# ---- design 1 ----
Figure 1. Wire density map (design 1).
23 x 23 tiles, from dark blue (low) to red (high), scaled to the fullest tile. Values are wire area over tile area, all layers added.
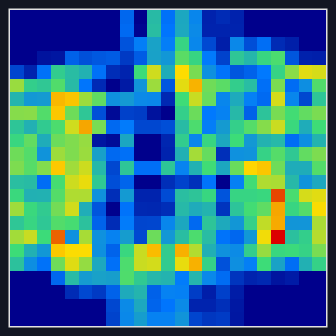

## src/rtl/dmem_arbiter.sv

```systemverilog
// Two-requester data-memory arbiter: CPU and loader/DMA share one single-port memory.
// Each grant gives one registered memory cycle followed by a one-cycle ack to the winner.
module dmem_arbiter #(
    parameter int unsigned CPU_PRIORITY = 0
) (
    input  logic        clock,
    input  logic        reset,
    input  logic        c_req,
    input  logic        c_we,
    input  logic [15:0] c_addr,
    input  logic [15:0] c_wdata,
    output logic        c_ack,
    output logic [15:0] c_rdata,
    input  logic        d_req,
    input  logic        d_we,
    input  logic [15:0] d_addr,
    input  logic [15:0] d_wdata,
    output logic        d_ack,
    output logic [15:0] d_rdata,
    output logic [15:0] dmemaddr,
    output logic [15:0] dmemwdata,
    output logic        dmemwrite,
    output logic        dmemread,
    input  logic [15:0] dmemrdata
);

    localparam bit CpuWins = (CPU_PRIORITY != 0);

    typedef enum logic [1:0] {StIdle, StServeC, StServeD} state_e;

    state_e      state_q, state_d;
    logic        last_d_q;
    logic        we_q;
    logic [15:0] addr_q, wdata_q;
    logic        c_ack_q, d_ack_q;
    logic [15:0] c_rdata_q, d_rdata_q;

    logic c_elig, d_elig, grant_c, grant_d;

    // A requester is masked during its own ack cycle so a held req counts as a new request.
    assign c_elig  = c_req & ~c_ack_q;
    assign d_elig  = d_req & ~d_ack_q;
    assign grant_c = (state_q == StIdle) & c_elig & (~d_elig | CpuWins | last_d_q);
    assign grant_d = (state_q == StIdle) & d_elig & ~grant_c;

    always_ff @(posedge clock or posedge reset) begin
        if (reset) begin
            state_q <= StIdle;
        end else begin
            state_q <= state_d;
        end
    end

    always_comb begin
        state_d = state_q;
        case (state_q)
            StIdle: begin
                if (grant_c) begin
                    state_d = StServeC;
                end else if (grant_d) begin
                    state_d = StServeD;
                end
            end
            StServeC, StServeD: state_d = StIdle;
            default:            state_d = StIdle;
        endcase
    end

    always_comb begin
        dmemaddr  = 16'h0000;
        dmemwdata = 16'h0000;
        dmemwrite = 1'b0;
        dmemread  = 1'b0;
        case (state_q)
            StServeC, StServeD: begin
                dmemaddr  = addr_q;
                dmemwdata = wdata_q;
                dmemwrite = we_q;
                dmemread  = ~we_q;
            end
            default: ;
        endcase
    end

    // Grant-time capture of the winner's request, plus completion bookkeeping.
    always_ff @(posedge clock or posedge reset) begin
        if (reset) begin
            last_d_q  <= 1'b1;
            we_q      <= 1'b0;
            addr_q    <= 16'h0000;
            wdata_q   <= 16'h0000;
            c_ack_q   <= 1'b0;
            d_ack_q   <= 1'b0;
            c_rdata_q <= 16'h0000;
            d_rdata_q <= 16'h0000;
        end else begin
            if (grant_c) begin
                we_q     <= c_we;
                addr_q   <= c_addr;
                wdata_q  <= c_wdata;
                last_d_q <= 1'b0;
            end else if (grant_d) begin
                we_q     <= d_we;
                addr_q   <= d_addr;
                wdata_q  <= d_wdata;
                last_d_q <= 1'b1;
            end
            c_ack_q <= (state_q == StServeC);
            d_ack_q <= (state_q == StServeD);
            if ((state_q == StServeC) && !we_q) begin
                c_rdata_q <= dmemrdata;
            end
            if ((state_q == StServeD) && !we_q) begin
                d_rdata_q <= dmemrdata;
            end
        end
    end

    assign c_ack   = c_ack_q;
    assign d_ack   = d_ack_q;
    assign c_rdata = c_rdata_q;
    assign d_rdata = d_rdata_q;

endmodule

```

## config.mk

```make
export PLATFORM = sky130hd
export DESIGN_NAME = dmem_arbiter
export DESIGN_NICKNAME = d
export VERILOG_FILES = /design/src/rtl/dmem_arbiter.sv
export SDC_FILE = /design/constraint.sdc
export NUM_CORES = 1
export LEC_CHECK = 0
export CORE_MARGIN = 10
export CORE_UTILIZATION = 36
export DETAILED_ROUTE_END_ITERATION = 8
export PLACE_DENSITY = 0.72
export REMOVE_ABC_BUFFERS = 1
export SKIP_CTS_REPAIR_TIMING = 1
export SLEW_MARGIN = 5
export SYNTH_ARGS = -nofsm -noshare
export SYNTH_HDL_FRONTEND = slang
export SYNTH_SLANG_ARGS = --single-unit
```

## constraint.sdc

```tcl
create_clock -name clock -period 3.4 [get_ports clock]
set_clock_uncertainty 0.05 [all_clocks]
set_input_delay 0.34 -clock clock [delete_from_list [all_inputs] [get_ports clock]]
set_output_delay 0.34 -clock clock [all_outputs]
set_load 0.005 [all_outputs]
```

# ---- design 2 ----
<file path="src/rtl/spi_byte_master_if.sv">
// spi_byte_master_if: host byte stream and SPI pin bundle for spi_byte_master.
//
// Signals:
//   tx_data  [7:0]  byte to send; sampled only on the accept cycle
//   tx_valid        tx_data is valid
//   tx_ready        master can accept a byte (accept = tx_valid & tx_ready)
//   rx_data  [7:0]  last byte received; held until the next rx_valid
//   rx_valid        one-cycle strobe, rx_data updated in the same cycle
//   busy            master is not idle
//   spi_ss          slave select, active-low
//   spi_sclk        SPI clock, idles low
//   spi_mosi        serial data out
//   spi_miso        serial data in
//
// Modports: master (the SPI master block), slave (host/pin-side environment).
interface spi_byte_master_if;
    logic [7:0] tx_data;
    logic       tx_valid;
    logic       tx_ready;
    logic [7:0] rx_data;
    logic       rx_valid;
    logic       busy;
    logic       spi_ss;
    logic       spi_sclk;
    logic       spi_mosi;
    logic       spi_miso;

    modport master (
        input  tx_data, tx_valid, spi_miso,
        output tx_ready, rx_data, rx_valid, busy, spi_ss, spi_sclk, spi_mosi
    );

    modport slave (
        output tx_data, tx_valid, spi_miso,
        input  tx_ready, rx_data, rx_valid, busy, spi_ss, spi_sclk, spi_mosi
    );
endinterface

</file>
<file path="src/rtl/spi_byte_master.sv">
// spi_byte_master: single-byte SPI master, mode 0 (CPOL=0, CPHA=0), MSB first.
// Turns a valid/ready byte stream into framed SPI transfers and returns each
// received byte with a one-cycle rx_valid strobe. SCLK is divided from clk.
//
// Parameters:
//   CLK_DIV  SCLK half-period in clk cycles (1..255)
//   SS_GAP   clk cycles spent in the inter-frame gap state (1..255)
//
// Ports:
//   clk     system clock, rising edge
//   rst     synchronous reset, active-high
//   bus_io  spi_byte_master_if.master: tx/rx stream, busy and SPI pins
//
// Build option: define SPI_BYTE_MASTER_BURST_EN to let a new byte be accepted
// at the end of HOLD, keeping spi_ss low and skipping the gap.
module spi_byte_master #(
    parameter int unsigned CLK_DIV = 4,
    parameter int unsigned SS_GAP  = 2
) (
    input  logic                     clk,
    input  logic                     rst,
    spi_byte_master_if.master        bus_io
);

    typedef enum logic [2:0] {StIdle, StSetup, StShift, StHold, StGap} state_e;

    localparam logic [7:0] DivLast = 8'(CLK_DIV - 1);
    localparam logic [7:0] GapLast = 8'(SS_GAP - 1);

    state_e     state_q, state_d;
    logic [7:0] cnt_q, cnt_d;
    logic [2:0] bit_q, bit_d;
    logic [7:0] tx_sh_q, tx_sh_d;
    logic [7:0] rx_sh_q, rx_sh_d;
    logic       ss_q, ss_d;
    logic       sclk_q, sclk_d;
    logic       mosi_q, mosi_d;
    logic [7:0] rx_data_q, rx_data_d;
    logic       rx_valid_q, rx_valid_d;

    logic hold_done;
    logic tx_ready;
    logic accept;

    assign hold_done = (state_q == StHold) && (cnt_q == DivLast);

`ifdef SPI_BYTE_MASTER_BURST_EN
    assign tx_ready = !rst && ((state_q == StIdle) || hold_done);
`else
    assign tx_ready = !rst && (state_q == StIdle);
`endif
    assign accept = bus_io.tx_valid && tx_ready;

    always_comb begin
        state_d    = state_q;
        cnt_d      = cnt_q;
        bit_d      = bit_q;
        tx_sh_d    = tx_sh_q;
        rx_sh_d    = rx_sh_q;
        ss_d       = ss_q;
        sclk_d     = sclk_q;
        mosi_d     = mosi_q;
        rx_data_d  = rx_data_q;
        rx_valid_d = 1'b0;

        case (state_q)
            StIdle: begin
                if (accept) begin
                    tx_sh_d = bus_io.tx_data;
                    mosi_d  = bus_io.tx_data[7];
                    ss_d    = 1'b0;
                    cnt_d   = '0;
                    bit_d   = '0;
                    state_d = StSetup;
                end
            end
            StSetup: begin
                if (cnt_q == DivLast) begin
                    cnt_d   = '0;
                    state_d = StShift;
                end else begin
                    cnt_d = cnt_q + 8'd1;
                end
            end
            StShift: begin
                if (cnt_q == DivLast) begin
                    cnt_d = '0;
                    if (!sclk_q) begin
                        // Rising edge: sample miso on the same clk edge that raises sclk.
                        sclk_d  = 1'b1;
                        rx_sh_d = {rx_sh_q[6:0], bus_io.spi_miso};
                    end else begin
                        sclk_d = 1'b0;
                        if (bit_q == 3'd7) begin
                            state_d = StHold;
                        end else begin
                            bit_d   = bit_q + 3'd1;
                            tx_sh_d = {tx_sh_q[6:0], 1'b0};
                            mosi_d  = tx_sh_q[6];
                        end
                    end
                end else begin
                    cnt_d = cnt_q + 8'd1;
                end
            end
            StHold: begin
                if (hold_done) begin
                    cnt_d      = '0;
                    rx_data_d  = rx_sh_q;
                    rx_valid_d = 1'b1;
                    ss_d       = 1'b1;
                    mosi_d     = 1'b0;
                    state_d    = StGap;
`ifdef SPI_BYTE_MASTER_BURST_EN
                    if (accept) begin
                        // Chain the next byte: ss stays low and SETUP expires after one cycle.
                        ss_d    = 1'b0;
                        tx_sh_d = bus_io.tx_data;
                        mosi_d  = bus_io.tx_data[7];
                        bit_d   = '0;
                        cnt_d   = DivLast;
                        state_d = StSetup;
                    end
`endif
                end else begin
                    cnt_d = cnt_q + 8'd1;
                end
            end
            StGap: begin
                if (cnt_q == GapLast) begin
                    cnt_d   = '0;
                    state_d = StIdle;
                end else begin
                    cnt_d = cnt_q + 8'd1;
                end
            end
            default: begin
                state_d = StIdle;
            end
        endcase
    end

    always_ff @(posedge clk) begin
        if (rst) begin
            state_q    <= StIdle;
            cnt_q      <= '0;
            bit_q      <= '0;
            tx_sh_q    <= '0;
            rx_sh_q    <= '0;
            ss_q       <= 1'b1;
            sclk_q     <= 1'b0;
            mosi_q     <= 1'b0;
            rx_data_q  <= '0;
            rx_valid_q <= 1'b0;
        end else begin
            state_q    <= state_d;
            cnt_q      <= cnt_d;
            bit_q      <= bit_d;
            tx_sh_q    <= tx_sh_d;
            rx_sh_q    <= rx_sh_d;
            ss_q       <= ss_d;
            sclk_q     <= sclk_d;
            mosi_q     <= mosi_d;
            rx_data_q  <= rx_data_d;
            rx_valid_q <= rx_valid_d;
        end
    end

    assign bus_io.tx_ready = tx_ready;
    assign bus_io.busy     = (state_q != StIdle);
    assign bus_io.spi_ss   = ss_q;
    assign bus_io.spi_sclk = sclk_q;
    assign bus_io.spi_mosi = mosi_q;
    assign bus_io.rx_data  = rx_data_q;
    assign bus_io.rx_valid = rx_valid_q;

endmodule
</file>
<file path="src/flat_wrapper.sv">
// flat-port wrapper written by rule: the top's interface ports become plain ports
module spi_byte_master_flat 
#(
    parameter int unsigned CLK_DIV = 4,
    parameter int unsigned SS_GAP  = 2
)
  (clk, rst, bus_io_tx_data, bus_io_tx_valid, bus_io_spi_miso, bus_io_tx_ready, bus_io_rx_data, bus_io_rx_valid, bus_io_busy, bus_io_spi_ss, bus_io_spi_sclk, bus_io_spi_mosi);
  spi_byte_master_if bus_io_i ();
  input  logic clk;
  input  logic rst;
  input wire logic [$bits(bus_io_i.tx_data)-1:0] bus_io_tx_data;
  input wire logic [$bits(bus_io_i.tx_valid)-1:0] bus_io_tx_valid;
  input wire logic [$bits(bus_io_i.spi_miso)-1:0] bus_io_spi_miso;
  output wire logic [$bits(bus_io_i.tx_ready)-1:0] bus_io_tx_ready;
  output wire logic [$bits(bus_io_i.rx_data)-1:0] bus_io_rx_data;
  output wire logic [$bits(bus_io_i.rx_valid)-1:0] bus_io_rx_valid;
  output wire logic [$bits(bus_io_i.busy)-1:0] bus_io_busy;
  output wire logic [$bits(bus_io_i.spi_ss)-1:0] bus_io_spi_ss;
  output wire logic [$bits(bus_io_i.spi_sclk)-1:0] bus_io_spi_sclk;
  output wire logic [$bits(bus_io_i.spi_mosi)-1:0] bus_io_spi_mosi;
  assign bus_io_i.tx_data = bus_io_tx_data;
  assign bus_io_i.tx_valid = bus_io_tx_valid;
  assign bus_io_i.spi_miso = bus_io_spi_miso;
  assign bus_io_tx_ready = bus_io_i.tx_ready;
  assign bus_io_rx_data = bus_io_i.rx_data;
  assign bus_io_rx_valid = bus_io_i.rx_valid;
  assign bus_io_busy = bus_io_i.busy;
  assign bus_io_spi_ss = bus_io_i.spi_ss;
  assign bus_io_spi_sclk = bus_io_i.spi_sclk;
  assign bus_io_spi_mosi = bus_io_i.spi_mosi;
  spi_byte_master #(.CLK_DIV(CLK_DIV), .SS_GAP(SS_GAP)) u_core (.clk(clk), .rst(rst), .bus_io(bus_io_i));
endmodule
</file>
<file path="config.mk">
export PLATFORM = sky130hd
export DESIGN_NAME = spi_byte_master_flat
export DESIGN_NICKNAME = d
export VERILOG_FILES = /design/src/rtl/spi_byte_master_if.sv /design/src/rtl/spi_byte_master.sv /design/src/flat_wrapper.sv
export SDC_FILE = /design/constraint.sdc
export NUM_CORES = 1
export LEC_CHECK = 0
export CORE_MARGIN = 2
export CORE_UTILIZATION = 35
export CTS_CLUSTER_SIZE = 24
export DETAILED_ROUTE_END_ITERATION = 16
export PLACE_DENSITY = 0.64
export SYNTH_ARGS = -nofsm -noshare
export SYNTH_HDL_FRONTEND = slang
export SYNTH_SLANG_ARGS = --single-unit
</file>
<file path="constraint.sdc">
create_clock -name clk -period 2.1 [get_ports clk]
set_clock_uncertainty 0.1 [all_clocks]
set_input_delay 0.42 -clock clk [delete_from_list [all_inputs] [get_ports clk]]
set_output_delay 0.42 -clock clk [all_outputs]
set_load 0.01 [all_outputs]
</file>
# ---- design 3 ----
==> config.mk <==
export PLATFORM = sky130hd
export DESIGN_NAME = rename_map_table_ckpt_flat
export DESIGN_NICKNAME = d
export VERILOG_FILES = /design/src/rtl/rename_map_table_ckpt_if.sv /design/src/rtl/rename_map_table_ckpt.sv /design/src/flat_wrapper.sv
export SDC_FILE = /design/constraint.sdc
export NUM_CORES = 2
export LEC_CHECK = 0
export CELL_PAD_IN_SITES_DETAIL_PLACEMENT = 2
export CELL_PAD_IN_SITES_GLOBAL_PLACEMENT = 2
export CORE_UTILIZATION = 45
export DETAILED_ROUTE_END_ITERATION = 10
export PLACE_DENSITY = 0.79
export SLEW_MARGIN = 10
export SYNTH_ARGS = -nofsm -noshare
export SYNTH_HDL_FRONTEND = slang
export SYNTH_SLANG_ARGS = --single-unit
==> constraint.sdc <==
create_clock -name clk -period 3.55 [get_ports clk]
set_input_delay 0.71 -clock clk [delete_from_list [all_inputs] [get_ports clk]]
set_output_delay 0.71 -clock clk [all_outputs]
set_load 0.005 [all_outputs]
==> src/rtl/rename_map_table_ckpt_if.sv <==
// ---------------------------------------------------------------------------
// rename_map_table_ckpt_if
//
// Purpose: bundles the rename-stage signals of rename_map_table_ckpt.
//   The master side is decode / recovery control. The slave side is the map
//   table itself.
//
// Signal summary (per-lane signals are packed [WIDTH] arrays):
//   ext_stall                   downstream stall
//   valid_instr, valid_new_rd   lane holds an instruction / lane writes rd
//   rs1, rs2, rd                architectural sources / destination
//   phys_rd                     newly allocated physical register
//   ckpt_req                    lane is a branch that wants a checkpoint
//   restore_valid, restore_id   mispredict recovery to a checkpoint
//   release_valid               oldest checkpoint resolved correctly
//   phys_rs1, phys_rs2, old_rd  renamed sources / previous mapping of rd
//   ckpt_id, ckpt_full          slot for a granted checkpoint / buffer full
//   int_stall                   group not accepted this cycle
//
// Optional macro COMMIT_MAP_EN adds the following signals:
//   commit_valid, commit_rd, commit_prd, flush_all
// ---------------------------------------------------------------------------
`ifndef NUM_PR
`define NUM_PR 64
`endif

interface rename_map_table_ckpt_if #(
  parameter int WIDTH    = 2,
  parameter int NUM_AR   = 32,
  parameter int NUM_PR   = `NUM_PR,
  parameter int NUM_CKPT = 4
);
  localparam int ARW = $clog2(NUM_AR);
  localparam int PRW = $clog2(NUM_PR);
  localparam int CKW = $clog2(NUM_CKPT);

  logic                      ext_stall;
  logic [WIDTH-1:0]          valid_instr;
  logic [WIDTH-1:0][ARW-1:0] rs1;
  logic [WIDTH-1:0][ARW-1:0] rs2;
  logic [WIDTH-1:0][ARW-1:0] rd;
  logic [WIDTH-1:0]          valid_new_rd;
  logic [WIDTH-1:0][PRW-1:0] phys_rd;
  logic [WIDTH-1:0]          ckpt_req;
  logic                      restore_valid;
  logic [CKW-1:0]            restore_id;
  logic                      release_valid;

  logic [WIDTH-1:0][PRW-1:0] phys_rs1;
  logic [WIDTH-1:0][PRW-1:0] phys_rs2;
  logic [WIDTH-1:0][PRW-1:0] old_rd;
  logic [CKW-1:0]            ckpt_id;
  logic                      ckpt_full;
  logic                      int_stall;

`ifdef COMMIT_MAP_EN
  logic [WIDTH-1:0]          commit_valid;
  logic [WIDTH-1:0][ARW-1:0] commit_rd;
  logic [WIDTH-1:0][PRW-1:0] commit_prd;
  logic                      flush_all;

  modport master (
    output ext_stall, valid_instr, rs1, rs2, rd, valid_new_rd, phys_rd,
           ckpt_req, restore_valid, restore_id, release_valid,
           commit_valid, commit_rd, commit_prd, flush_all,
    input  phys_rs1, phys_rs2, old_rd, ckpt_id, ckpt_full, int_stall
  );

  modport slave (
    input  ext_stall, valid_instr, rs1, rs2, rd, valid_new_rd, phys_rd,
           ckpt_req, restore_valid, restore_id, release_valid,
           commit_valid, commit_rd, commit_prd, flush_all,
    output phys_rs1, phys_rs2, old_rd, ckpt_id, ckpt_full, int_stall
  );
`else
  modport master (
    output ext_stall, valid_instr, rs1, rs2, rd, valid_new_rd, phys_rd,
           ckpt_req, restore_valid, restore_id, release_valid,
    input  phys_rs1, phys_rs2, old_rd, ckpt_id, ckpt_full, int_stall
  );

  modport slave (
    input  ext_stall, valid_instr, rs1, rs2, rd, valid_new_rd, phys_rd,
           ckpt_req, restore_valid, restore_id, release_valid,
    output phys_rs1, phys_rs2, old_rd, ckpt_id, ckpt_full, int_stall
  );
`endif

endinterface

==> src/rtl/rename_map_table_ckpt.sv <==
// ---------------------------------------------------------------------------
// rename_map_table_ckpt
//
// Purpose: register rename map table with built-in branch checkpoints.
//   Each cycle it renames a group of WIDTH instructions. Sources see the
//   writes of older lanes in the same group.
//   A branch lane can snapshot the map into a circular buffer of NUM_CKPT
//   slots. A mispredict restores the map from a slot chosen by its id.
//
// Ports:
//   clk    clock
//   reset  asynchronous, active-low reset
//   bus    rename_map_table_ckpt_if.slave (see the interface header)
//
// Optional macro COMMIT_MAP_EN adds a retirement map fed by the commit
//   lanes. With this macro, flush_all rebuilds the speculative map from the
//   retirement map and empties the checkpoint buffer.
// ---------------------------------------------------------------------------
`ifndef NUM_PR
`define NUM_PR 64
`endif

module rename_map_table_ckpt #(
  parameter int WIDTH    = 2,
  parameter int NUM_AR   = 32,
  parameter int NUM_PR   = `NUM_PR,
  parameter int NUM_CKPT = 4
) (
  input  logic                   clk,
  input  logic                   reset,
  rename_map_table_ckpt_if.slave bus
);

  localparam int PRW = $clog2(NUM_PR);
  localparam int ARW = $clog2(NUM_AR);
  localparam int CKW = $clog2(NUM_CKPT);
  localparam int CNW = CKW + 1;

  typedef logic [NUM_AR-1:0][PRW-1:0] map_t;

  map_t                   map_q, map_d;
  map_t [NUM_CKPT-1:0]    ckpt_q, ckpt_d;
  logic [CKW-1:0]         head_q, head_d;
  logic [CKW-1:0]         tail_q, tail_d;
  logic [CNW-1:0]         count_q, count_d;

  logic [WIDTH-1:0]          we;
  logic [WIDTH-1:0]          grant_mask;
  logic                      grant_any;
  logic                      grant_taken;
  logic                      snap_open;
  map_t                      full_map;
  map_t                      snap_map;
  logic                      ckpt_full_c;
  logic                      int_stall_c;
  logic                      accept;
  logic                      release_ok;
  logic [CKW-1:0]            restore_off;
  logic [CNW-1:0]            count_mid;
  logic [WIDTH-1:0][PRW-1:0] phys_rs1_c;
  logic [WIDTH-1:0][PRW-1:0] phys_rs2_c;
  logic [WIDTH-1:0][PRW-1:0] old_rd_c;

`ifdef COMMIT_MAP_EN
  map_t rmap_q, rmap_d;
`endif

  // A lane writes the map only if it is real, asks for rd and rd is not AR 0
  always_comb begin
    we = '0;
    for (int j = 0; j < WIDTH; j++) begin
      we[j] = bus.valid_instr[j] & bus.valid_new_rd[j] & (bus.rd[j] != '0);
    end
  end

  // Only the lowest requesting lane gets a checkpoint
  always_comb begin
    grant_mask = '0;
    grant_any  = 1'b0;
    for (int k = 0; k < WIDTH; k++) begin
      if (!grant_any && bus.valid_instr[k] && bus.ckpt_req[k]) begin
        grant_mask[k] = 1'b1;
        grant_any     = 1'b1;
      end
    end
  end

  // Map after the whole group, and the snapshot that stops at the granted
  // branch lane (the branch lane's own write is included)
  always_comb begin
    full_map  = map_q;
    snap_map  = map_q;
    snap_open = 1'b1;
    for (int j = 0; j < WIDTH; j++) begin
      if (we[j]) begin
        full_map[bus.rd[j]] = bus.phys_rd[j];
        if (snap_open) begin
          snap_map[bus.rd[j]] = bus.phys_rd[j];
        end
      end
      if (grant_mask[j]) begin
        snap_open = 1'b0;
      end
    end
  end

  // Source lookup with bypass from older lanes of the same group; the
  // highest older lane wins because the loop ends on it
  always_comb begin
    phys_rs1_c = '0;
    phys_rs2_c = '0;
    old_rd_c   = '0;
    for (int i = 0; i < WIDTH; i++) begin
      phys_rs1_c[i] = map_q[bus.rs1[i]];
      phys_rs2_c[i] = map_q[bus.rs2[i]];
      old_rd_c[i]   = map_q[bus.rd[i]];
      for (int j = 0; j < i; j++) begin
        if (we[j] && (bus.rd[j] == bus.rs1[i])) phys_rs1_c[i] = bus.phys_rd[j];
        if (we[j] && (bus.rd[j] == bus.rs2[i])) phys_rs2_c[i] = bus.phys_rd[j];
        if (we[j] && (bus.rd[j] == bus.rd[i]))  old_rd_c[i]   = bus.phys_rd[j];
      end
      if (bus.rs1[i] == '0) phys_rs1_c[i] = '0;
      if (bus.rs2[i] == '0) phys_rs2_c[i] = '0;
      if (bus.rd[i]  == '0) old_rd_c[i]   = '0;
    end
  end

  assign ckpt_full_c = (count_q == CNW'(NUM_CKPT));
  assign restore_off = bus.restore_id - head_q;

  // A full buffer blocks a checkpoint unless the head frees a slot this cycle
`ifdef COMMIT_MAP_EN
  assign int_stall_c = bus.flush_all | bus.restore_valid |
                       (grant_any & ckpt_full_c & ~bus.release_valid);
`else
  assign int_stall_c = bus.restore_valid |
                       (grant_any & ckpt_full_c & ~bus.release_valid);
`endif

  assign accept      = ~bus.ext_stall & ~int_stall_c;
  assign grant_taken = accept & grant_any;

`ifdef COMMIT_MAP_EN
  // Retirement map, younger commit lanes win, AR 0 never written
  always_comb begin
    rmap_d = rmap_q;
    for (int j = 0; j < WIDTH; j++) begin
      if (bus.commit_valid[j] && (bus.commit_rd[j] != '0)) begin
        rmap_d[bus.commit_rd[j]] = bus.commit_prd[j];
      end
    end
  end
`endif

  // Next map / checkpoint state. A restore is resolved first, and a release
  // is then applied to the result. Because a restore keeps its own slot
  // live, a release on the same cycle always has a slot to free.
  always_comb begin
    map_d      = map_q;
    ckpt_d     = ckpt_q;
    head_d     = head_q;
    tail_d     = tail_q;
    count_mid  = count_q;
    count_d    = count_q;
    release_ok = 1'b0;

    if (bus.restore_valid) begin
      map_d     = ckpt_q[bus.restore_id];
      tail_d    = bus.restore_id + 1'b1;
      count_mid = {1'b0, restore_off} + 1'b1;
    end else if (accept) begin
      map_d = full_map;
      if (grant_any) begin
        ckpt_d[tail_q] = snap_map;
        tail_d         = tail_q + 1'b1;
      end
    end

    release_ok = bus.release_valid & (count_mid != '0);
    count_d    = count_mid + CNW'(grant_taken) - CNW'(release_ok);
    head_d     = head_q + CKW'(release_ok);

`ifdef COMMIT_MAP_EN
    if (bus.flush_all) begin
      map_d   = rmap_d;
      head_d  = '0;
      tail_d  = '0;
      count_d = '0;
    end
`endif
  end

  // State registers; reset restores the identity map and an empty buffer
  always_ff @(posedge clk or negedge reset) begin
    if (!reset) begin
      for (int i = 0; i < NUM_AR; i++) begin
        map_q[i] <= PRW'(i);
      end
      ckpt_q  <= '0;
      head_q  <= '0;
      tail_q  <= '0;
      count_q <= '0;
    end else begin
      map_q   <= map_d;
      ckpt_q  <= ckpt_d;
      head_q  <= head_d;
      tail_q  <= tail_d;
      count_q <= count_d;
    end
  end

`ifdef COMMIT_MAP_EN
  always_ff @(posedge clk or negedge reset) begin
    if (!reset) begin
      for (int i = 0; i < NUM_AR; i++) begin
        rmap_q[i] <= PRW'(i);
      end
    end else begin
      rmap_q <= rmap_d;
    end
  end
`endif

  assign bus.phys_rs1  = phys_rs1_c;
  assign bus.phys_rs2  = phys_rs2_c;
  assign bus.old_rd    = old_rd_c;
  assign bus.ckpt_id   = tail_q;
  assign bus.ckpt_full = ckpt_full_c;
  assign bus.int_stall = int_stall_c;

  // A restore must name a live slot, i.e. lie in [head, tail)
  assert property (@(posedge clk) disable iff (!reset)
                   bus.restore_valid |-> ({1'b0, restore_off} < count_q));

endmodule

==> src/flat_wrapper.sv <==
// flat-port wrapper written by rule: the top's interface ports become plain ports
module rename_map_table_ckpt_flat 
#(
  parameter int WIDTH    = 2,
  parameter int NUM_AR   = 32,
  parameter int NUM_PR   = `NUM_PR,
  parameter int NUM_CKPT = 4
)
  (clk, reset, bus_ext_stall, bus_valid_instr, bus_rs1, bus_rs2, bus_rd, bus_valid_new_rd, bus_phys_rd, bus_ckpt_req, bus_restore_valid, bus_restore_id, bus_release_valid, bus_phys_rs1, bus_phys_rs2, bus_old_rd, bus_ckpt_id, bus_ckpt_full, bus_int_stall);
  rename_map_table_ckpt_if #(.WIDTH(WIDTH), .NUM_AR(NUM_AR), .NUM_PR(NUM_PR), .NUM_CKPT(NUM_CKPT)) bus_i ();
  input  logic clk;
  input  logic reset;
  input wire logic [$bits(bus_i.ext_stall)-1:0] bus_ext_stall;
  input wire logic [$bits(bus_i.valid_instr)-1:0] bus_valid_instr;
  input wire logic [$bits(bus_i.rs1)-1:0] bus_rs1;
  input wire logic [$bits(bus_i.rs2)-1:0] bus_rs2;
  input wire logic [$bits(bus_i.rd)-1:0] bus_rd;
  input wire logic [$bits(bus_i.valid_new_rd)-1:0] bus_valid_new_rd;
  input wire logic [$bits(bus_i.phys_rd)-1:0] bus_phys_rd;
  input wire logic [$bits(bus_i.ckpt_req)-1:0] bus_ckpt_req;
  input wire logic [$bits(bus_i.restore_valid)-1:0] bus_restore_valid;
  input wire logic [$bits(bus_i.restore_id)-1:0] bus_restore_id;
  input wire logic [$bits(bus_i.release_valid)-1:0] bus_release_valid;
  output wire logic [$bits(bus_i.phys_rs1)-1:0] bus_phys_rs1;
  output wire logic [$bits(bus_i.phys_rs2)-1:0] bus_phys_rs2;
  output wire logic [$bits(bus_i.old_rd)-1:0] bus_old_rd;
  output wire logic [$bits(bus_i.ckpt_id)-1:0] bus_ckpt_id;
  output wire logic [$bits(bus_i.ckpt_full)-1:0] bus_ckpt_full;
  output wire logic [$bits(bus_i.int_stall)-1:0] bus_int_stall;
  assign bus_i.ext_stall = bus_ext_stall;
  assign bus_i.valid_instr = bus_valid_instr;
  assign bus_i.rs1 = bus_rs1;
  assign bus_i.rs2 = bus_rs2;
  assign bus_i.rd = bus_rd;
  assign bus_i.valid_new_rd = bus_valid_new_rd;
  assign bus_i.phys_rd = bus_phys_rd;
  assign bus_i.ckpt_req = bus_ckpt_req;
  assign bus_i.restore_valid = bus_restore_valid;
  assign bus_i.restore_id = bus_restore_id;
  assign bus_i.release_valid = bus_release_valid;
  assign bus_phys_rs1 = bus_i.phys_rs1;
  assign bus_phys_rs2 = bus_i.phys_rs2;
  assign bus_old_rd = bus_i.old_rd;
  assign bus_ckpt_id = bus_i.ckpt_id;
  assign bus_ckpt_full = bus_i.ckpt_full;
  assign bus_int_stall = bus_i.int_stall;
  rename_map_table_ckpt #(.WIDTH(WIDTH), .NUM_AR(NUM_AR), .NUM_PR(NUM_PR), .NUM_CKPT(NUM_CKPT)) u_core (.clk(clk), .reset(reset), .bus(bus_i));
endmodule

==> screenshots <==
The clock network.
panel A
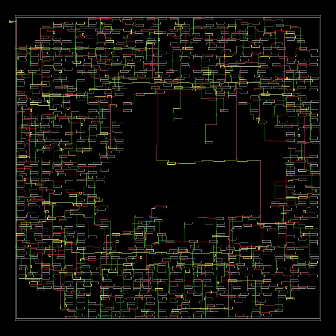
panel B
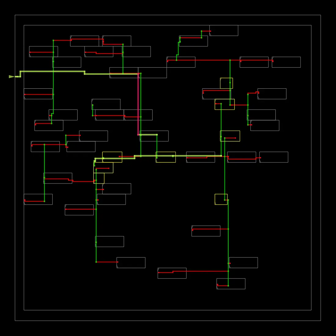
panel C
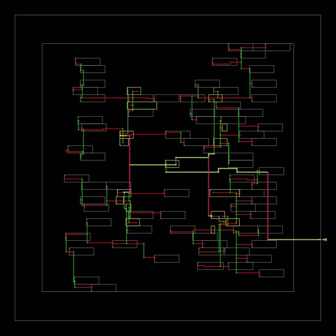
panel B: design 2
panel C: design 1
panel A: design 3
- fewest sequential cells: panel B

Figure 2. M4 wires (design 3).
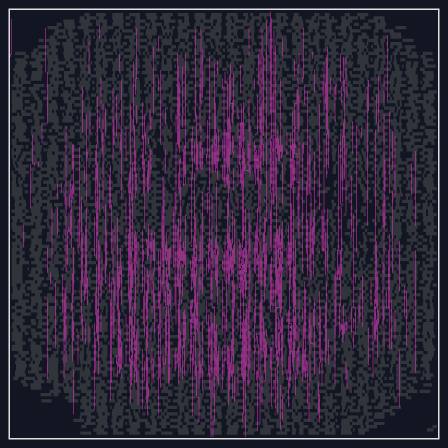
The layer holds 8.3% of the routed length. 505 nets have wire on it.
via count: 52.12k
routed wire length: 310900 µm

Figure 3. Wire density map (design 3).
36 x 36 tiles, from dark blue (low) to red (high), scaled to the fullest tile. Values are wire area over tile area, all layers added.
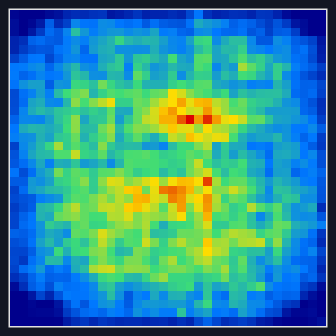
The mean over all tiles is 0.42. 27% of the tiles are over half the peak. 3.5% of the tiles are nearly empty. The fullest tile reaches 1.1. The densest ninth of the die: center.
GRT Total Usage: 47.11%
Routed wire per std cell: 44.65 µm

==> GITHUB_STEP_SUMMARY, design 3 <==
## Synthesis and layout report

| Metric | Value |
|---|---|
| Vias in the first global route | `56.52k` |
| Gr busiest metal | `met2` |
| Cell area after layout | `70870 µm²` |
| Yosys reg bits | `967` |
| Worst-Margin Slew | `1.108 ns` |
| MI comb cells | `3184` |
| Routing usage on met2 | `71.86%` |
| Hold Startpoint | `bus_restore_valid` |
| Number of tapcells | `1729` |
| PnR worst setup slack | `-0.09165 ns` |
| Post-placement cell count | `6561` |
| Power Dens Cells | `610.2 nW/µm²` |
| Routed wl met2 | `139100 µm` |
| Detail Route Antenna Nets | `0` |
| Status | `complete, but fails checks` |
| Main power group | `registers` |
| Failing checks | `setup timing` |
| Hold EP | `u_core.bus.ckpt_id[1]$_DFFE_PN0P_` |
| Final TNS setup | `-1.022 ns` |
| Crit path required time | `2.84 ns` |
| Initial DRC count | `6996` |
| Endpoints failing setup | `18` |
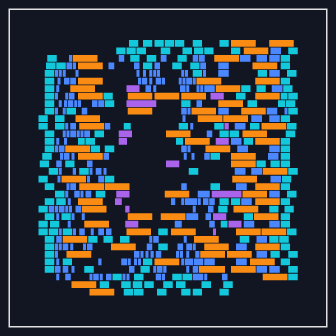
Figure 4: design 1, placement by cell class.
Key: flops = orange [cells 70, share of their area 36%]; other buffers and delay cells = cyan [cells 159, share of their area 33%]; combinational and other logic = blue [cells 219, share of their area 27%]; clock drivers and dummy loads = purple [cells 16, share of their area 4.4%]
Core Util, Final: 57.38%
# rows: 34

Figure 5. M4 wires (design 1).
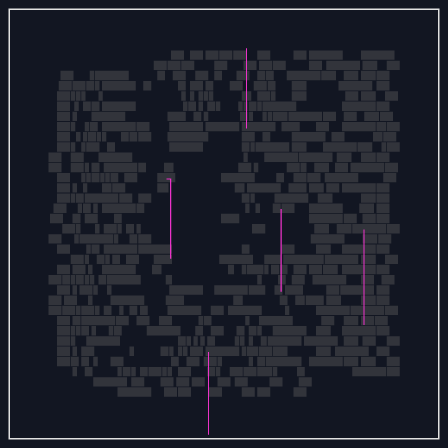
The layer holds 1.2% of the routed length. The wires run mostly vertical. The layer carries 112 µm of wire.

About Figure 1:
The mean over all tiles is 0.12. The emptiest ninth of the die: north-west. 24% of the tiles are over half the peak. The fullest tile reaches 0.38. 18% of the tiles are nearly empty.

==> GITHUB_STEP_SUMMARY, design 1 <==
## Synthesis and layout report

| Metric | Value |
|---|---|
| FMAX | `380.6 MHz` |
| Slew Viols, Final | `0` |
| Seq area share | `35.20%` |
| Worst-Margin Slew | `0.8318 ns` |
| Number of synthesized flops with an enable pin | `0` |
| Status | `complete, no violations` |
| Reg2Reg Depth | `6` |
| Yosys reg bits | `70` |
| I/O Buffers | `153` |
| XOR Share, Synth | `0%` |
| Crit. Startpoint | `state_q[1]$_DFFE_PP0P_` |
| Sw Ratio | `32.32%` |
| First-pass GRT wire length | `15020 µm` |
| MUX area fraction | `11.32%` |
| Clock root buffer | `clkbuf_8` |
| Initial DRT Pass Iterations | `4` |
| Clk tree area frac | `4.296%` |
| Hpwl dp | `7358 µm` |
| Gr ovfl total | `0` |
| Antenna Cells | `0` |
| Worst slew margin | `44.55%` |
| Cell Count, Final, Fillers Out | `572` |
| Endpoints failing setup | `0` |
| Reg2reg start | `state_q[1]$_DFFE_PP0P_` |
| Io pins | `154` |
| Tcrit/Tclk final | `77.28%` |
| Critical R2R Capture | `addr_q[10]$_DFFE_PP0P_` |
| Main power group | `combinational logic` |
| Routed wl met3 | `1146 µm` |
Figure 6. Clock wires, drivers and flops (design 2).
Bar = 20 µm.
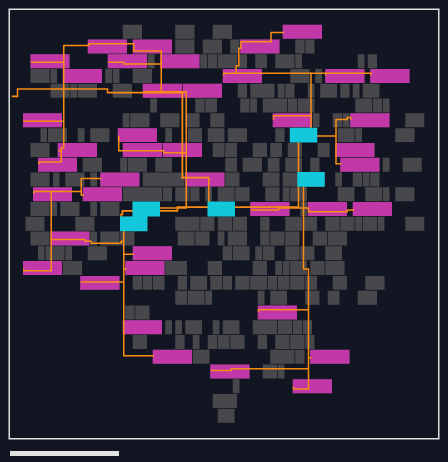
Key: clock wires = orange [length 506 µm]; clock drivers = cyan [count 5]; flip-flops = magenta [count 41]
Position of the flops: all over the die. There are 6 routed clock nets.
clock-net power: 533 µW
Clock Power Share: 35.7%
Worst-Skew Late Latency: 0.29 ns

==> GITHUB_STEP_SUMMARY, design 2 <==
## Synthesis and layout report

| Metric | Value |
|---|---|
| MUX area fraction | `9.201%` |
| Dominant flop cell | `dfxtp_1` |
| Asr flop ratio synth | `0%` |
| Post-CTS Setup Bufs | `0` |
| Status | `complete, no violations` |
| Die Area | `6209 µm²` |
| Clk tree area frac | `3.706%` |
| Adder Area Share | `2.556%` |
| Grt met1 use | `20.44%` |
| Initial DRT Pass Iterations | `6` |
| Hold Startpoint | `u_core.tx_sh_q[0]$_SDFFE_PP0P_` |
| Fillcell total | `546` |
| First-pass GRT wire length | `7748 µm` |
| Clock Path Buffers | `2` |
| Synth area leader | `dfxtp_1` |
| Antenna Cells | `0` |
| I/O Buffers | `25` |
| Critical R2R Capture | `u_core.rx_sh_q[7]$_SDFFE_PP0P_` |
| Routed wl met2 | `2073 µm` |
| Cell area after layout | `2532 µm²` |

# ---- design 4 ----
[src/rtl/alu_op_sequencer.sv]
// rtl/alu_op_sequencer.sv - ALU operand/select initiator with result capture and accumulator chaining
//
// Purpose: accepts ALU commands over a valid/ready handshake, drives registered
// operands and select onto a combinational ALU, waits SETTLE_CYCLES, captures
// the result with carry/zero/error flags and returns it over a second handshake.
//
// Ports:
//   clk, rst_n                  clock, asynchronous active-low reset
//   cmd_valid/cmd_ready         command handshake
//   cmd_op, cmd_a, cmd_b        ALU select and operands
//   cmd_chain                   take operand A from the accumulator when it is valid
//   acc_clr                     invalidate the accumulator
//   alu_a, alu_b, alu_sel       registered drive to the ALU
//   alu_out, alu_carry          ALU result and carry of A+B
//   rsp_valid/rsp_ready         response handshake
//   rsp_result, rsp_carry,
//   rsp_zero, rsp_err           captured result and flags
//   ops_done                    completed-response counter (wraps)
//   busy                        sequencer not idle

module alu_op_sequencer #(
    parameter int WIDTH         = 8,
    parameter int SETTLE_CYCLES = 1,
    parameter int CNT_W         = 8
) (
    input  logic             clk,
    input  logic             rst_n,
    input  logic             cmd_valid,
    output logic             cmd_ready,
    input  logic [3:0]       cmd_op,
    input  logic [WIDTH-1:0] cmd_a,
    input  logic [WIDTH-1:0] cmd_b,
    input  logic             cmd_chain,
    input  logic             acc_clr,
    output logic [WIDTH-1:0] alu_a,
    output logic [WIDTH-1:0] alu_b,
    output logic [3:0]       alu_sel,
    input  logic [WIDTH-1:0] alu_out,
    input  logic             alu_carry,
    output logic             rsp_valid,
    input  logic             rsp_ready,
    output logic [WIDTH-1:0] rsp_result,
    output logic             rsp_carry,
    output logic             rsp_zero,
    output logic             rsp_err,
    output logic [CNT_W-1:0] ops_done,
    output logic             busy
);

    localparam logic [3:0] OP_ADD = 4'b0000;
    localparam logic [3:0] OP_DIV = 4'b0011;

    typedef enum logic [1:0] {
        IDLE  = 2'd0,
        DRIVE = 2'd1,
        RESP  = 2'd2
    } state_t;

    state_t           state;
    state_t           state_next;
    logic [3:0]       settle_cnt;
    logic [WIDTH-1:0] acc;
    logic             acc_valid;

    logic             cmd_fire;
    logic             capture;
    logic             rsp_fire;
    logic             div_zero;
    logic [WIDTH-1:0] result_next;

    // Divide by zero is decided by the sequencer itself; the ALU output is
    // not trusted in that case and is replaced by all ones.
    assign div_zero    = (alu_sel == OP_DIV) && (alu_b == '0);
    assign result_next = div_zero ? '1 : alu_out;
    assign busy        = (state != IDLE);

    always_comb begin
        state_next = state;
        cmd_ready  = 1'b0;
        cmd_fire   = 1'b0;
        capture    = 1'b0;
        rsp_fire   = 1'b0;
        case (state)
            IDLE: begin
                cmd_ready = 1'b1;
                if (cmd_valid) begin
                    cmd_fire   = 1'b1;
                    state_next = DRIVE;
                end
            end
            DRIVE: begin
                // Counter was loaded with SETTLE_CYCLES, so reaching 1 marks
                // the last cycle the ALU inputs have been held.
                if (settle_cnt == 4'd1) begin
                    capture    = 1'b1;
                    state_next = RESP;
                end
            end
            RESP: begin
                if (rsp_ready) begin
                    rsp_fire   = 1'b1;
                    state_next = IDLE;
                end
            end
            default: state_next = IDLE;
        endcase
    end

    always_ff @(posedge clk or negedge rst_n) begin
        if (!rst_n) begin
            state      <= IDLE;
            settle_cnt <= '0;
            alu_a      <= '0;
            alu_b      <= '0;
            alu_sel    <= '0;
            rsp_valid  <= 1'b0;
            rsp_result <= '0;
            rsp_carry  <= 1'b0;
            rsp_zero   <= 1'b0;
            rsp_err    <= 1'b0;
            ops_done   <= '0;
            acc        <= '0;
            acc_valid  <= 1'b0;
        end else begin
            state <= state_next;

            if (cmd_fire) begin
                alu_sel    <= cmd_op;
                alu_b      <= cmd_b;
                alu_a      <= (cmd_chain && acc_valid) ? acc : cmd_a;
                settle_cnt <= 4'(SETTLE_CYCLES);
            end else if (state == DRIVE) begin
                settle_cnt <= settle_cnt - 4'd1;
            end

            if (capture) begin
                rsp_result <= result_next;
                // Carry is only meaningful for the add operation.
                rsp_carry  <= (alu_sel == OP_ADD) && alu_carry;
                rsp_zero   <= (result_next == '0);
                rsp_err    <= div_zero;
                rsp_valid  <= 1'b1;
            end

            if (rsp_fire) begin
                rsp_valid <= 1'b0;
                ops_done  <= ops_done + CNT_W'(1);
                if (!rsp_err) begin
                    acc       <= rsp_result;
                    acc_valid <= 1'b1;
                end
            end

            // Placed last so a clear on the handshake edge wins.
            if (acc_clr) begin
                acc_valid <= 1'b0;
            end
        end
    end

endmodule

[config.mk]
export PLATFORM = sky130hd
export DESIGN_NAME = alu_op_sequencer
export DESIGN_NICKNAME = d
export VERILOG_FILES = /design/src/rtl/alu_op_sequencer.sv
export SDC_FILE = /design/constraint.sdc
export NUM_CORES = 1
export LEC_CHECK = 0
export ABC_AREA = 1
export CAP_MARGIN = 0
export CORE_UTILIZATION = 50
export DETAILED_ROUTE_END_ITERATION = 10
export PLACE_DENSITY = 0.82
export SLEW_MARGIN = 20
export SYNTH_ARGS = -nofsm -noshare
export SYNTH_HDL_FRONTEND = slang
export SYNTH_SLANG_ARGS = --single-unit
[constraint.sdc]
create_clock -name clk -period 3.45 [get_ports clk]
set_input_delay 0.5175 -clock clk [delete_from_list [all_inputs] [get_ports clk]]
set_output_delay 0.5175 -clock clk [all_outputs]
set_load 0.05 [all_outputs]
# ---- design 5 ----
<file path="config.mk">
export PLATFORM = sky130hd
export DESIGN_NAME = sigmoid_pipe
export DESIGN_NICKNAME = d
export VERILOG_FILES = /design/src/rtl/sigmoid_pipe.sv
export SDC_FILE = /design/constraint.sdc
export NUM_CORES = 1
export LEC_CHECK = 0
export CORE_MARGIN = 2
export CORE_UTILIZATION = 40
export DETAILED_ROUTE_END_ITERATION = 6
export REMOVE_ABC_BUFFERS = 1
export SYNTH_ARGS = -nofsm -noshare
export SYNTH_HDL_FRONTEND = slang
export SYNTH_SLANG_ARGS = --single-unit
</file>
<file path="constraint.sdc">
create_clock -name clk -period 3.96 [get_ports clk]
set_input_delay 0.396 -clock clk [delete_from_list [all_inputs] [get_ports clk]]
set_output_delay 0.396 -clock clk [all_outputs]
set_load 0.03 [all_outputs]
</file>
<file path="src/rtl/sigmoid_pipe.sv">
// Purpose : pipelined piecewise-linear sigmoid (optional tanh) on a signed Q(IW).(FW) stream, tag carried alongside.
// Latency : 3 cycles from accept to out_valid; one sample per cycle with out_ready held high.
// Backpr. : stall-aware valid/ready chain; holds up to 3 samples, in_ready drops only when all stages are full and out_ready is low.
//
// Ports:
//   clk, rst_n                   clock, asynchronous active-low reset
//   in_valid/in_ready            input handshake; in_data signed Q(IW).(FW), in_tag user tag
//   mode                         0 = sigmoid, 1 = tanh (honoured only when SIGMOID_PIPE_TANH_EN is defined)
//   out_valid/out_ready          output handshake; out_data Q(IW).(FW) result, out_tag matching tag
//
// Build option: define SIGMOID_PIPE_TANH_EN to build the tanh path. Without it, mode
// is ignored and every result is a sigmoid approximation.
//
// Approximation: with a = |x|, ip = integer part, fr = fraction,
//   t = (HALF + fr/4) >> ip   (zero once ip exceeds FW)
//   sigmoid(x) = x < 0 ? t : ONE - t
//   tanh(x)    = sigmoid-style segment evaluated on 2|x|, mapped to ONE - 2t (sign-mirrored).
module sigmoid_pipe #(
    parameter int IW   = 8,
    parameter int FW   = 8,
    parameter int TAGW = 4
) (
    input  logic                clk,
    input  logic                rst_n,
    input  logic                in_valid,
    output logic                in_ready,
    input  logic [IW+FW-1:0]    in_data,
    input  logic [TAGW-1:0]     in_tag,
    input  logic                mode,
    output logic                out_valid,
    input  logic                out_ready,
    output logic [IW+FW-1:0]    out_data,
    output logic [TAGW-1:0]     out_tag
);

    localparam int W = IW + FW;

    localparam logic [W-1:0] ONE      = W'(1) << FW;
    localparam logic [W-1:0] HALF     = W'(1) << (FW - 1);
    localparam logic [W-1:0] MAX_POS  = {1'b0, {(W-1){1'b1}}};
    localparam logic [W-1:0] MOST_NEG = {1'b1, {(W-1){1'b0}}};

    // FW widened so the shift-out test works for any IW (including IW smaller than log2(FW)).
    localparam logic [IW+31:0] FW_EXT = (IW + 32)'(FW);

    // Stage 1: sign and saturated magnitude.
    typedef struct packed {
        logic            sgn;
        logic [TAGW-1:0] tag;
        logic [W-1:0]    mag;
    } st1_t;

    // Stage 2: sign and segment value t.
    typedef struct packed {
        logic            sgn;
        logic [TAGW-1:0] tag;
        logic [W-1:0]    t;
    } st2_t;

    logic v1, v2, v3;
    st1_t st1;
    st2_t st2;

`ifdef SIGMOID_PIPE_TANH_EN
    logic m1, m2;
`else
    logic unused_mode;
    assign unused_mode = mode;
`endif

    // ------------------------------------------------------------------
    // Load enables. A stage loads when it is empty or its contents move
    // on this cycle, so bubbles collapse and a full pipe can accept and
    // emit on the same edge.
    // ------------------------------------------------------------------
    logic adv2, adv3;

    assign adv3      = !v3 || out_ready;
    assign adv2      = !v2 || adv3;
    assign in_ready  = !v1 || adv2;
    assign out_valid = v3;

    // ------------------------------------------------------------------
    // Stage 1: absolute value. The most negative input has no positive
    // counterpart and saturates to the largest positive magnitude.
    // ------------------------------------------------------------------
    logic [W-1:0] in_neg;
    logic [W-1:0] in_abs;

    always_comb begin
        in_neg = -in_data;
        if (!in_data[W-1]) begin
            in_abs = in_data;
        end else if (in_data == MOST_NEG) begin
            in_abs = MAX_POS;
        end else begin
            in_abs = in_neg;
        end
    end

    always_ff @(posedge clk or negedge rst_n) begin
        if (!rst_n) begin
            v1  <= 1'b0;
            st1 <= '0;
`ifdef SIGMOID_PIPE_TANH_EN
            m1  <= 1'b0;
`endif
        end else if (in_ready) begin
            v1 <= in_valid;
            if (in_valid) begin
                st1.sgn <= in_data[W-1];
                st1.tag <= in_tag;
                st1.mag <= in_abs;
`ifdef SIGMOID_PIPE_TANH_EN
                m1      <= mode;
`endif
            end
        end
    end

    // ------------------------------------------------------------------
    // Stage 2: segment lookup. tanh(x) = 2*sigmoid(2x) - 1, so the tanh
    // path doubles the magnitude first (saturating; mag[W-1] is always 0
    // so overflow shows up as mag[W-2]).
    // ------------------------------------------------------------------
    logic [W-1:0]  seg_a;
    logic [IW-1:0] seg_ip;
    logic [FW-1:0] seg_fr;
    logic [W-1:0]  seg_t;

    always_comb begin
        seg_a = st1.mag;
`ifdef SIGMOID_PIPE_TANH_EN
        if (m1) begin
            seg_a = st1.mag[W-2] ? MAX_POS : {st1.mag[W-2:0], 1'b0};
        end
`endif
        seg_ip = seg_a[W-1:FW];
        seg_fr = seg_a[FW-1:0];
        // Beyond FW integer steps the segment has shifted out entirely.
        if ((IW + 32)'(seg_ip) > FW_EXT) begin
            seg_t = '0;
        end else begin
            seg_t = (HALF + W'(seg_fr >> 2)) >> seg_ip;
        end
    end

    always_ff @(posedge clk or negedge rst_n) begin
        if (!rst_n) begin
            v2  <= 1'b0;
            st2 <= '0;
`ifdef SIGMOID_PIPE_TANH_EN
            m2  <= 1'b0;
`endif
        end else if (adv2) begin
            v2 <= v1;
            if (v1) begin
                st2.sgn <= st1.sgn;
                st2.tag <= st1.tag;
                st2.t   <= seg_t;
`ifdef SIGMOID_PIPE_TANH_EN
                m2      <= m1;
`endif
            end
        end
    end

    // ------------------------------------------------------------------
    // Stage 3: mirror around the midpoint by sign. Sigmoid lands in
    // 0..ONE; tanh lands in -ONE..ONE as two's complement (wraps in W bits).
    // ------------------------------------------------------------------
    logic [W-1:0] res;
`ifdef SIGMOID_PIPE_TANH_EN
    logic [W-1:0] t_x2;
`endif

    always_comb begin
        res = st2.sgn ? st2.t : (ONE - st2.t);
`ifdef SIGMOID_PIPE_TANH_EN
        t_x2 = {st2.t[W-2:0], 1'b0};
        if (m2) begin
            res = st2.sgn ? (t_x2 - ONE) : (ONE - t_x2);
        end
`endif
    end

    // Output registers only change when a new sample moves in, so data
    // and tag hold stable while the consumer stalls.
    always_ff @(posedge clk or negedge rst_n) begin
        if (!rst_n) begin
            v3       <= 1'b0;
            out_data <= '0;
            out_tag  <= '0;
        end else if (adv3) begin
            v3 <= v2;
            if (v2) begin
                out_data <= res;
                out_tag  <= st2.tag;
            end
        end
    end

endmodule

</file>
# ---- design 6 ----
## src/rtl/display_pkg.sv

```systemverilog
// Shared display types: pixel struct, scan states, colour-bar table.
// Used by buf_scanout (optional SCANOUT_PATTERN_EN test pattern).
package display_pkg;

  typedef struct packed {
    logic [7:0] r;
    logic [7:0] g;
    logic [7:0] b;
  } rgb888_t;

  typedef enum logic [1:0] {
    IDLE,
    RUN,
    DRAIN
  } scan_state_t;

  function automatic rgb888_t bar_colour(
    input logic [2:0] idx
  );
    rgb888_t c;
    case (idx)
      3'd0:    c = 24'hFFFFFF;
      3'd1:    c = 24'hFFFF00;
      3'd2:    c = 24'h00FFFF;
      3'd3:    c = 24'h00FF00;
      3'd4:    c = 24'hFF00FF;
      3'd5:    c = 24'hFF0000;
      3'd6:    c = 24'h0000FF;
      default: c = 24'h000000;
    endcase
    return c;
  endfunction

endpackage

```

## src/rtl/buf_scanout_if.sv

```systemverilog
// Frame-buffer read port: read enable and address out,
// registered RGB data back one cycle later.
interface buf_scanout_if #(
  parameter int ADDR_W = 20
);

  logic              RE;
  logic [ADDR_W-1:0] Addr;
  logic [7:0]        R_in;
  logic [7:0]        G_in;
  logic [7:0]        B_in;

  modport master (
    output RE,
    output Addr,
    input  R_in,
    input  G_in,
    input  B_in
  );

  modport slave (
    input  RE,
    input  Addr,
    output R_in,
    output G_in,
    output B_in
  );

endinterface

```

## src/rtl/scan_timing_gen.sv

```systemverilog
// Raster counters plus combinational active/sync/frame flags.
// SCANOUT_PATTERN_EN adds the colour-bar index output.
module scan_timing_gen #(
  parameter int H_ACTIVE = 100,
  parameter int V_ACTIVE = 100,
  parameter int H_FP     = 4,
  parameter int H_SYNC   = 8,
  parameter int H_BP     = 4,
  parameter int V_FP     = 1,
  parameter int V_SYNC   = 2,
  parameter int V_BP     = 1,
  localparam int H_TOTAL =
    H_ACTIVE + H_FP + H_SYNC + H_BP,
  localparam int V_TOTAL =
    V_ACTIVE + V_FP + V_SYNC + V_BP,
  localparam int HW = $clog2(H_TOTAL + 1),
  localparam int VW = $clog2(V_TOTAL + 1)
) (
  input  logic clk,
  input  logic rst_n,
  input  logic run,
  output logic active,
  output logic hs_zone,
  output logic vs_zone,
  output logic sof,
  output logic eof
`ifdef SCANOUT_PATTERN_EN
  ,
  output logic [2:0] bar
`endif
);

  localparam logic [HW-1:0] H_END =
    HW'(H_ACTIVE);
  localparam logic [HW-1:0] HS_BEG =
    HW'(H_ACTIVE + H_FP);
  localparam logic [HW-1:0] HS_END =
    HW'(H_ACTIVE + H_FP + H_SYNC);
  localparam logic [HW-1:0] H_LAST =
    HW'(H_TOTAL - 1);
  localparam logic [VW-1:0] V_END =
    VW'(V_ACTIVE);
  localparam logic [VW-1:0] VS_BEG =
    VW'(V_ACTIVE + V_FP);
  localparam logic [VW-1:0] VS_END =
    VW'(V_ACTIVE + V_FP + V_SYNC);
  localparam logic [VW-1:0] V_LAST =
    VW'(V_TOTAL - 1);

  logic [HW-1:0] hcnt;
  logic [VW-1:0] vcnt;

  always_ff @(posedge clk or negedge rst_n) begin
    if (!rst_n) begin
      hcnt <= '0;
      vcnt <= '0;
    end else if (!run) begin
      hcnt <= '0;
      vcnt <= '0;
    end else if (hcnt == H_LAST) begin
      hcnt <= '0;
      if (vcnt == V_LAST)
        vcnt <= '0;
      else
        vcnt <= vcnt + VW'(1);
    end else begin
      hcnt <= hcnt + HW'(1);
    end
  end

  assign active = run
    && (hcnt < H_END)
    && (vcnt < V_END);

  assign hs_zone = run
    && (hcnt >= HS_BEG)
    && (hcnt < HS_END);

  // Vertical sync spans whole lines.
  assign vs_zone = run
    && (vcnt >= VS_BEG)
    && (vcnt < VS_END);

  assign sof = run
    && (hcnt == '0)
    && (vcnt == '0);

  assign eof = run
    && (hcnt == H_LAST)
    && (vcnt == V_LAST);

`ifdef SCANOUT_PATTERN_EN
  assign bar = 3'(
    (32'(hcnt) << 3) / H_ACTIVE);
`endif

endmodule

```

## src/rtl/buf_scanout.sv

```systemverilog
// Frame-buffer scan-out: FSM, address counter, output re-timing.
// Define SCANOUT_PATTERN_EN for the pat_en colour-bar generator.
module buf_scanout
  import display_pkg::*;
#(
  parameter int H_ACTIVE = 100,
  parameter int V_ACTIVE = 100,
  parameter int H_FP     = 4,
  parameter int H_SYNC   = 8,
  parameter int H_BP     = 4,
  parameter int V_FP     = 1,
  parameter int V_SYNC   = 2,
  parameter int V_BP     = 1,
  parameter int ADDR_W   = 20
) (
  input  logic       clk,
  input  logic       reset,
  input  logic       en,
`ifdef SCANOUT_PATTERN_EN
  input  logic       pat_en,
`endif
  buf_scanout_if.master fb,
  output logic [7:0] R_out,
  output logic [7:0] G_out,
  output logic [7:0] B_out,
  output logic       hsync,
  output logic       vsync,
  output logic       de,
  output logic       frame_start
);

  scan_state_t       state;
  logic              run;
  logic              active;
  logic              hs_zone;
  logic              vs_zone;
  logic              sof;
  logic              eof;
  logic              pat_sel;
  logic [ADDR_W-1:0] addr;
  rgb888_t           pix;

`ifdef SCANOUT_PATTERN_EN
  logic [2:0] bar;
  logic       pat_q;
  rgb888_t    pat_rgb;
  assign pat_sel = pat_en;
`else
  assign pat_sel = 1'b0;
`endif

  assign run = (state != IDLE);

  scan_timing_gen #(
    .H_ACTIVE (H_ACTIVE),
    .V_ACTIVE (V_ACTIVE),
    .H_FP     (H_FP),
    .H_SYNC   (H_SYNC),
    .H_BP     (H_BP),
    .V_FP     (V_FP),
    .V_SYNC   (V_SYNC),
    .V_BP     (V_BP)
  ) u_timing (
    .clk     (clk),
    .rst_n   (reset),
    .run     (run),
    .active  (active),
    .hs_zone (hs_zone),
    .vs_zone (vs_zone),
    .sof     (sof),
    .eof     (eof)
`ifdef SCANOUT_PATTERN_EN
    ,
    .bar     (bar)
`endif
  );

  // Frames always complete; en only matters at the wrap.
  always_ff @(posedge clk or negedge reset) begin
    if (!reset) begin
      state <= IDLE;
    end else begin
      unique case (state)
        IDLE:
          if (en) state <= RUN;
        RUN:
          if (!en) state <= eof ? IDLE : DRAIN;
        DRAIN:
          if (en)       state <= RUN;
          else if (eof) state <= IDLE;
        default:
          state <= IDLE;
      endcase
    end
  end

  always_ff @(posedge clk or negedge reset) begin
    if (!reset)
      addr <= '0;
    else if (!run || eof)
      addr <= '0;
    else if (active)
      addr <= addr + ADDR_W'(1);
  end

  assign fb.RE   = active && !pat_sel;
  assign fb.Addr = addr;

  // Pins register one clock after the counters so they
  // line up with the buffer's registered read data.
  always_ff @(posedge clk or negedge reset) begin
    if (!reset) begin
      de          <= 1'b0;
      hsync       <= 1'b1;
      vsync       <= 1'b1;
      frame_start <= 1'b0;
    end else begin
      de          <= active;
      hsync       <= !hs_zone;
      vsync       <= !vs_zone;
      frame_start <= sof;
    end
  end

`ifdef SCANOUT_PATTERN_EN
  always_ff @(posedge clk or negedge reset) begin
    if (!reset) begin
      pat_q   <= 1'b0;
      pat_rgb <= '0;
    end else begin
      pat_q   <= pat_sel;
      pat_rgb <= bar_colour(bar);
    end
  end
`endif

  always_comb begin
    pix = '0;
    if (de)
      pix = {fb.R_in, fb.G_in, fb.B_in};
`ifdef SCANOUT_PATTERN_EN
    if (de && pat_q)
      pix = pat_rgb;
`endif
  end

  assign R_out = pix.r;
  assign G_out = pix.g;
  assign B_out = pix.b;

endmodule

```

## src/flat_wrapper.sv

```systemverilog
// flat-port wrapper written by rule: the top's interface ports become plain ports
module buf_scanout_flat import display_pkg::*;
#(
  parameter int H_ACTIVE = 100,
  parameter int V_ACTIVE = 100,
  parameter int H_FP     = 4,
  parameter int H_SYNC   = 8,
  parameter int H_BP     = 4,
  parameter int V_FP     = 1,
  parameter int V_SYNC   = 2,
  parameter int V_BP     = 1,
  parameter int ADDR_W   = 20
)
  (clk, reset, en, R_out, G_out, B_out, hsync, vsync, de, frame_start, fb_RE, fb_Addr, fb_R_in, fb_G_in, fb_B_in);
  buf_scanout_if #(.ADDR_W(ADDR_W)) fb_i ();
  input  logic clk;
  input  logic reset;
  input  logic en;
  output logic [7:0] R_out;
  output logic [7:0] G_out;
  output logic [7:0] B_out;
  output logic hsync;
  output logic vsync;
  output logic de;
  output logic frame_start;
  output wire logic [$bits(fb_i.RE)-1:0] fb_RE;
  output wire logic [$bits(fb_i.Addr)-1:0] fb_Addr;
  input wire logic [$bits(fb_i.R_in)-1:0] fb_R_in;
  input wire logic [$bits(fb_i.G_in)-1:0] fb_G_in;
  input wire logic [$bits(fb_i.B_in)-1:0] fb_B_in;
  assign fb_RE = fb_i.RE;
  assign fb_Addr = fb_i.Addr;
  assign fb_i.R_in = fb_R_in;
  assign fb_i.G_in = fb_G_in;
  assign fb_i.B_in = fb_B_in;
  buf_scanout #(.H_ACTIVE(H_ACTIVE), .V_ACTIVE(V_ACTIVE), .H_FP(H_FP), .H_SYNC(H_SYNC), .H_BP(H_BP), .V_FP(V_FP), .V_SYNC(V_SYNC), .V_BP(V_BP), .ADDR_W(ADDR_W)) u_core (.clk(clk), .reset(reset), .en(en), .fb(fb_i), .R_out(R_out), .G_out(G_out), .B_out(B_out), .hsync(hsync), .vsync(vsync), .de(de), .frame_start(frame_start));
endmodule
```

## config.mk

```make
export PLATFORM = sky130hd
export DESIGN_NAME = buf_scanout_flat
export DESIGN_NICKNAME = d
export VERILOG_FILES = /design/src/rtl/display_pkg.sv /design/src/rtl/buf_scanout_if.sv /design/src/rtl/scan_timing_gen.sv /design/src/rtl/buf_scanout.sv /design/src/flat_wrapper.sv
export SDC_FILE = /design/constraint.sdc
export NUM_CORES = 1
export LEC_CHECK = 0
export CORE_AREA = 2 2 83 85
export CTS_BUF_LIST = sky130_fd_sc_hd__clkbuf_2
export DETAILED_ROUTE_END_ITERATION = 10
export DIE_AREA = 0 0 85 87
export PLACE_DENSITY = 0.62
export REMOVE_ABC_BUFFERS = 1
export SETUP_SLACK_MARGIN = 0.5
export SLEW_MARGIN = 20
export SYNTH_ARGS = -nofsm -noshare
export SYNTH_HDL_FRONTEND = slang
export SYNTH_SLANG_ARGS = --single-unit
```

## constraint.sdc

```tcl
create_clock -name clk -period 2.5 [get_ports clk]
set_input_delay 0.5 -clock clk [delete_from_list [all_inputs] [get_ports clk]]
set_output_delay 0.5 -clock clk [all_outputs]
set_load 0.01 [all_outputs]
```

Figure 7. Register map, names as in the netlist (design 5).
Other sequential cells in the stronger gray, the rest of the logic in the fainter gray.
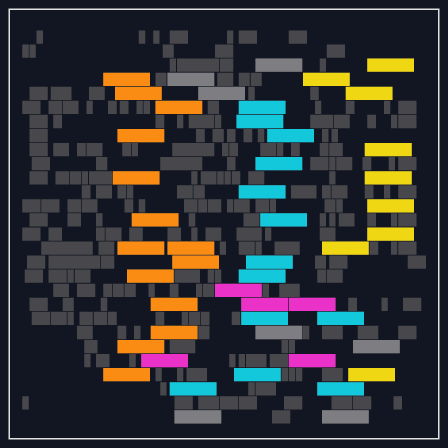
Key: `seg_a` = orange [placed flops 14]; `st1` = magenta [placed flops 5]; `out_data` = yellow [placed flops 9]; `st2` = cyan [placed flops 13]
Seq area share: 40.52%
sequential power: 627 µW

==> GITHUB_STEP_SUMMARY, design 5 <==
## Synthesis and layout report

| Metric | Value |
|---|---|
| Max reg flops | `14` |
| Die X-Extent | `82.76 µm` |
| YS warnings | `0` |
| CTS resizes | `0` |
| Register area | `1201 µm²` |
| OpenROAD warning count | `26` |
| Core area | `5956 µm²` |
| Hpwl dp | `3362 µm` |
| Top cell type by instance count after synthesis | `dfrtp_1` |
| Post-CTS Setup Bufs | `0` |
| Synthesis area per yosys | `2481 µm²` |
| Leading cell kind | `registers` |
| Post-placement cell area | `2872 µm²` |
| MUX area fraction | `7.211%` |
| CP top delay family | `buffers and inverters` |
| Flops | `48` |
| Buffer and inverter count on the worst path | `2` |
| Logic family by area | `simple AND/OR/NAND/NOR gates` |
| Worst-Skew Late Latency | `0.30 ns` |
| Core Util, Final | `49.77%` |
| P_comb | `350 µW` |
| Worst Skew | `0.003123 ns` |
| Synthesized area per cell | `10.09 µm²` |
| Sw Ratio | `32.06%` |
| And+or+nand+nor area frac | `16.99%` |
| Status | `complete, no violations` |
| Synth area leader | `dfrtp_1` |
| Core Util at FP | `41.66%` |
| Layout cells sized above 1 | `9.964%` |
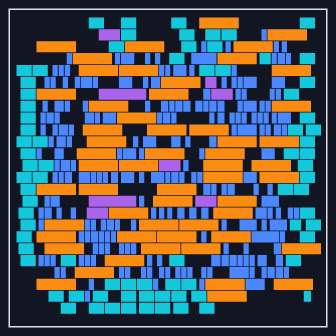
Figure 8: design 4, placement by cell class.
Key: combinational and other logic = blue [cells 217, share of their area 31%]; clock drivers and dummy loads = purple [cells 8, share of their area 4.1%]; flops = orange [cells 55, share of their area 41%]; other buffers and delay cells = cyan [cells 78, share of their area 23%]
Core Util, Final: 71.58%
cell area after layout: 3403 µm²

==> GITHUB_STEP_SUMMARY, design 4 <==
## Synthesis and layout report

| Metric | Value |
|---|---|
| Endpoints failing setup | `0` |
| Cts hold-fix bufs | `0` |
| Main power group | `combinational logic` |
| Routed wl met3 | `245 µm` |
| FMAX | `437.1 MHz` |
| Logic pwr share | `53.5%` |
| Crit start category | `register` |
| Worst slew margin | `41.00%` |
| OpenROAD warning count | `27` |
| Crit path required time | `2.93 ns` |
| I/O Buffers | `76` |
| Critical R2R Capture | `settle_cnt[1]$_DFFE_PN0P_` |
| Routed wire length | `5179 µm` |
| Routed wire per std cell | `12.19 µm` |
| Asr flop ratio synth | `100.0%` |
| Status | `complete, no violations` |
| Post-Syn Instances | `279` |
| Slew Viols, Final | `0` |
| Cell internal pwr | `1845 µW` |
| Number of vias per cell | `4.864` |
| Seq area share | `40.44%` |
| Synthesized area per cell | `8.866 µm²` |
| Seq share, synth | `55.64%` |
| MI comb cells | `187` |
| Power Dens Cells | `1044 nW/µm²` |
| Fin. Hold Viols | `0` |
| Routing usage on met2 | `36.97%` |
Figure 9. Register map, names as in the netlist (design 6).
Other sequential cells in the stronger gray, the rest of the logic in the fainter gray.
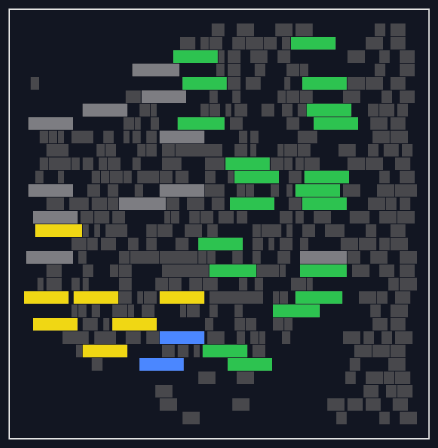
Key: `u_core.state` = blue [placed flops 2]; `u_core.u_timing.hcnt` = yellow [placed flops 7]; `u_core.fb.Addr` = green [placed flops 20]
sequential power: 728 µW
Seq area share: 30.00%
register area: 1013 µm²

Figure 10. Placement by cell class (design 6).
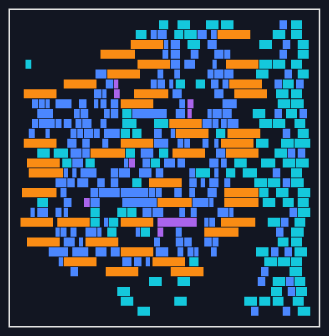
Key: clock drivers and dummy loads = purple [cells 8, share of their area 1.9%]; flops = orange [cells 40, share of their area 31%]; other buffers and delay cells = cyan [cells 104, share of their area 29%]; combinational and other logic = blue [cells 187, share of their area 38%]

==> GITHUB_STEP_SUMMARY, design 6 <==
## Synthesis and layout report

| Metric | Value |
|---|---|
| Static leakage | `0.001424 µW` |
| Crit path required time | `2.84 ns` |
| Signal buffers | `104` |
| Flops | `40` |
| Pre-CTS WS | `0.2324 ns` |
| Core Util, Final | `51.43%` |
| Initial DRT Pass Iterations | `4` |
| Worst slew margin | `67.08%` |
| Tot Pwr | `1460 µW` |
| Worst Skew | `0.02259 ns` |
| MI comb cells | `180` |
| WL met1 | `2548 µm` |
| Unrepaired setup endpoints after global routing | `yes` |
| TritonCTS Buffers | `5` |
| Slowest cell on crit path | `or4_4` |
| Worst-Margin Slew | `0.4938 ns` |
| Buffer and inverter count on the worst path | `2` |
| Cts hold-fix bufs | `0` |
| Most frequent logic cell in the layout | `clkdlybuf4s50_1` |
| Sw Ratio | `28.73%` |
| Status | `complete, no violations` |
| Clock buffer count | `5` |
| Most used cell, CP | `buf_6` |

# ---- design 7 ----
Figure 11. M4 wires (design 7).
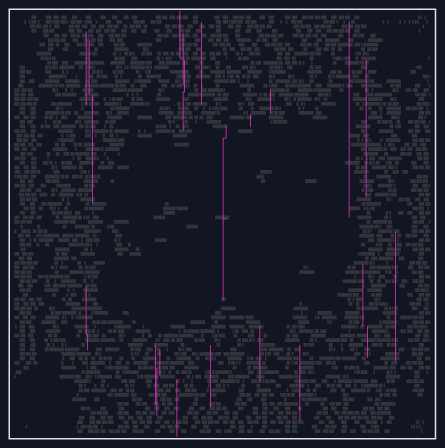

### src/rtl/rdback_serializer.sv
// rtl/rdback_serializer.sv - round-robin readback FIFO to OUT_WIDTH beat serializer.
// Define RDBACK_WORD_CNT_EN to build the per-channel delivered-word counters.
module rdback_serializer #(
  parameter int DQ_WIDTH  = 256,
  parameter int OUT_WIDTH = 64
) (
  input  logic                 clk,
  input  logic                 rstn,
  input  logic                 fifo_empty_pc0,
  output logic                 fifo_rd_en_pc0,
  input  logic [DQ_WIDTH-1:0]  fifo_dout_pc0,
  input  logic                 fifo_empty_pc1,
  output logic                 fifo_rd_en_pc1,
  input  logic [DQ_WIDTH-1:0]  fifo_dout_pc1,
  output logic [OUT_WIDTH-1:0] m_tdata,
  output logic                 m_tvalid,
  input  logic                 m_tready,
  output logic                 m_tlast,
  output logic                 m_tid,
  output logic                 busy,
  output logic [31:0]          word_cnt_pc0,
  output logic [31:0]          word_cnt_pc1
);

  localparam int BEATS = DQ_WIDTH / OUT_WIDTH;
  localparam int BW    = (BEATS > 1) ? $clog2(BEATS) : 1;
  localparam logic [BW-1:0] LAST_BEAT = BW'(BEATS - 1);

  localparam logic [1:0] ST_IDLE = 2'd0;
  localparam logic [1:0] ST_POP  = 2'd1;
  localparam logic [1:0] ST_LOAD = 2'd2;
  localparam logic [1:0] ST_SEND = 2'd3;

  logic [1:0]          state_q, state_d;
  logic [DQ_WIDTH-1:0] shift_q, shift_d;
  logic [BW-1:0]       beat_q, beat_d;
  logic                tid_q, tid_d;
  logic                sel_q, sel_d;
  // Channel that wins the next tie; flips to the other channel after each pop.
  logic                prio_q, prio_d;

  logic any_pc0, any_pc1, pick_pc1, pop, beat_xfer, last_xfer;

  assign any_pc0  = !fifo_empty_pc0;
  assign any_pc1  = !fifo_empty_pc1;
  assign pick_pc1 = any_pc1 && (!any_pc0 || prio_q);
  assign pop      = (state_q == ST_IDLE) && (any_pc0 || any_pc1);

  // Gated by rstn so a non-empty FIFO is never popped while reset is held.
  assign fifo_rd_en_pc0 = rstn && pop && !pick_pc1;
  assign fifo_rd_en_pc1 = rstn && pop && pick_pc1;

  assign m_tvalid  = (state_q == ST_SEND);
  assign m_tdata   = shift_q[OUT_WIDTH-1:0];
  assign m_tlast   = m_tvalid && (beat_q == LAST_BEAT);
  assign m_tid     = tid_q;
  assign busy      = (state_q != ST_IDLE);
  assign beat_xfer = m_tvalid && m_tready;
  assign last_xfer = beat_xfer && (beat_q == LAST_BEAT);

  always_comb begin
    state_d = state_q;
    shift_d = shift_q;
    beat_d  = beat_q;
    tid_d   = tid_q;
    sel_d   = sel_q;
    prio_d  = prio_q;
    case (state_q)
      ST_IDLE: begin
        if (pop) begin
          sel_d   = pick_pc1;
          prio_d  = !pick_pc1;
          state_d = ST_POP;
        end
      end
      ST_POP: begin
        state_d = ST_LOAD;
      end
      ST_LOAD: begin
        shift_d = sel_q ? fifo_dout_pc1 : fifo_dout_pc0;
        tid_d   = sel_q;
        beat_d  = '0;
        state_d = ST_SEND;
      end
      ST_SEND: begin
        if (beat_xfer) begin
          shift_d = shift_q >> OUT_WIDTH;
          if (beat_q == LAST_BEAT) begin
            beat_d  = '0;
            state_d = ST_IDLE;
          end else begin
            beat_d = beat_q + BW'(1);
          end
        end
      end
      default: begin
        state_d = ST_IDLE;
      end
    endcase
  end

  always_ff @(posedge clk or negedge rstn) begin
    if (!rstn) begin
      state_q <= ST_IDLE;
      shift_q <= '0;
      beat_q  <= '0;
      tid_q   <= 1'b0;
      sel_q   <= 1'b0;
      prio_q  <= 1'b0;
    end else begin
      state_q <= state_d;
      shift_q <= shift_d;
      beat_q  <= beat_d;
      tid_q   <= tid_d;
      sel_q   <= sel_d;
      prio_q  <= prio_d;
    end
  end

`ifdef RDBACK_WORD_CNT_EN
  logic [31:0] cnt_pc0_q, cnt_pc0_d;
  logic [31:0] cnt_pc1_q, cnt_pc1_d;

  always_comb begin
    cnt_pc0_d = cnt_pc0_q;
    cnt_pc1_d = cnt_pc1_q;
    if (last_xfer) begin
      if (tid_q) cnt_pc1_d = cnt_pc1_q + 32'd1;
      else       cnt_pc0_d = cnt_pc0_q + 32'd1;
    end
  end

  always_ff @(posedge clk or negedge rstn) begin
    if (!rstn) begin
      cnt_pc0_q <= '0;
      cnt_pc1_q <= '0;
    end else begin
      cnt_pc0_q <= cnt_pc0_d;
      cnt_pc1_q <= cnt_pc1_d;
    end
  end

  assign word_cnt_pc0 = cnt_pc0_q;
  assign word_cnt_pc1 = cnt_pc1_q;
`else
  logic unused_last_xfer;
  assign unused_last_xfer = last_xfer;
  assign word_cnt_pc0     = 32'd0;
  assign word_cnt_pc1     = 32'd0;
`endif

endmodule

### config.mk
export PLATFORM = sky130hd
export DESIGN_NAME = rdback_serializer
export DESIGN_NICKNAME = d
export VERILOG_FILES = /design/src/rtl/rdback_serializer.sv
export SDC_FILE = /design/constraint.sdc
export NUM_CORES = 1
export LEC_CHECK = 0
export CORE_AREA = 2 2 252 254
export DETAILED_ROUTE_END_ITERATION = 8
export DIE_AREA = 0 0 254 256
export HOLD_SLACK_MARGIN = 0.15
export PLACE_DENSITY = 0.58
export SYNTH_ARGS = -nofsm -noshare
export SYNTH_HDL_FRONTEND = slang
export SYNTH_SLANG_ARGS = --single-unit
export TNS_END_PERCENT = 20
### constraint.sdc
create_clock -name clk -period 2.25 [get_ports clk]
set_clock_uncertainty 0.1 [all_clocks]
set_input_delay 0.225 -clock clk [delete_from_list [all_inputs] [get_ports clk]]
set_output_delay 0.225 -clock clk [all_outputs]
set_load 0.02 [all_outputs]
# ---- design 8 ----
===== config.mk =====
export PLATFORM = sky130hd
export DESIGN_NAME = uart_param_frame_tx
export DESIGN_NICKNAME = d
export VERILOG_FILES = /design/src/rtl/uart_frame_pkg.sv /design/src/rtl/uart_param_frame_tx.sv
export SDC_FILE = /design/constraint.sdc
export NUM_CORES = 1
export LEC_CHECK = 0
export ABC_AREA = 1
export CAP_MARGIN = 15
export CELL_PAD_IN_SITES_DETAIL_PLACEMENT = 0
export CELL_PAD_IN_SITES_GLOBAL_PLACEMENT = 2
export CORE_MARGIN = 8
export CORE_UTILIZATION = 29
export CTS_CLUSTER_DIAMETER = 150
export DETAILED_ROUTE_END_ITERATION = 7
export PLACE_DENSITY_LB_ADDON = 0.1
export SETUP_SLACK_MARGIN = 0.1
export SLEW_MARGIN = 20
export SYNTH_ARGS = -nofsm -noshare
export SYNTH_HDL_FRONTEND = slang
export SYNTH_SLANG_ARGS = --single-unit

===== constraint.sdc =====
create_clock -name clk -period 2.5 [get_ports clk]
set_input_delay 0.25 -clock clk [delete_from_list [all_inputs] [get_ports clk]]
set_output_delay 0.25 -clock clk [all_outputs]
set_load 0.005 [all_outputs]

===== src/rtl/uart_frame_pkg.sv =====
// Shared definitions for the parameter command frame (tx encoder and rx decoder).
// Holds the frame layout, FSM encoding and byte/checksum helpers.
package uart_frame_pkg;

  localparam int unsigned FRAME_LEN         = 11;
  localparam logic [3:0]  IDX_SYNC          = 4'd0;
  localparam logic [3:0]  IDX_SIG           = 4'd1;
  localparam logic [3:0]  IDX_ADD0          = 4'd2;
  localparam logic [3:0]  IDX_AMP0          = 4'd6;
  localparam logic [3:0]  IDX_CSUM          = 4'd10;
  localparam logic [7:0]  DEFAULT_SYNC_BYTE = 8'hA5;

  localparam logic [1:0]  ST_IDLE = 2'd0;
  localparam logic [1:0]  ST_SEND = 2'd1;
  localparam logic [1:0]  ST_GAP  = 2'd2;

  // XOR of every payload byte (indices 1..9)
  function automatic logic [7:0] frame_csum(
    input logic [7:0]  sig,
    input logic [31:0] add,
    input logic [31:0] amp
  );
    return sig ^ add[7:0] ^ add[15:8] ^ add[23:16] ^ add[31:24]
               ^ amp[7:0] ^ amp[15:8] ^ amp[23:16] ^ amp[31:24];
  endfunction

  function automatic logic [7:0] frame_byte(
    input logic [3:0]  idx,
    input logic [7:0]  sync,
    input logic [7:0]  sig,
    input logic [31:0] add,
    input logic [31:0] amp,
    input logic [7:0]  csum
  );
    logic [7:0] b;
    case (idx)
      IDX_SYNC:         b = sync;
      IDX_SIG:          b = sig;
      IDX_ADD0:         b = add[7:0];
      IDX_ADD0 + 4'd1:  b = add[15:8];
      IDX_ADD0 + 4'd2:  b = add[23:16];
      IDX_ADD0 + 4'd3:  b = add[31:24];
      IDX_AMP0:         b = amp[7:0];
      IDX_AMP0 + 4'd1:  b = amp[15:8];
      IDX_AMP0 + 4'd2:  b = amp[23:16];
      IDX_AMP0 + 4'd3:  b = amp[31:24];
      IDX_CSUM:         b = csum;
      default:          b = 8'h00;
    endcase
    return b;
  endfunction

endpackage


===== src/rtl/uart_param_frame_tx.sv =====
// Parameter frame encoder: snapshots the parameter set on start and streams
// the 11-byte frame over a valid/ready byte interface toward the UART wrapper.
module uart_param_frame_tx
  import uart_frame_pkg::*;
#(
  parameter logic [7:0]  SYNC_BYTE  = DEFAULT_SYNC_BYTE,
  parameter int unsigned GAP_CYCLES = 0
) (
  input  logic        clk,
  input  logic        reset,
  input  logic        start,
  input  logic [7:0]  signalNumber,
  input  logic [31:0] adder,
  input  logic [31:0] amplitude,
  output logic [7:0]  to_uart_data,
  output logic        to_uart_valid,
  input  logic        to_uart_ready,
  output logic        to_uart_error,
  output logic        busy,
  output logic        done,
  output logic        start_dropped
);

  localparam logic [3:0] LAST_IDX = 4'(FRAME_LEN - 1);
  localparam logic [7:0] GAP_LAST = (GAP_CYCLES > 0) ? 8'(GAP_CYCLES - 1) : 8'd0;

  logic [1:0]  r_state;
  logic [3:0]  r_idx;
  logic [7:0]  r_sig;
  logic [31:0] r_add;
  logic [31:0] r_amp;
  logic [7:0]  r_csum;
  logic [7:0]  r_gap_cnt;
  logic [7:0]  r_data;
  logic        r_valid;
  logic        r_busy;
  logic        r_done;
  logic        r_drop;

  logic        w_xfer;
  logic        w_last;
  logic [3:0]  w_next_idx;
  logic [7:0]  w_next_byte;

  assign w_xfer      = r_valid && to_uart_ready;
  assign w_last      = (r_idx == LAST_IDX);
  assign w_next_idx  = r_idx + 4'd1;
  // Next byte is prepared from the snapshot so the data register updates with no bubble
  assign w_next_byte = frame_byte(w_next_idx, SYNC_BYTE, r_sig, r_add, r_amp, r_csum);

  // Frame sequencer: snapshot, byte stepping, end-of-frame pulses and inter-frame gap
  always_ff @(posedge clk) begin
    if (reset) begin
      r_state   <= ST_IDLE;
      r_idx     <= 4'd0;
      r_sig     <= 8'h00;
      r_add     <= 32'h0000_0000;
      r_amp     <= 32'h0000_0000;
      r_csum    <= 8'h00;
      r_gap_cnt <= 8'd0;
      r_data    <= 8'h00;
      r_valid   <= 1'b0;
      r_busy    <= 1'b0;
      r_done    <= 1'b0;
      r_drop    <= 1'b0;
    end else begin
      r_done <= 1'b0;
      r_drop <= start && (r_state != ST_IDLE);
      case (r_state)
        ST_IDLE: begin
          if (start) begin
            r_sig   <= signalNumber;
            r_add   <= adder;
            r_amp   <= amplitude;
            r_csum  <= frame_csum(signalNumber, adder, amplitude);
            r_idx   <= IDX_SYNC;
            r_data  <= SYNC_BYTE;
            r_valid <= 1'b1;
            r_busy  <= 1'b1;
            r_state <= ST_SEND;
          end
        end
        ST_SEND: begin
          if (w_xfer) begin
            if (w_last) begin
              r_valid <= 1'b0;
              r_done  <= 1'b1;
              r_idx   <= 4'd0;
              if (GAP_CYCLES > 0) begin
                r_gap_cnt <= 8'd0;
                r_state   <= ST_GAP;
              end else begin
                r_busy  <= 1'b0;
                r_state <= ST_IDLE;
              end
            end else begin
              r_idx  <= w_next_idx;
              r_data <= w_next_byte;
            end
          end
        end
        ST_GAP: begin
          if (r_gap_cnt == GAP_LAST) begin
            r_gap_cnt <= 8'd0;
            r_busy    <= 1'b0;
            r_state   <= ST_IDLE;
          end else begin
            r_gap_cnt <= r_gap_cnt + 8'd1;
          end
        end
        default: begin
          r_valid <= 1'b0;
          r_busy  <= 1'b0;
          r_state <= ST_IDLE;
        end
      endcase
    end
  end

  assign to_uart_data  = r_data;
  assign to_uart_valid = r_valid;
  assign to_uart_error = 1'b0;
  assign busy          = r_busy;
  assign done          = r_done;
  assign start_dropped = r_drop;

endmodule


# ---- design 9 ----
$ cat src/rtl/instr_load_ctrl.sv
// instr_load_ctrl: fills the instruction memory from a syn/ack/last stream
// source before execution. While the load runs, the CPU is held in stall.
// A load ends in one of three ways:
//   - success: the word flagged last has been written
//   - error:   the source stays silent for too long, or sends more words
//              than the memory can hold
//   - abort:   the load is cancelled and the block returns to idle
module instr_load_ctrl #(
  parameter int IWIDTH  = 32,
  parameter int AWIDTH  = 8,
  parameter int TIMEOUT = 16
) (
  input  logic              l_clk,
  input  logic              l_rst,
  input  logic              l_i_start,
  input  logic              l_i_abort,
  output logic              l_o_syn,
  input  logic [IWIDTH-1:0] l_i_instr,
  input  logic              l_i_ack,
  input  logic              l_i_last,
  output logic              l_o_imem_we,
  output logic [AWIDTH-1:0] l_o_imem_addr,
  output logic [IWIDTH-1:0] l_o_imem_data,
  output logic              l_o_cpu_hold,
  output logic              l_o_busy,
  output logic              l_o_done,
  output logic              l_o_err,
  output logic [AWIDTH:0]   l_o_count
);

  localparam int TW = $clog2(TIMEOUT + 1);

  // Word count at which every imem address has been written.
  localparam logic [AWIDTH:0] FULL = {1'b1, {AWIDTH{1'b0}}};

  // Value of the silence counter on the final cycle allowed without an ack.
  localparam logic [TW-1:0] TLAST = TW'(TIMEOUT - 1);

  typedef enum logic [1:0] {IDLE, LOAD, DONE, ERR} state_t;

  state_t              state_q, state_d;
  logic [TW-1:0]       tcnt_q, tcnt_d;
  logic [AWIDTH:0]     count_d;
  logic                we_d;
  logic [AWIDTH-1:0]   addr_d;
  logic [IWIDTH-1:0]   data_d;

  // Next-state and datapath decisions.
  // Within a load, the first matching rule applies:
  //   1. abort outranks everything else;
  //   2. an ack into a full memory is an error;
  //   3. otherwise an ack writes the word;
  //   4. otherwise the silence counter advances toward the timeout.
  always_comb begin
    state_d = state_q;
    tcnt_d  = tcnt_q;
    count_d = l_o_count;
    we_d    = 1'b0;
    addr_d  = l_o_imem_addr;
    data_d  = l_o_imem_data;
    case (state_q)
      IDLE, DONE, ERR: begin
        if (l_i_start) begin
          state_d = LOAD;
          count_d = '0;
          tcnt_d  = '0;
        end
      end
      LOAD: begin
        if (l_i_abort) begin
          state_d = IDLE;
        end else if (l_i_ack) begin
          if (l_o_count == FULL) begin
            state_d = ERR;
          end else begin
            we_d    = 1'b1;
            addr_d  = l_o_count[AWIDTH-1:0];
            data_d  = l_i_instr;
            count_d = l_o_count + 1'b1;
            tcnt_d  = '0;
            if (l_i_last) state_d = DONE;
          end
        end else begin
          if (tcnt_q == TLAST) state_d = ERR;
          else                 tcnt_d  = tcnt_q + 1'b1;
        end
      end
      default: state_d = IDLE;
    endcase
  end

  // Register the state and all outputs.
  // Status flags are decoded from the next state, so each flag changes on
  // the same edge as the transition that causes it.
  always_ff @(posedge l_clk) begin
    if (l_rst) begin
      state_q       <= IDLE;
      tcnt_q        <= '0;
      l_o_count     <= '0;
      l_o_imem_we   <= 1'b0;
      l_o_imem_addr <= '0;
      l_o_imem_data <= '0;
      l_o_syn       <= 1'b0;
      l_o_busy      <= 1'b0;
      l_o_done      <= 1'b0;
      l_o_err       <= 1'b0;
      l_o_cpu_hold  <= 1'b1;
    end else begin
      state_q       <= state_d;
      tcnt_q        <= tcnt_d;
      l_o_count     <= count_d;
      l_o_imem_we   <= we_d;
      l_o_imem_addr <= addr_d;
      l_o_imem_data <= data_d;
      l_o_syn       <= (state_d == LOAD);
      l_o_busy      <= (state_d == LOAD);
      l_o_done      <= (state_d == DONE);
      l_o_err       <= (state_d == ERR);
      l_o_cpu_hold  <= (state_d != DONE);
    end
  end

endmodule
$ cat config.mk
export PLATFORM = sky130hd
export DESIGN_NAME = instr_load_ctrl
export DESIGN_NICKNAME = d
export VERILOG_FILES = /design/src/rtl/instr_load_ctrl.sv
export SDC_FILE = /design/constraint.sdc
export NUM_CORES = 1
export LEC_CHECK = 0
export CAP_MARGIN = 5
export CORE_MARGIN = 5
export CORE_UTILIZATION = 30
export DETAILED_ROUTE_END_ITERATION = 10
export HOLD_SLACK_MARGIN = 0.12
export PLACE_DENSITY = 0.63
export SLEW_MARGIN = 0
export SYNTH_ARGS = -nofsm -noshare
export SYNTH_HDL_FRONTEND = slang
export SYNTH_SLANG_ARGS = --single-unit
$ cat constraint.sdc
create_clock -name l_clk -period 2 [get_ports l_clk]
set_input_delay 0.2 -clock l_clk [delete_from_list [all_inputs] [get_ports l_clk]]
set_output_delay 0.2 -clock l_clk [all_outputs]
set_load 0.01 [all_outputs]
# ---- design 10 ----
**src/rtl/control_unit_pkg.sv**
```systemverilog
// Shared encodings for the accumulator machine: opcodes, ALU operation
// codes, bus source codes and the control FSM state set.
package control_unit_pkg;

  localparam logic [3:0] OP_NOP   = 4'h0;
  localparam logic [3:0] OP_MVAC  = 4'h1;
  localparam logic [3:0] OP_MVR   = 4'h2;
  localparam logic [3:0] OP_LOAD  = 4'h3;
  localparam logic [3:0] OP_STORE = 4'h4;
  localparam logic [3:0] OP_ADD   = 4'h5;
  localparam logic [3:0] OP_SUB   = 4'h6;
  localparam logic [3:0] OP_INCR  = 4'h7;
  localparam logic [3:0] OP_SHL   = 4'h8;
  localparam logic [3:0] OP_SHR   = 4'h9;
  localparam logic [3:0] OP_OR    = 4'hA;
  localparam logic [3:0] OP_JMPZ  = 4'hB;
  localparam logic [3:0] OP_JMP   = 4'hC;
  localparam logic [3:0] OP_LDI   = 4'hD;
  localparam logic [3:0] OP_ILL   = 4'hE;
  localparam logic [3:0] OP_HALT  = 4'hF;

  localparam logic [3:0] ALU_INCR = 4'b0000;
  localparam logic [3:0] ALU_ADD  = 4'b0001;
  localparam logic [3:0] ALU_SUB  = 4'b0010;
  localparam logic [3:0] ALU_SHL  = 4'b0011;
  localparam logic [3:0] ALU_SHR  = 4'b0100;
  localparam logic [3:0] ALU_OR   = 4'b0101;
  localparam logic [3:0] ALU_NONE = 4'b0111;

  // Bus sources 0..7 select R[n] directly.
  localparam logic [3:0] BUS_AC   = 4'd0;
  localparam logic [3:0] BUS_DRAM = 4'd8;
  localparam logic [3:0] BUS_OPND = 4'd9;
  localparam logic [3:0] BUS_ALU  = 4'd10;

  typedef enum logic [3:0] {
    ST_IDLE, ST_FETCH1, ST_FETCH2, ST_DECODE, ST_OPF1, ST_OPF2,
    ST_EXEC1, ST_EXEC2, ST_MEM1, ST_MEM2, ST_HALT
  } state_t;

  // Opcodes that run through the ALU and write the result back to AC.
  function automatic logic is_alu_op(input logic [3:0] op);
    return (op >= OP_ADD) && (op <= OP_OR);
  endfunction

  // ALU operation applied for an arithmetic/logic opcode.
  function automatic logic [3:0] alu_code(input logic [3:0] op);
    case (op)
      OP_ADD:  return ALU_ADD;
      OP_SUB:  return ALU_SUB;
      OP_INCR: return ALU_INCR;
      OP_SHL:  return ALU_SHL;
      OP_SHR:  return ALU_SHR;
      OP_OR:   return ALU_OR;
      default: return ALU_NONE;
    endcase
  endfunction

endpackage

```
**src/rtl/control_unit_if.sv**
```systemverilog
// Control-unit to datapath/memory signal bundle. The master side is the
// control unit; the slave side is the datapath plus instruction memory.
interface control_unit_if #(parameter int NREG = 8);
  import control_unit_pkg::*;

  logic            start;
  logic [7:0]      instr_in;
  logic            zero_flag;
  logic            iram_rd;
  logic            pc_inc;
  logic            pc_load;
  logic [7:0]      pc_target;
  logic [7:0]      operand_out;
  logic [3:0]      alu_sel;
  logic [3:0]      bus_sel;
  logic [NREG-1:0] reg_load;
  logic            dram_rd;
  logic            dram_wr;
  logic            done;
  logic            illegal;

  modport master (
    input  start, instr_in, zero_flag,
    output iram_rd, pc_inc, pc_load, pc_target, operand_out, alu_sel,
           bus_sel, reg_load, dram_rd, dram_wr, done, illegal
  );

  modport slave (
    output start, instr_in, zero_flag,
    input  iram_rd, pc_inc, pc_load, pc_target, operand_out, alu_sel,
           bus_sel, reg_load, dram_rd, dram_wr, done, illegal
  );
endinterface

```
**src/rtl/control_unit.sv**
```systemverilog
// Multi-cycle control FSM for the accumulator machine. Next state and the
// outputs belonging to that next state are decoded combinationally and then
// registered together, so every output is a flop and is cleared by reset.
module control_unit
  import control_unit_pkg::*;
#(
  parameter int NREG = 8
) (
  input  logic          clk,
  input  logic          rst,
  control_unit_if.master bus
);

  localparam logic [NREG-1:0] LOAD_AC = {{(NREG-1){1'b0}}, 1'b1};

  // Register fields wrap modulo the register count.
  function automatic logic [3:0] wrap_reg(input logic [3:0] r);
    return 4'(int'(r) % NREG);
  endfunction

  state_t          state_q, state_d;
  logic [7:0]      ir_q, ir_d;
  logic [7:0]      opnd_q, opnd_d;
  logic            zflag_q, zflag_d;

  logic            iram_rd_q, iram_rd_d;
  logic            pc_inc_q, pc_inc_d;
  logic            pc_load_q, pc_load_d;
  logic [7:0]      pc_target_q, pc_target_d;
  logic [7:0]      operand_out_q, operand_out_d;
  logic [3:0]      alu_sel_q, alu_sel_d;
  logic [3:0]      bus_sel_q, bus_sel_d;
  logic [NREG-1:0] reg_load_q, reg_load_d;
  logic            dram_rd_q, dram_rd_d;
  logic            dram_wr_q, dram_wr_d;
  logic            done_q, done_d;
  logic            illegal_q, illegal_d;

  logic [3:0]      op_d;
  logic [3:0]      r_d;

  // Next-state sequencing and capture of IR, operand byte and zero flag.
  always_comb begin
    state_d = state_q;
    ir_d    = ir_q;
    opnd_d  = opnd_q;
    zflag_d = zflag_q;
    case (state_q)
      ST_IDLE:   if (bus.start) state_d = ST_FETCH1;
      ST_FETCH1: state_d = ST_FETCH2;
      ST_FETCH2: begin
        ir_d    = bus.instr_in;
        state_d = ST_DECODE;
      end
      ST_DECODE: begin
        case (ir_q[7:4])
          OP_JMPZ, OP_JMP, OP_LDI: state_d = ST_OPF1;
          OP_LOAD, OP_STORE:       state_d = ST_MEM1;
          OP_HALT:                 state_d = ST_HALT;
          OP_NOP, OP_ILL:          state_d = ST_FETCH1;
          default:                 state_d = ST_EXEC1;
        endcase
      end
      ST_OPF1:   state_d = ST_OPF2;
      ST_OPF2: begin
        opnd_d  = bus.instr_in;
        state_d = ST_EXEC1;
      end
      ST_EXEC1:  state_d = is_alu_op(ir_q[7:4]) ? ST_EXEC2 : ST_FETCH1;
      ST_EXEC2: begin
        // zero_flag reflects the op applied during EXEC1.
        zflag_d = bus.zero_flag;
        state_d = ST_FETCH1;
      end
      ST_MEM1:   state_d = (ir_q[7:4] == OP_LOAD) ? ST_MEM2 : ST_FETCH1;
      ST_MEM2:   state_d = ST_FETCH1;
      ST_HALT:   state_d = ST_HALT;
      default:   state_d = ST_IDLE;
    endcase
  end

  // Output decode for the state being entered; uses the freshly captured IR/operand.
  always_comb begin
    op_d          = ir_d[7:4];
    r_d           = wrap_reg(ir_d[3:0]);
    iram_rd_d     = 1'b0;
    pc_inc_d      = 1'b0;
    pc_load_d     = 1'b0;
    pc_target_d   = '0;
    operand_out_d = '0;
    alu_sel_d     = ALU_NONE;
    bus_sel_d     = BUS_AC;
    reg_load_d    = '0;
    dram_rd_d     = 1'b0;
    dram_wr_d     = 1'b0;
    done_d        = 1'b0;
    illegal_d     = 1'b0;
    case (state_d)
      ST_FETCH1, ST_OPF1: iram_rd_d = 1'b1;
      ST_FETCH2, ST_OPF2: pc_inc_d  = 1'b1;
      ST_DECODE:          illegal_d = (op_d == OP_ILL);
      ST_EXEC1: begin
        case (op_d)
          OP_MVAC: begin
            bus_sel_d  = r_d;
            reg_load_d = LOAD_AC;
          end
          OP_MVR:  reg_load_d = LOAD_AC << r_d;
          OP_LDI: begin
            bus_sel_d     = BUS_OPND;
            reg_load_d    = LOAD_AC;
            operand_out_d = opnd_d;
          end
          OP_JMP: begin
            pc_load_d   = 1'b1;
            pc_target_d = opnd_d;
          end
          OP_JMPZ: begin
            // Branch on the latched flag of the last ALU op, not the live input.
            pc_load_d   = zflag_d;
            pc_target_d = opnd_d;
          end
          default: begin
            if (is_alu_op(op_d)) begin
              bus_sel_d = r_d;
              alu_sel_d = alu_code(op_d);
            end
          end
        endcase
      end
      ST_EXEC2: begin
        bus_sel_d  = BUS_ALU;
        reg_load_d = LOAD_AC;
      end
      ST_MEM1: begin
        if (op_d == OP_LOAD) dram_rd_d = 1'b1;
        else                 dram_wr_d = 1'b1;
      end
      ST_MEM2: begin
        bus_sel_d  = BUS_DRAM;
        reg_load_d = LOAD_AC;
      end
      ST_HALT:  done_d = 1'b1;
      default: ;
    endcase
  end

  // State, internal registers and registered outputs; reset clears all at once.
  always_ff @(posedge clk or posedge rst) begin
    if (rst) begin
      state_q       <= ST_IDLE;
      ir_q          <= '0;
      opnd_q        <= '0;
      zflag_q       <= 1'b0;
      iram_rd_q     <= 1'b0;
      pc_inc_q      <= 1'b0;
      pc_load_q     <= 1'b0;
      pc_target_q   <= '0;
      operand_out_q <= '0;
      alu_sel_q     <= ALU_NONE;
      bus_sel_q     <= BUS_AC;
      reg_load_q    <= '0;
      dram_rd_q     <= 1'b0;
      dram_wr_q     <= 1'b0;
      done_q        <= 1'b0;
      illegal_q     <= 1'b0;
    end else begin
      state_q       <= state_d;
      ir_q          <= ir_d;
      opnd_q        <= opnd_d;
      zflag_q       <= zflag_d;
      iram_rd_q     <= iram_rd_d;
      pc_inc_q      <= pc_inc_d;
      pc_load_q     <= pc_load_d;
      pc_target_q   <= pc_target_d;
      operand_out_q <= operand_out_d;
      alu_sel_q     <= alu_sel_d;
      bus_sel_q     <= bus_sel_d;
      reg_load_q    <= reg_load_d;
      dram_rd_q     <= dram_rd_d;
      dram_wr_q     <= dram_wr_d;
      done_q        <= done_d;
      illegal_q     <= illegal_d;
    end
  end

  assign bus.iram_rd     = iram_rd_q;
  assign bus.pc_inc      = pc_inc_q;
  assign bus.pc_load     = pc_load_q;
  assign bus.pc_target   = pc_target_q;
  assign bus.operand_out = operand_out_q;
  assign bus.alu_sel     = alu_sel_q;
  assign bus.bus_sel     = bus_sel_q;
  assign bus.reg_load    = reg_load_q;
  assign bus.dram_rd     = dram_rd_q;
  assign bus.dram_wr     = dram_wr_q;
  assign bus.done        = done_q;
  assign bus.illegal     = illegal_q;

endmodule

```
**src/flat_wrapper.sv**
```systemverilog
// flat-port wrapper written by rule: the top's interface ports become plain ports
module control_unit_flat import control_unit_pkg::*;
#(
  parameter int NREG = 8
)
  (clk, rst, bus_start, bus_instr_in, bus_zero_flag, bus_iram_rd, bus_pc_inc, bus_pc_load, bus_pc_target, bus_operand_out, bus_alu_sel, bus_bus_sel, bus_reg_load, bus_dram_rd, bus_dram_wr, bus_done, bus_illegal);
  control_unit_if #(.NREG(NREG)) bus_i ();
  input  logic clk;
  input  logic rst;
  input wire logic [$bits(bus_i.start)-1:0] bus_start;
  input wire logic [$bits(bus_i.instr_in)-1:0] bus_instr_in;
  input wire logic [$bits(bus_i.zero_flag)-1:0] bus_zero_flag;
  output wire logic [$bits(bus_i.iram_rd)-1:0] bus_iram_rd;
  output wire logic [$bits(bus_i.pc_inc)-1:0] bus_pc_inc;
  output wire logic [$bits(bus_i.pc_load)-1:0] bus_pc_load;
  output wire logic [$bits(bus_i.pc_target)-1:0] bus_pc_target;
  output wire logic [$bits(bus_i.operand_out)-1:0] bus_operand_out;
  output wire logic [$bits(bus_i.alu_sel)-1:0] bus_alu_sel;
  output wire logic [$bits(bus_i.bus_sel)-1:0] bus_bus_sel;
  output wire logic [$bits(bus_i.reg_load)-1:0] bus_reg_load;
  output wire logic [$bits(bus_i.dram_rd)-1:0] bus_dram_rd;
  output wire logic [$bits(bus_i.dram_wr)-1:0] bus_dram_wr;
  output wire logic [$bits(bus_i.done)-1:0] bus_done;
  output wire logic [$bits(bus_i.illegal)-1:0] bus_illegal;
  assign bus_i.start = bus_start;
  assign bus_i.instr_in = bus_instr_in;
  assign bus_i.zero_flag = bus_zero_flag;
  assign bus_iram_rd = bus_i.iram_rd;
  assign bus_pc_inc = bus_i.pc_inc;
  assign bus_pc_load = bus_i.pc_load;
  assign bus_pc_target = bus_i.pc_target;
  assign bus_operand_out = bus_i.operand_out;
  assign bus_alu_sel = bus_i.alu_sel;
  assign bus_bus_sel = bus_i.bus_sel;
  assign bus_reg_load = bus_i.reg_load;
  assign bus_dram_rd = bus_i.dram_rd;
  assign bus_dram_wr = bus_i.dram_wr;
  assign bus_done = bus_i.done;
  assign bus_illegal = bus_i.illegal;
  control_unit #(.NREG(NREG)) u_core (.clk(clk), .rst(rst), .bus(bus_i));
endmodule
```
**config.mk**
```make
export PLATFORM = sky130hd
export DESIGN_NAME = control_unit_flat
export DESIGN_NICKNAME = d
export VERILOG_FILES = /design/src/rtl/control_unit_pkg.sv /design/src/rtl/control_unit_if.sv /design/src/rtl/control_unit.sv /design/src/flat_wrapper.sv
export SDC_FILE = /design/constraint.sdc
export NUM_CORES = 1
export LEC_CHECK = 0
export CAP_MARGIN = 5
export CORE_UTILIZATION = 52
export CTS_CLUSTER_DIAMETER = 40
export DETAILED_ROUTE_END_ITERATION = 10
export HOLD_SLACK_MARGIN = 0.06
export PLACE_DENSITY = 0.79
export SYNTH_ARGS = -nofsm -noshare
export SYNTH_HDL_FRONTEND = slang
export SYNTH_SLANG_ARGS = --single-unit
```
**constraint.sdc**
```tcl
create_clock -name clk -period 3.09 [get_ports clk]
set_input_delay 0.618 -clock clk [delete_from_list [all_inputs] [get_ports clk]]
set_output_delay 0.618 -clock clk [all_outputs]
set_load 0.02 [all_outputs]
```
Figure 12. Clock wires, drivers and flops (design 9).
Bar = 20 µm.
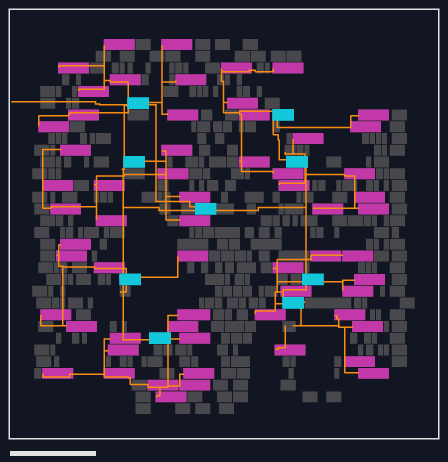
Key: clock drivers = cyan [count 9]; flip-flops = magenta [count 61]; clock wires = orange [length 801 µm]
There are 10 routed clock nets.

Figure 13. Placement by cell class (design 9).
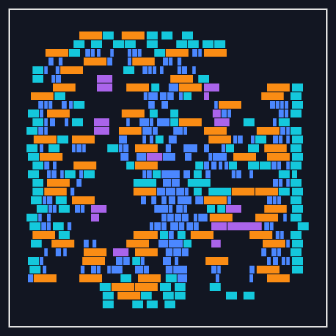
Key: flops = orange [cells 61, share of their area 34%]; clock drivers and dummy loads = purple [cells 16, share of their area 5.8%]; combinational and other logic = blue [cells 209, share of their area 30%]; other buffers and delay cells = cyan [cells 114, share of their area 31%]

==> GITHUB_STEP_SUMMARY, design 9 <==
## Synthesis and layout report

| Metric | Value |
|---|---|
| Clk tree area frac | `5.589%` |
| Gr busiest metal | `met2` |
| Crit. Startpoint | `tcnt_q[0]$_SDFFE_PP0P_` |
| Die Area | `9823 µm²` |
| Core Util at FP | `30.83%` |
| Initial DRC count | `82` |
| Slowest cell on crit path | `or4_1` |
| Routing usage on met2 | `19.42%` |
| Tcrit/Tclk final | `94.79%` |
| Gr ovfl total | `0` |
| PnR worst setup slack | `0.1041 ns` |
| Commonest cells in the netlist | `85 x nand2_1, 61 x dfxtp_1, 45 x a21oi_1, 13 x nor2_1, 9 x clkbuf_1` |
| Seq area share | `32.50%` |
| Routed wl met2 | `2642 µm` |
| Fillcell total | `750` |
| Number of tapcells | `102` |
| Largest cells by area after synthesis | `dfxtp_1 51%, nand2_1 13%, a21oi_1 9.5%` |
| Grt met1 use | `14.23%` |
| Reg power frac | `47.5%` |
| # rows | `32` |
| Critical path class | `reg -> reg` |
| Reg2Reg Depth | `6` |
| TritonCTS Buffers | `9` |
| Endpoints failing setup | `0` |
| Reg2reg start | `tcnt_q[0]$_SDFFE_PP0P_` |
| Io pins | `93` |
| Post-CTS Setup Bufs | `0` |
| MI comb cells | `205` |
| End point of the critical path | `tcnt_q[3]$_SDFFE_PP0P_` |
| Status | `complete, no violations` |
Figure 14. Placement by cell class (design 7).
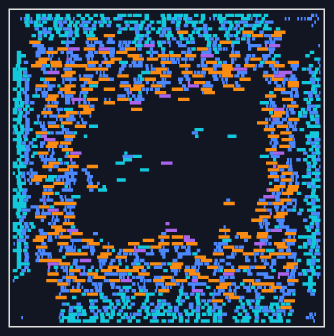
Key: combinational and other logic = blue [cells 1249, share of their area 40%]; flops = orange [cells 263, share of their area 28%]; other buffers and delay cells = cyan [cells 663, share of their area 28%]; clock drivers and dummy loads = purple [cells 56, share of their area 4.0%]

Figure 15. Wire density map (design 7).
25 x 26 tiles, from dark blue (low) to red (high), scaled to the fullest tile. Values are wire area over tile area, all layers added.
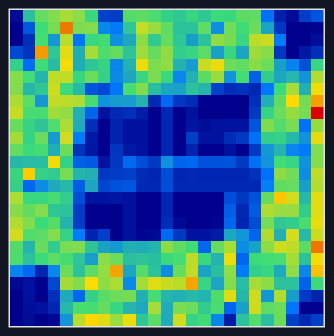
10% of the tiles are nearly empty. 33% of the tiles are over half the peak. The emptiest ninth of the die: center. The fullest tile reaches 0.37.

Notes on Figure 11 above:
15 nets have wire on it. The layer carries 1020 µm of wire. The longest straight run is 117 µm. The layer holds 1.9% of the routed length. The wires run mostly vertical.

==> GITHUB_STEP_SUMMARY, design 7 <==
## Synthesis and layout report

| Metric | Value |
|---|---|
| Post-CTS Setup Bufs | `0` |
| Unrepaired setup endpoints after global routing | `no` |
| Area share, top type | `37.23%` |
| Slowest stage delay, CP | `0.43 ns` |
| Logic family by area | `multiplexers` |
| Layout cells sized above 1 | `14.61%` |
| Critical R2R Capture | `shift_q[54]$_DFFE_PN0P_` |
| Die X-Extent | `254 µm` |
| CTS resizes | `13` |
| Post-Syn Instances | `1727` |
| Final TNS setup | `0 ns` |
| HP Class | `in -> reg` |
| Status | `complete, no violations` |
| Buffer and inverter count on the worst path | `2` |
| Signal buffers | `663` |
| WL met1 | `22660 µm` |
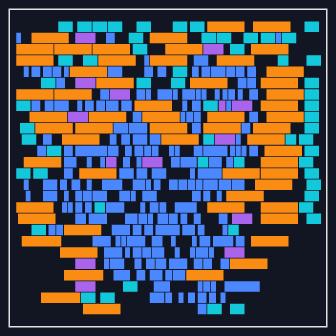
Figure 16: design 10, placement by cell class.
Key: clock drivers and dummy loads = purple [cells 14, share of their area 5.1%]; combinational and other logic = blue [cells 194, share of their area 37%]; flops = orange [cells 58, share of their area 42%]; other buffers and delay cells = cyan [cells 56, share of their area 16%]
# rows: 26
core area: 5205 µm²

==> GITHUB_STEP_SUMMARY, design 10 <==
## Synthesis and layout report

| Metric | Value |
|---|---|
| Status | `complete, no violations` |
| Buffer and inverter count on the worst path | `2` |
| And+or+nand+nor area frac | `23.10%` |
| Routing usage on met2 | `39.45%` |
| Routed wl met3 | `384 µm` |
| Critical-path cell list | `inv_1, ha_1, nor2b_1, o311ai_2, a21oi_1, nor2_2, inv_1, a2111oi_0` |
| Seq area share | `40.78%` |
| Asr flop ratio synth | `100.0%` |
| Gr busiest metal | `met2` |
| Grt met1 use | `31.11%` |
| Final Net Count | `337` |
| HP Class | `reg -> reg` |
| Hpwl dp | `4512 µm` |
| Cell area after layout | `3568 µm²` |
| Logic cell area | `1237 µm²` |
| # Cells Yosys | `266` |
| Initial DRT Pass Iterations | `4` |
| CTS resizes | `0` |
| Post-CTS Setup Bufs | `0` |
Figure 17. Register map, names as in the netlist (design 8).
Other sequential cells in the stronger gray, the rest of the logic in the fainter gray.
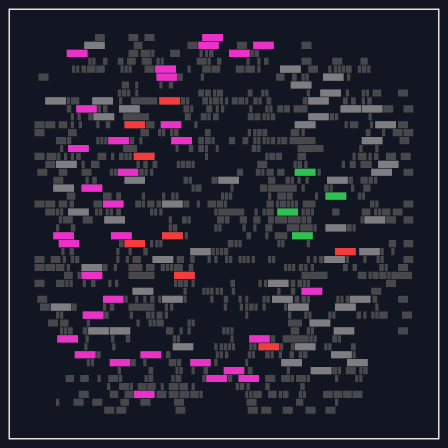
Key: `r_idx` = green [placed flops 4]; `r_add` = magenta [placed flops 32]; `r_sig` = red [placed flops 8]
Another 51 sequential cells are not colored.

==> GITHUB_STEP_SUMMARY, design 8 <==
## Synthesis and layout report

| Metric | Value |
|---|---|
| Number of vias per cell | `4.590` |
| Logic pwr share | `18.5%` |
| P_comb | `699 µW` |
| Die Area | `21540 µm²` |
| Clk tree area frac | `4.641%` |
| MUX area fraction | `0%` |
| Status | `complete, no violations` |
| Leading cell kind | `logic gates` |
| Seq area share | `30.02%` |
| Pre-CTS WS | `0.3689 ns` |
| Critical path class | `reg -> reg` |
| Hold depth | `2` |
| TritonCTS Buffers | `9` |
| Most frequent logic cell in the layout | `nor2_1` |
| Vias in the first global route | `4714` |
| XOR Share, Synth | `9.208%` |
| Max VDD drop | `0.0003263 V` |
| Gr busiest metal | `met1` |
| Register area | `1902 µm²` |
| Uppermost routed layer | `met4` |
| # Cells Yosys | `728` |
| Antenna violations before repair | `0` |
| Cell Type Count | `29` |
| Routed wire per std cell | `16.22 µm` |
| Cts hold-fix bufs | `0` |
| CTS tree | `yes` |
| Largest registers | `r_add x32, r_amp x32` |
| Yosys reg bits | `95` |
| Post-placement cell count | `1015` |

## Gallery

The clock network.
shot_01.png
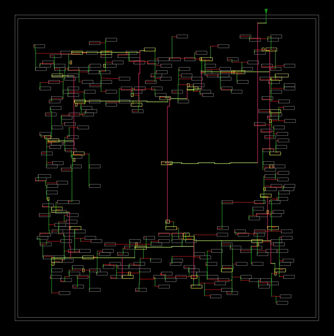
shot_02.png
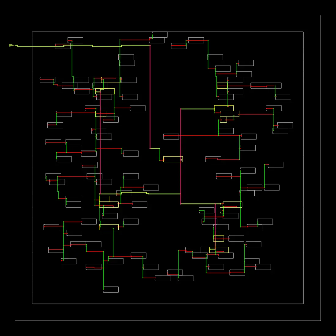
shot_03.png
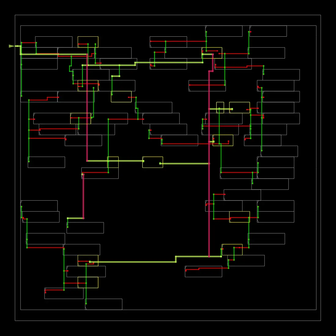
shot_04.png
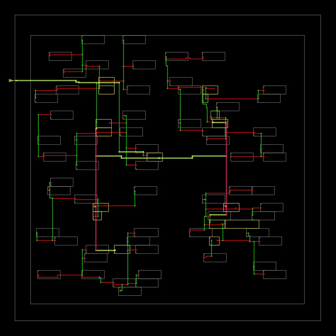
Design 7 is shot_01.png.
Design 9 is shot_04.png.
Design 8 is shot_02.png.
Design 10 is shot_03.png.
The one with the most sequential cells is shot_01.png.
The one with the most clock buffers is shot_01.png.


# ---- design 11 ----
Figure 18. Register map, names as in the netlist (design 11).
Other sequential cells in the stronger gray, the rest of the logic in the fainter gray.
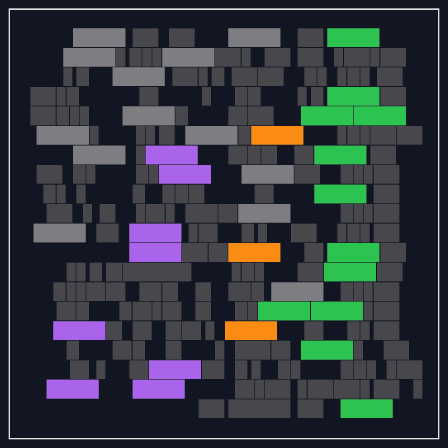

--- src/rtl/srb_seq_ctrl.sv ---
// srb_seq_ctrl: launches one pulse through an SRB chain and measures its latency.
// Optional timeout abort is selected by defining SRB_SEQ_TIMEOUT_EN.
module srb_seq_ctrl #(
    parameter int N       = 12,
    parameter int CNT_W   = 8,
    parameter int TIMEOUT = 255
) (
    input  logic             clk,
    input  logic             rst,
    input  logic             cfg_valid,
    output logic             cfg_ready,
    input  logic [N-1:0]     cfg_toggle,
    output logic             srb_start,
    output logic [N-1:0]     srb_toggle,
    output logic             srb_in,
    input  logic             chain_out,
    output logic             res_valid,
    input  logic             res_ready,
    output logic [CNT_W-1:0] res_latency,
    output logic             res_timeout,
    output logic             busy
);

    typedef enum logic [2:0] {
        S_IDLE,
        S_ARM,
        S_FIRE,
        S_WAIT,
        S_DONE
    } state_t;

    localparam logic [CNT_W-1:0] CNT_MAX = '1;

`ifdef SRB_SEQ_TIMEOUT_EN
    localparam logic [CNT_W-1:0] TMO = CNT_W'(TIMEOUT);
`else
    logic unused_timeout;
    assign unused_timeout = (TIMEOUT != 0);
`endif

    state_t           state;
    logic [CNT_W-1:0] cnt;

    always_ff @(posedge clk) begin
        if (rst) begin
            state       <= S_IDLE;
            cnt         <= '0;
            cfg_ready   <= 1'b1;
            srb_start   <= 1'b0;
            srb_in      <= 1'b0;
            srb_toggle  <= '0;
            res_valid   <= 1'b0;
            res_latency <= '0;
            res_timeout <= 1'b0;
            busy        <= 1'b0;
        end else begin
            unique case (state)
                S_IDLE: begin
                    if (cfg_valid) begin
                        srb_toggle  <= cfg_toggle;
                        res_timeout <= 1'b0;
                        cfg_ready   <= 1'b0;
                        busy        <= 1'b1;
                        srb_start   <= 1'b1;
                        state       <= S_ARM;
                    end
                end
                S_ARM: begin
                    srb_in <= 1'b1;
                    state  <= S_FIRE;
                end
                S_FIRE: begin
                    srb_in <= 1'b0;
                    cnt    <= CNT_W'(1);
                    state  <= S_WAIT;
                end
                S_WAIT: begin
                    // A pulse arriving on the timeout edge still counts as a hit
                    if (chain_out) begin
                        res_latency <= cnt;
                        res_valid   <= 1'b1;
                        srb_start   <= 1'b0;
                        state       <= S_DONE;
`ifdef SRB_SEQ_TIMEOUT_EN
                    end else if (cnt == TMO) begin
                        res_latency <= TMO;
                        res_timeout <= 1'b1;
                        res_valid   <= 1'b1;
                        srb_start   <= 1'b0;
                        state       <= S_DONE;
`endif
                    end else if (cnt != CNT_MAX) begin
                        cnt <= cnt + 1'b1;
                    end
                end
                S_DONE: begin
                    if (res_ready) begin
                        res_valid <= 1'b0;
                        cfg_ready <= 1'b1;
                        busy      <= 1'b0;
                        state     <= S_IDLE;
                    end
                end
                default: begin
                    state <= S_IDLE;
                end
            endcase
        end
    end

endmodule

--- config.mk ---
export PLATFORM = sky130hd
export DESIGN_NAME = srb_seq_ctrl
export DESIGN_NICKNAME = d
export VERILOG_FILES = /design/src/rtl/srb_seq_ctrl.sv
export SDC_FILE = /design/constraint.sdc
export NUM_CORES = 1
export LEC_CHECK = 0
export CAP_MARGIN = 30
export CORE_MARGIN = 2
export CORE_UTILIZATION = 48
export CTS_BUF_LIST = sky130_fd_sc_hd__clkbuf_4 sky130_fd_sc_hd__clkbuf_8
export DETAILED_ROUTE_END_ITERATION = 8
export MAX_ROUTING_LAYER = met4
export PLACE_DENSITY_LB_ADDON = 0.12
export SYNTH_ARGS = -nofsm -noshare
export SYNTH_HDL_FRONTEND = slang
export SYNTH_SLANG_ARGS = --single-unit
--- constraint.sdc ---
create_clock -name clk -period 1.95 [get_ports clk]
set_input_delay 0.39 -clock clk [delete_from_list [all_inputs] [get_ports clk]]
set_output_delay 0.39 -clock clk [all_outputs]
set_load 0.01 [all_outputs]
# ---- design 12 ----
**config.mk**
```make
export PLATFORM = sky130hd
export DESIGN_NAME = mat_mac_accum
export DESIGN_NICKNAME = d
export VERILOG_FILES = /design/src/rtl/mat_mac_accum.sv
export SDC_FILE = /design/constraint.sdc
export NUM_CORES = 1
export LEC_CHECK = 0
export ABC_AREA = 1
export CAP_MARGIN = 5
export CORE_ASPECT_RATIO = 0.5
export CORE_MARGIN = 4
export CORE_UTILIZATION = 45
export CTS_BUF_LIST = sky130_fd_sc_hd__clkbuf_4 sky130_fd_sc_hd__clkbuf_8
export CTS_CLUSTER_SIZE = 28
export DETAILED_ROUTE_END_ITERATION = 8
export GPL_TIMING_DRIVEN = 0
export MAX_ROUTING_LAYER = met4
export SLEW_MARGIN = 0
export SYNTH_ARGS = -nofsm -noshare
export SYNTH_HDL_FRONTEND = slang
export SYNTH_SLANG_ARGS = --single-unit
```
**constraint.sdc**
```tcl
create_clock -name clk -period 2 [get_ports clk]
set_input_delay 0.3 -clock clk [delete_from_list [all_inputs] [get_ports clk]]
set_output_delay 0.3 -clock clk [all_outputs]
set_load 0.02 [all_outputs]
```
**src/rtl/mat_mac_accum.sv**
```systemverilog
// Two-stage signed multiply-accumulate with result handshake and run FSM.
// Optional: MAT_MAC_SATURATE_EN clamps accumulator adds instead of wrapping.
`timescale 1ns/1ps
module mat_mac_accum #(
  parameter int DATA_W  = 8,
  parameter int ACC_W   = 20,
  parameter int VEC_LEN = 8,
  parameter int N_RES   = 64,
  parameter int RES_AW  = 6
) (
  input  logic              clk,
  input  logic              rst,
  input  logic              start,
  input  logic              in_valid,
  output logic              in_ready,
  input  logic [DATA_W-1:0] a,
  input  logic [DATA_W-1:0] b,
  output logic              res_valid,
  input  logic              res_ready,
  output logic [ACC_W-1:0]  res_data,
  output logic [RES_AW-1:0] res_addr,
  output logic              busy,
  output logic              done
);

  localparam int PW = 2 * DATA_W;
  localparam int EW = $clog2(VEC_LEN);

  localparam logic [EW-1:0] ELEM_LAST =
    EW'(VEC_LEN - 1);
  localparam logic [RES_AW-1:0] RES_LAST =
    RES_AW'(N_RES - 1);

  typedef enum logic [1:0] {
    IDLE,
    RUN,
    FIN
  } state_t;

  state_t state;

  logic [EW-1:0]     elem;
  logic [RES_AW-1:0] vec;
  logic              all_in;

  logic              s1_valid;
  logic signed [PW-1:0] s1_p;
  logic              s1_first;
  logic              s1_last;

  logic signed [ACC_W-1:0] acc;
  logic              s2_done;

  logic stall;
  logic accept;
  logic res_take;
  logic last_elem;

  logic signed [PW-1:0]    ax;
  logic signed [PW-1:0]    bx;
  logic signed [PW-1:0]    prod;
  logic signed [ACC_W-1:0] ext;
  logic signed [ACC_W:0]   sum;
  logic signed [ACC_W-1:0] add_res;
  logic signed [ACC_W-1:0] acc_next;

  assign stall     = res_valid & ~res_ready;
  assign in_ready  = (state == RUN) & ~all_in
                   & ~stall;
  assign accept    = in_valid & in_ready;
  assign res_take  = res_valid & res_ready;
  assign last_elem = (elem == ELEM_LAST);

  assign busy = (state == RUN);
  assign done = (state == FIN);

  assign ax   = PW'($signed(a));
  assign bx   = PW'($signed(b));
  assign prod = ax * bx;

  assign ext = ACC_W'(s1_p);
  assign sum = (ACC_W+1)'(acc)
             + (ACC_W+1)'(ext);

`ifdef MAT_MAC_SATURATE_EN
  localparam logic signed [ACC_W-1:0] ACC_MAX =
    {1'b0, {(ACC_W-1){1'b1}}};
  localparam logic signed [ACC_W-1:0] ACC_MIN =
    {1'b1, {(ACC_W-1){1'b0}}};

  // Top two sum bits disagree only on overflow.
  always_comb begin
    add_res = sum[ACC_W-1:0];
    if (sum[ACC_W] != sum[ACC_W-1])
      add_res = sum[ACC_W] ? ACC_MIN : ACC_MAX;
  end
`else
  assign add_res = sum[ACC_W-1:0];
`endif

  assign acc_next = s1_first ? ext : add_res;

  always_ff @(posedge clk or negedge rst) begin
    if (!rst) begin
      state  <= IDLE;
      elem   <= '0;
      vec    <= '0;
      all_in <= 1'b0;
    end else begin
      case (state)
        IDLE: begin
          if (start) begin
            state  <= RUN;
            elem   <= '0;
            vec    <= '0;
            all_in <= 1'b0;
          end
        end
        RUN: begin
          if (accept) begin
            if (last_elem) begin
              elem <= '0;
              if (vec == RES_LAST)
                all_in <= 1'b1;
              else
                vec <= vec + 1'b1;
            end else begin
              elem <= elem + 1'b1;
            end
          end
          if (res_take && res_addr == RES_LAST)
            state <= FIN;
        end
        FIN:     state <= IDLE;
        default: state <= IDLE;
      endcase
    end
  end

  always_ff @(posedge clk or negedge rst) begin
    if (!rst) begin
      s1_valid <= 1'b0;
      s1_p     <= '0;
      s1_first <= 1'b0;
      s1_last  <= 1'b0;
      acc      <= '0;
      s2_done  <= 1'b0;
    end else if (!stall) begin
      s1_valid <= accept;
      if (accept) begin
        s1_p     <= prod;
        s1_first <= (elem == '0);
        s1_last  <= last_elem;
      end
      s2_done <= s1_valid & s1_last;
      if (s1_valid)
        acc <= acc_next;
    end
  end

  // A held result stalls the pipe, so a load never overwrites one.
  always_ff @(posedge clk or negedge rst) begin
    if (!rst) begin
      res_valid <= 1'b0;
      res_data  <= '0;
      res_addr  <= '0;
    end else begin
      if (!stall && s2_done) begin
        res_valid <= 1'b1;
        res_data  <= acc;
      end else if (res_take) begin
        res_valid <= 1'b0;
      end
      if (res_take)
        res_addr <= (res_addr == RES_LAST)
                  ? '0 : res_addr + 1'b1;
    end
  end

endmodule
```
Figure 19. The clock network (design 11).
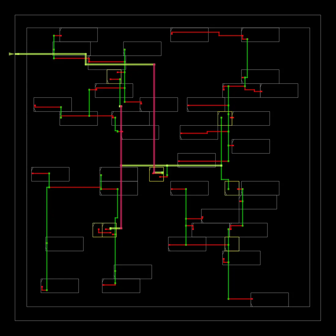
clock buffer count: 6
TritonCTS Buffers: 5
Worst Skew: 0.004556 ns
Worst-Skew Late Latency: 0.33 ns

## Picture notes: Figure 18
Key: `srb_toggle` = green [placed flops 12]; `state` = orange [placed flops 3]; `cnt` = purple [placed flops 8]
Another 13 sequential cells are not colored.

==> GITHUB_STEP_SUMMARY, design 11 <==
## Synthesis and layout report

| Metric | Value |
|---|---|
| Status | `complete, no violations` |
| H-tree Lvls | `2` |
| Clk sink count | `36` |
| Buffer and inverter count on the worst path | `0` |
| # rows | `20` |
| CTS resizes | `0` |
| Syn-to-layout area delta | `31.93%` |
| Cell area after layout | `1959 µm²` |
| GRT Total Usage | `21.86%` |
| Vias in the first global route | `1284` |
| Layout cells sized above 1 | `7.273%` |
| MI comb cells | `130` |
| Inverters | `2` |
| PnR worst setup slack | `0.2656 ns` |
| Logic pwr share | `17.2%` |
| Routing usage on met2 | `35.95%` |
| Grt met1 use | `24.76%` |
| WL met1 | `1454 µm` |
| Met3 usage | `5.022%` |
| Reg2reg start | `cnt[0]$_SDFFE_PP0P_` |
Figure 20. Register map, names as in the netlist (design 12).
Other sequential cells in the stronger gray, the rest of the logic in the fainter gray.
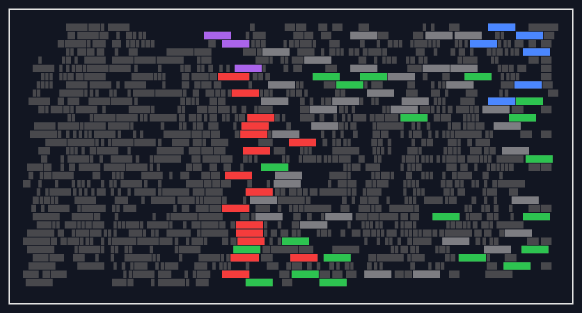
Key: `elem` = purple [placed flops 3]; `res_data` = green [placed flops 20]; `res_addr` = blue [placed flops 6, where north-east]; `s1_p` = red [placed flops 16]
Another 34 sequential cells are not colored.
register area: 1982 µm²
Seq area share: 21.17%

==> GITHUB_STEP_SUMMARY, design 12 <==
## Synthesis and layout report

| Metric | Value |
|---|---|
| Core Util at FP | `46.05%` |
| End point of the critical path | `s1_p[12]$_DFFE_PN0P_` |
| Detail Route Antenna Nets | `0` |
| PnR worst setup slack | `-1.575 ns` |
| Cell internal pwr | `7818 µW` |
| Hold Startpoint | `a[0]` |
| Synthesis area per yosys | `7098 µm²` |
| WL met1 | `9185 µm` |
| Crit. Startpoint | `a[7]` |
| Crit path DAT | `3.82 ns` |
| HP Class | `in -> reg` |
| Post-CTS Setup Bufs | `20` |
| Crit start category | `input port` |
| Initial DRT Pass Iterations | `5` |
| Flops | `79` |
| Grt met1 use | `30.56%` |
| CP top delay family | `adder cells` |
| Status | `complete, but fails checks` |
| Max VDD drop | `0.0005641 V` |
| Failing checks | `setup timing` |
| CTS tree | `yes` |
| CTS resizes | `81` |
| Synth area leader | `dfrtp_1` |
| Endpoints failing setup | `12` |
| Mapped cell area | `7098 µm²` |


==> notes/layouts.md <==
Pictures saved along the way, in no particular order.

Clock wires, drivers and flops.
picture 1
Bar = 20 µm.
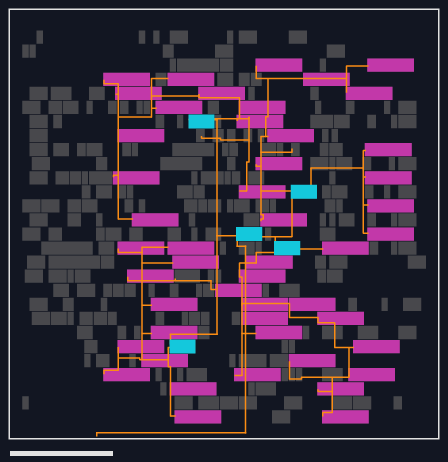
picture 2
Bar = 20 µm.
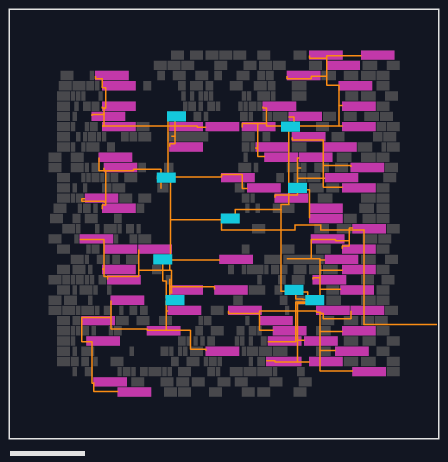
picture 3
Bar = 20 µm.
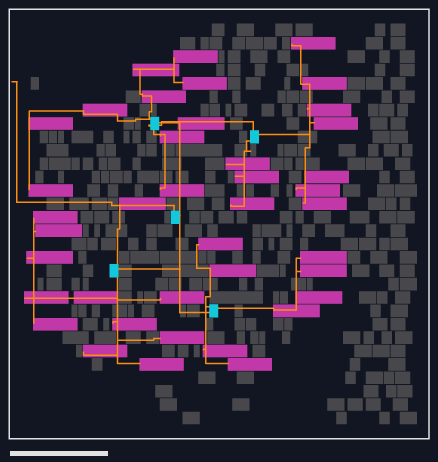
picture 4
Bar = 20 µm.
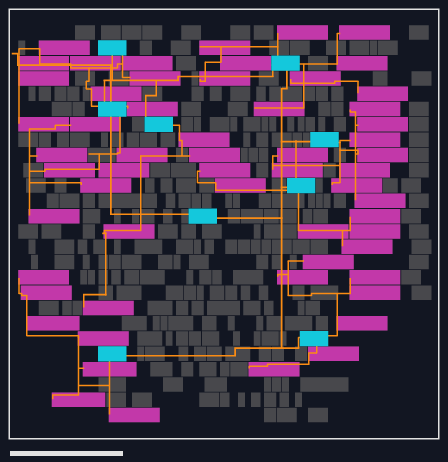
picture 5
Bar = 100 µm.
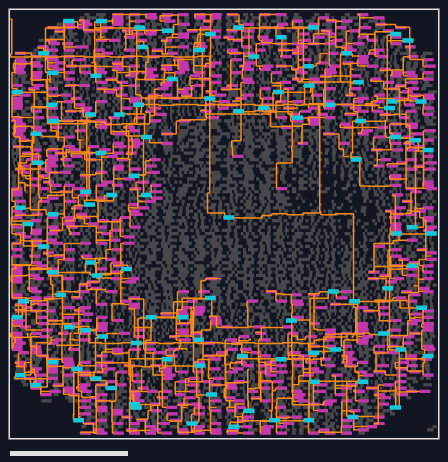
picture 6
Bar = 20 µm.
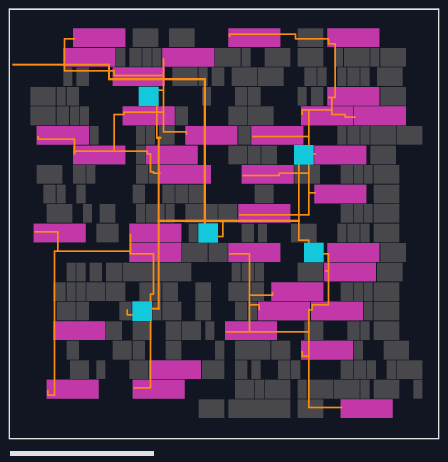
Design 10 is picture 4.
Design 11 is picture 6.
Design 6 is picture 3.
Design 1 is picture 2.
Design 3 is picture 5.
Design 5 is picture 1.

Key to picture 3:
Key: flip-flops = magenta [count 40]; clock wires = orange [length 488 µm]; clock drivers = cyan [count 5]
There are 6 routed clock nets.


==> notes/layouts.md <==
Pictures saved along the way, in no particular order.

Placement by cell class.
(a)
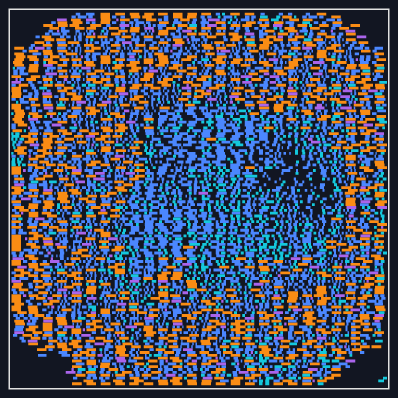
(b)
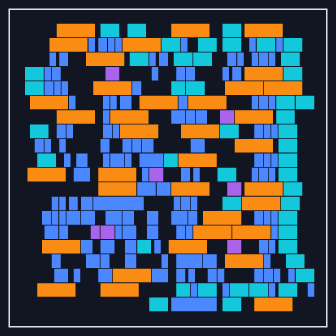
(c)
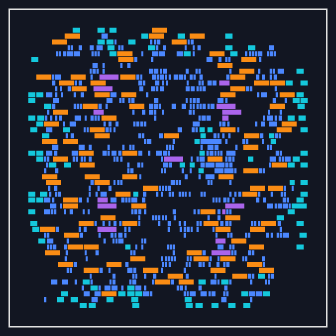
(d)
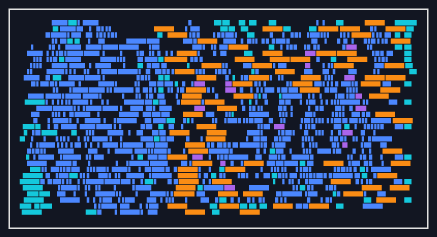
(e)
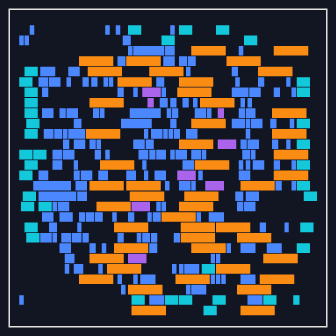
(f)
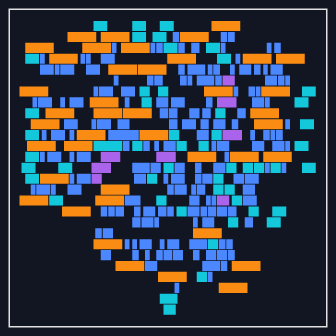
| from | picture |
|---|---|
| design 3 | (a) |
| design 5 | (e) |
| design 8 | (c) |
| design 12 | (d) |
| design 2 | (f) |
| design 11 | (b) |
- most cells: (a)
- fewest cells: (b)

Power is estimated from default activity; no workload was simulated.
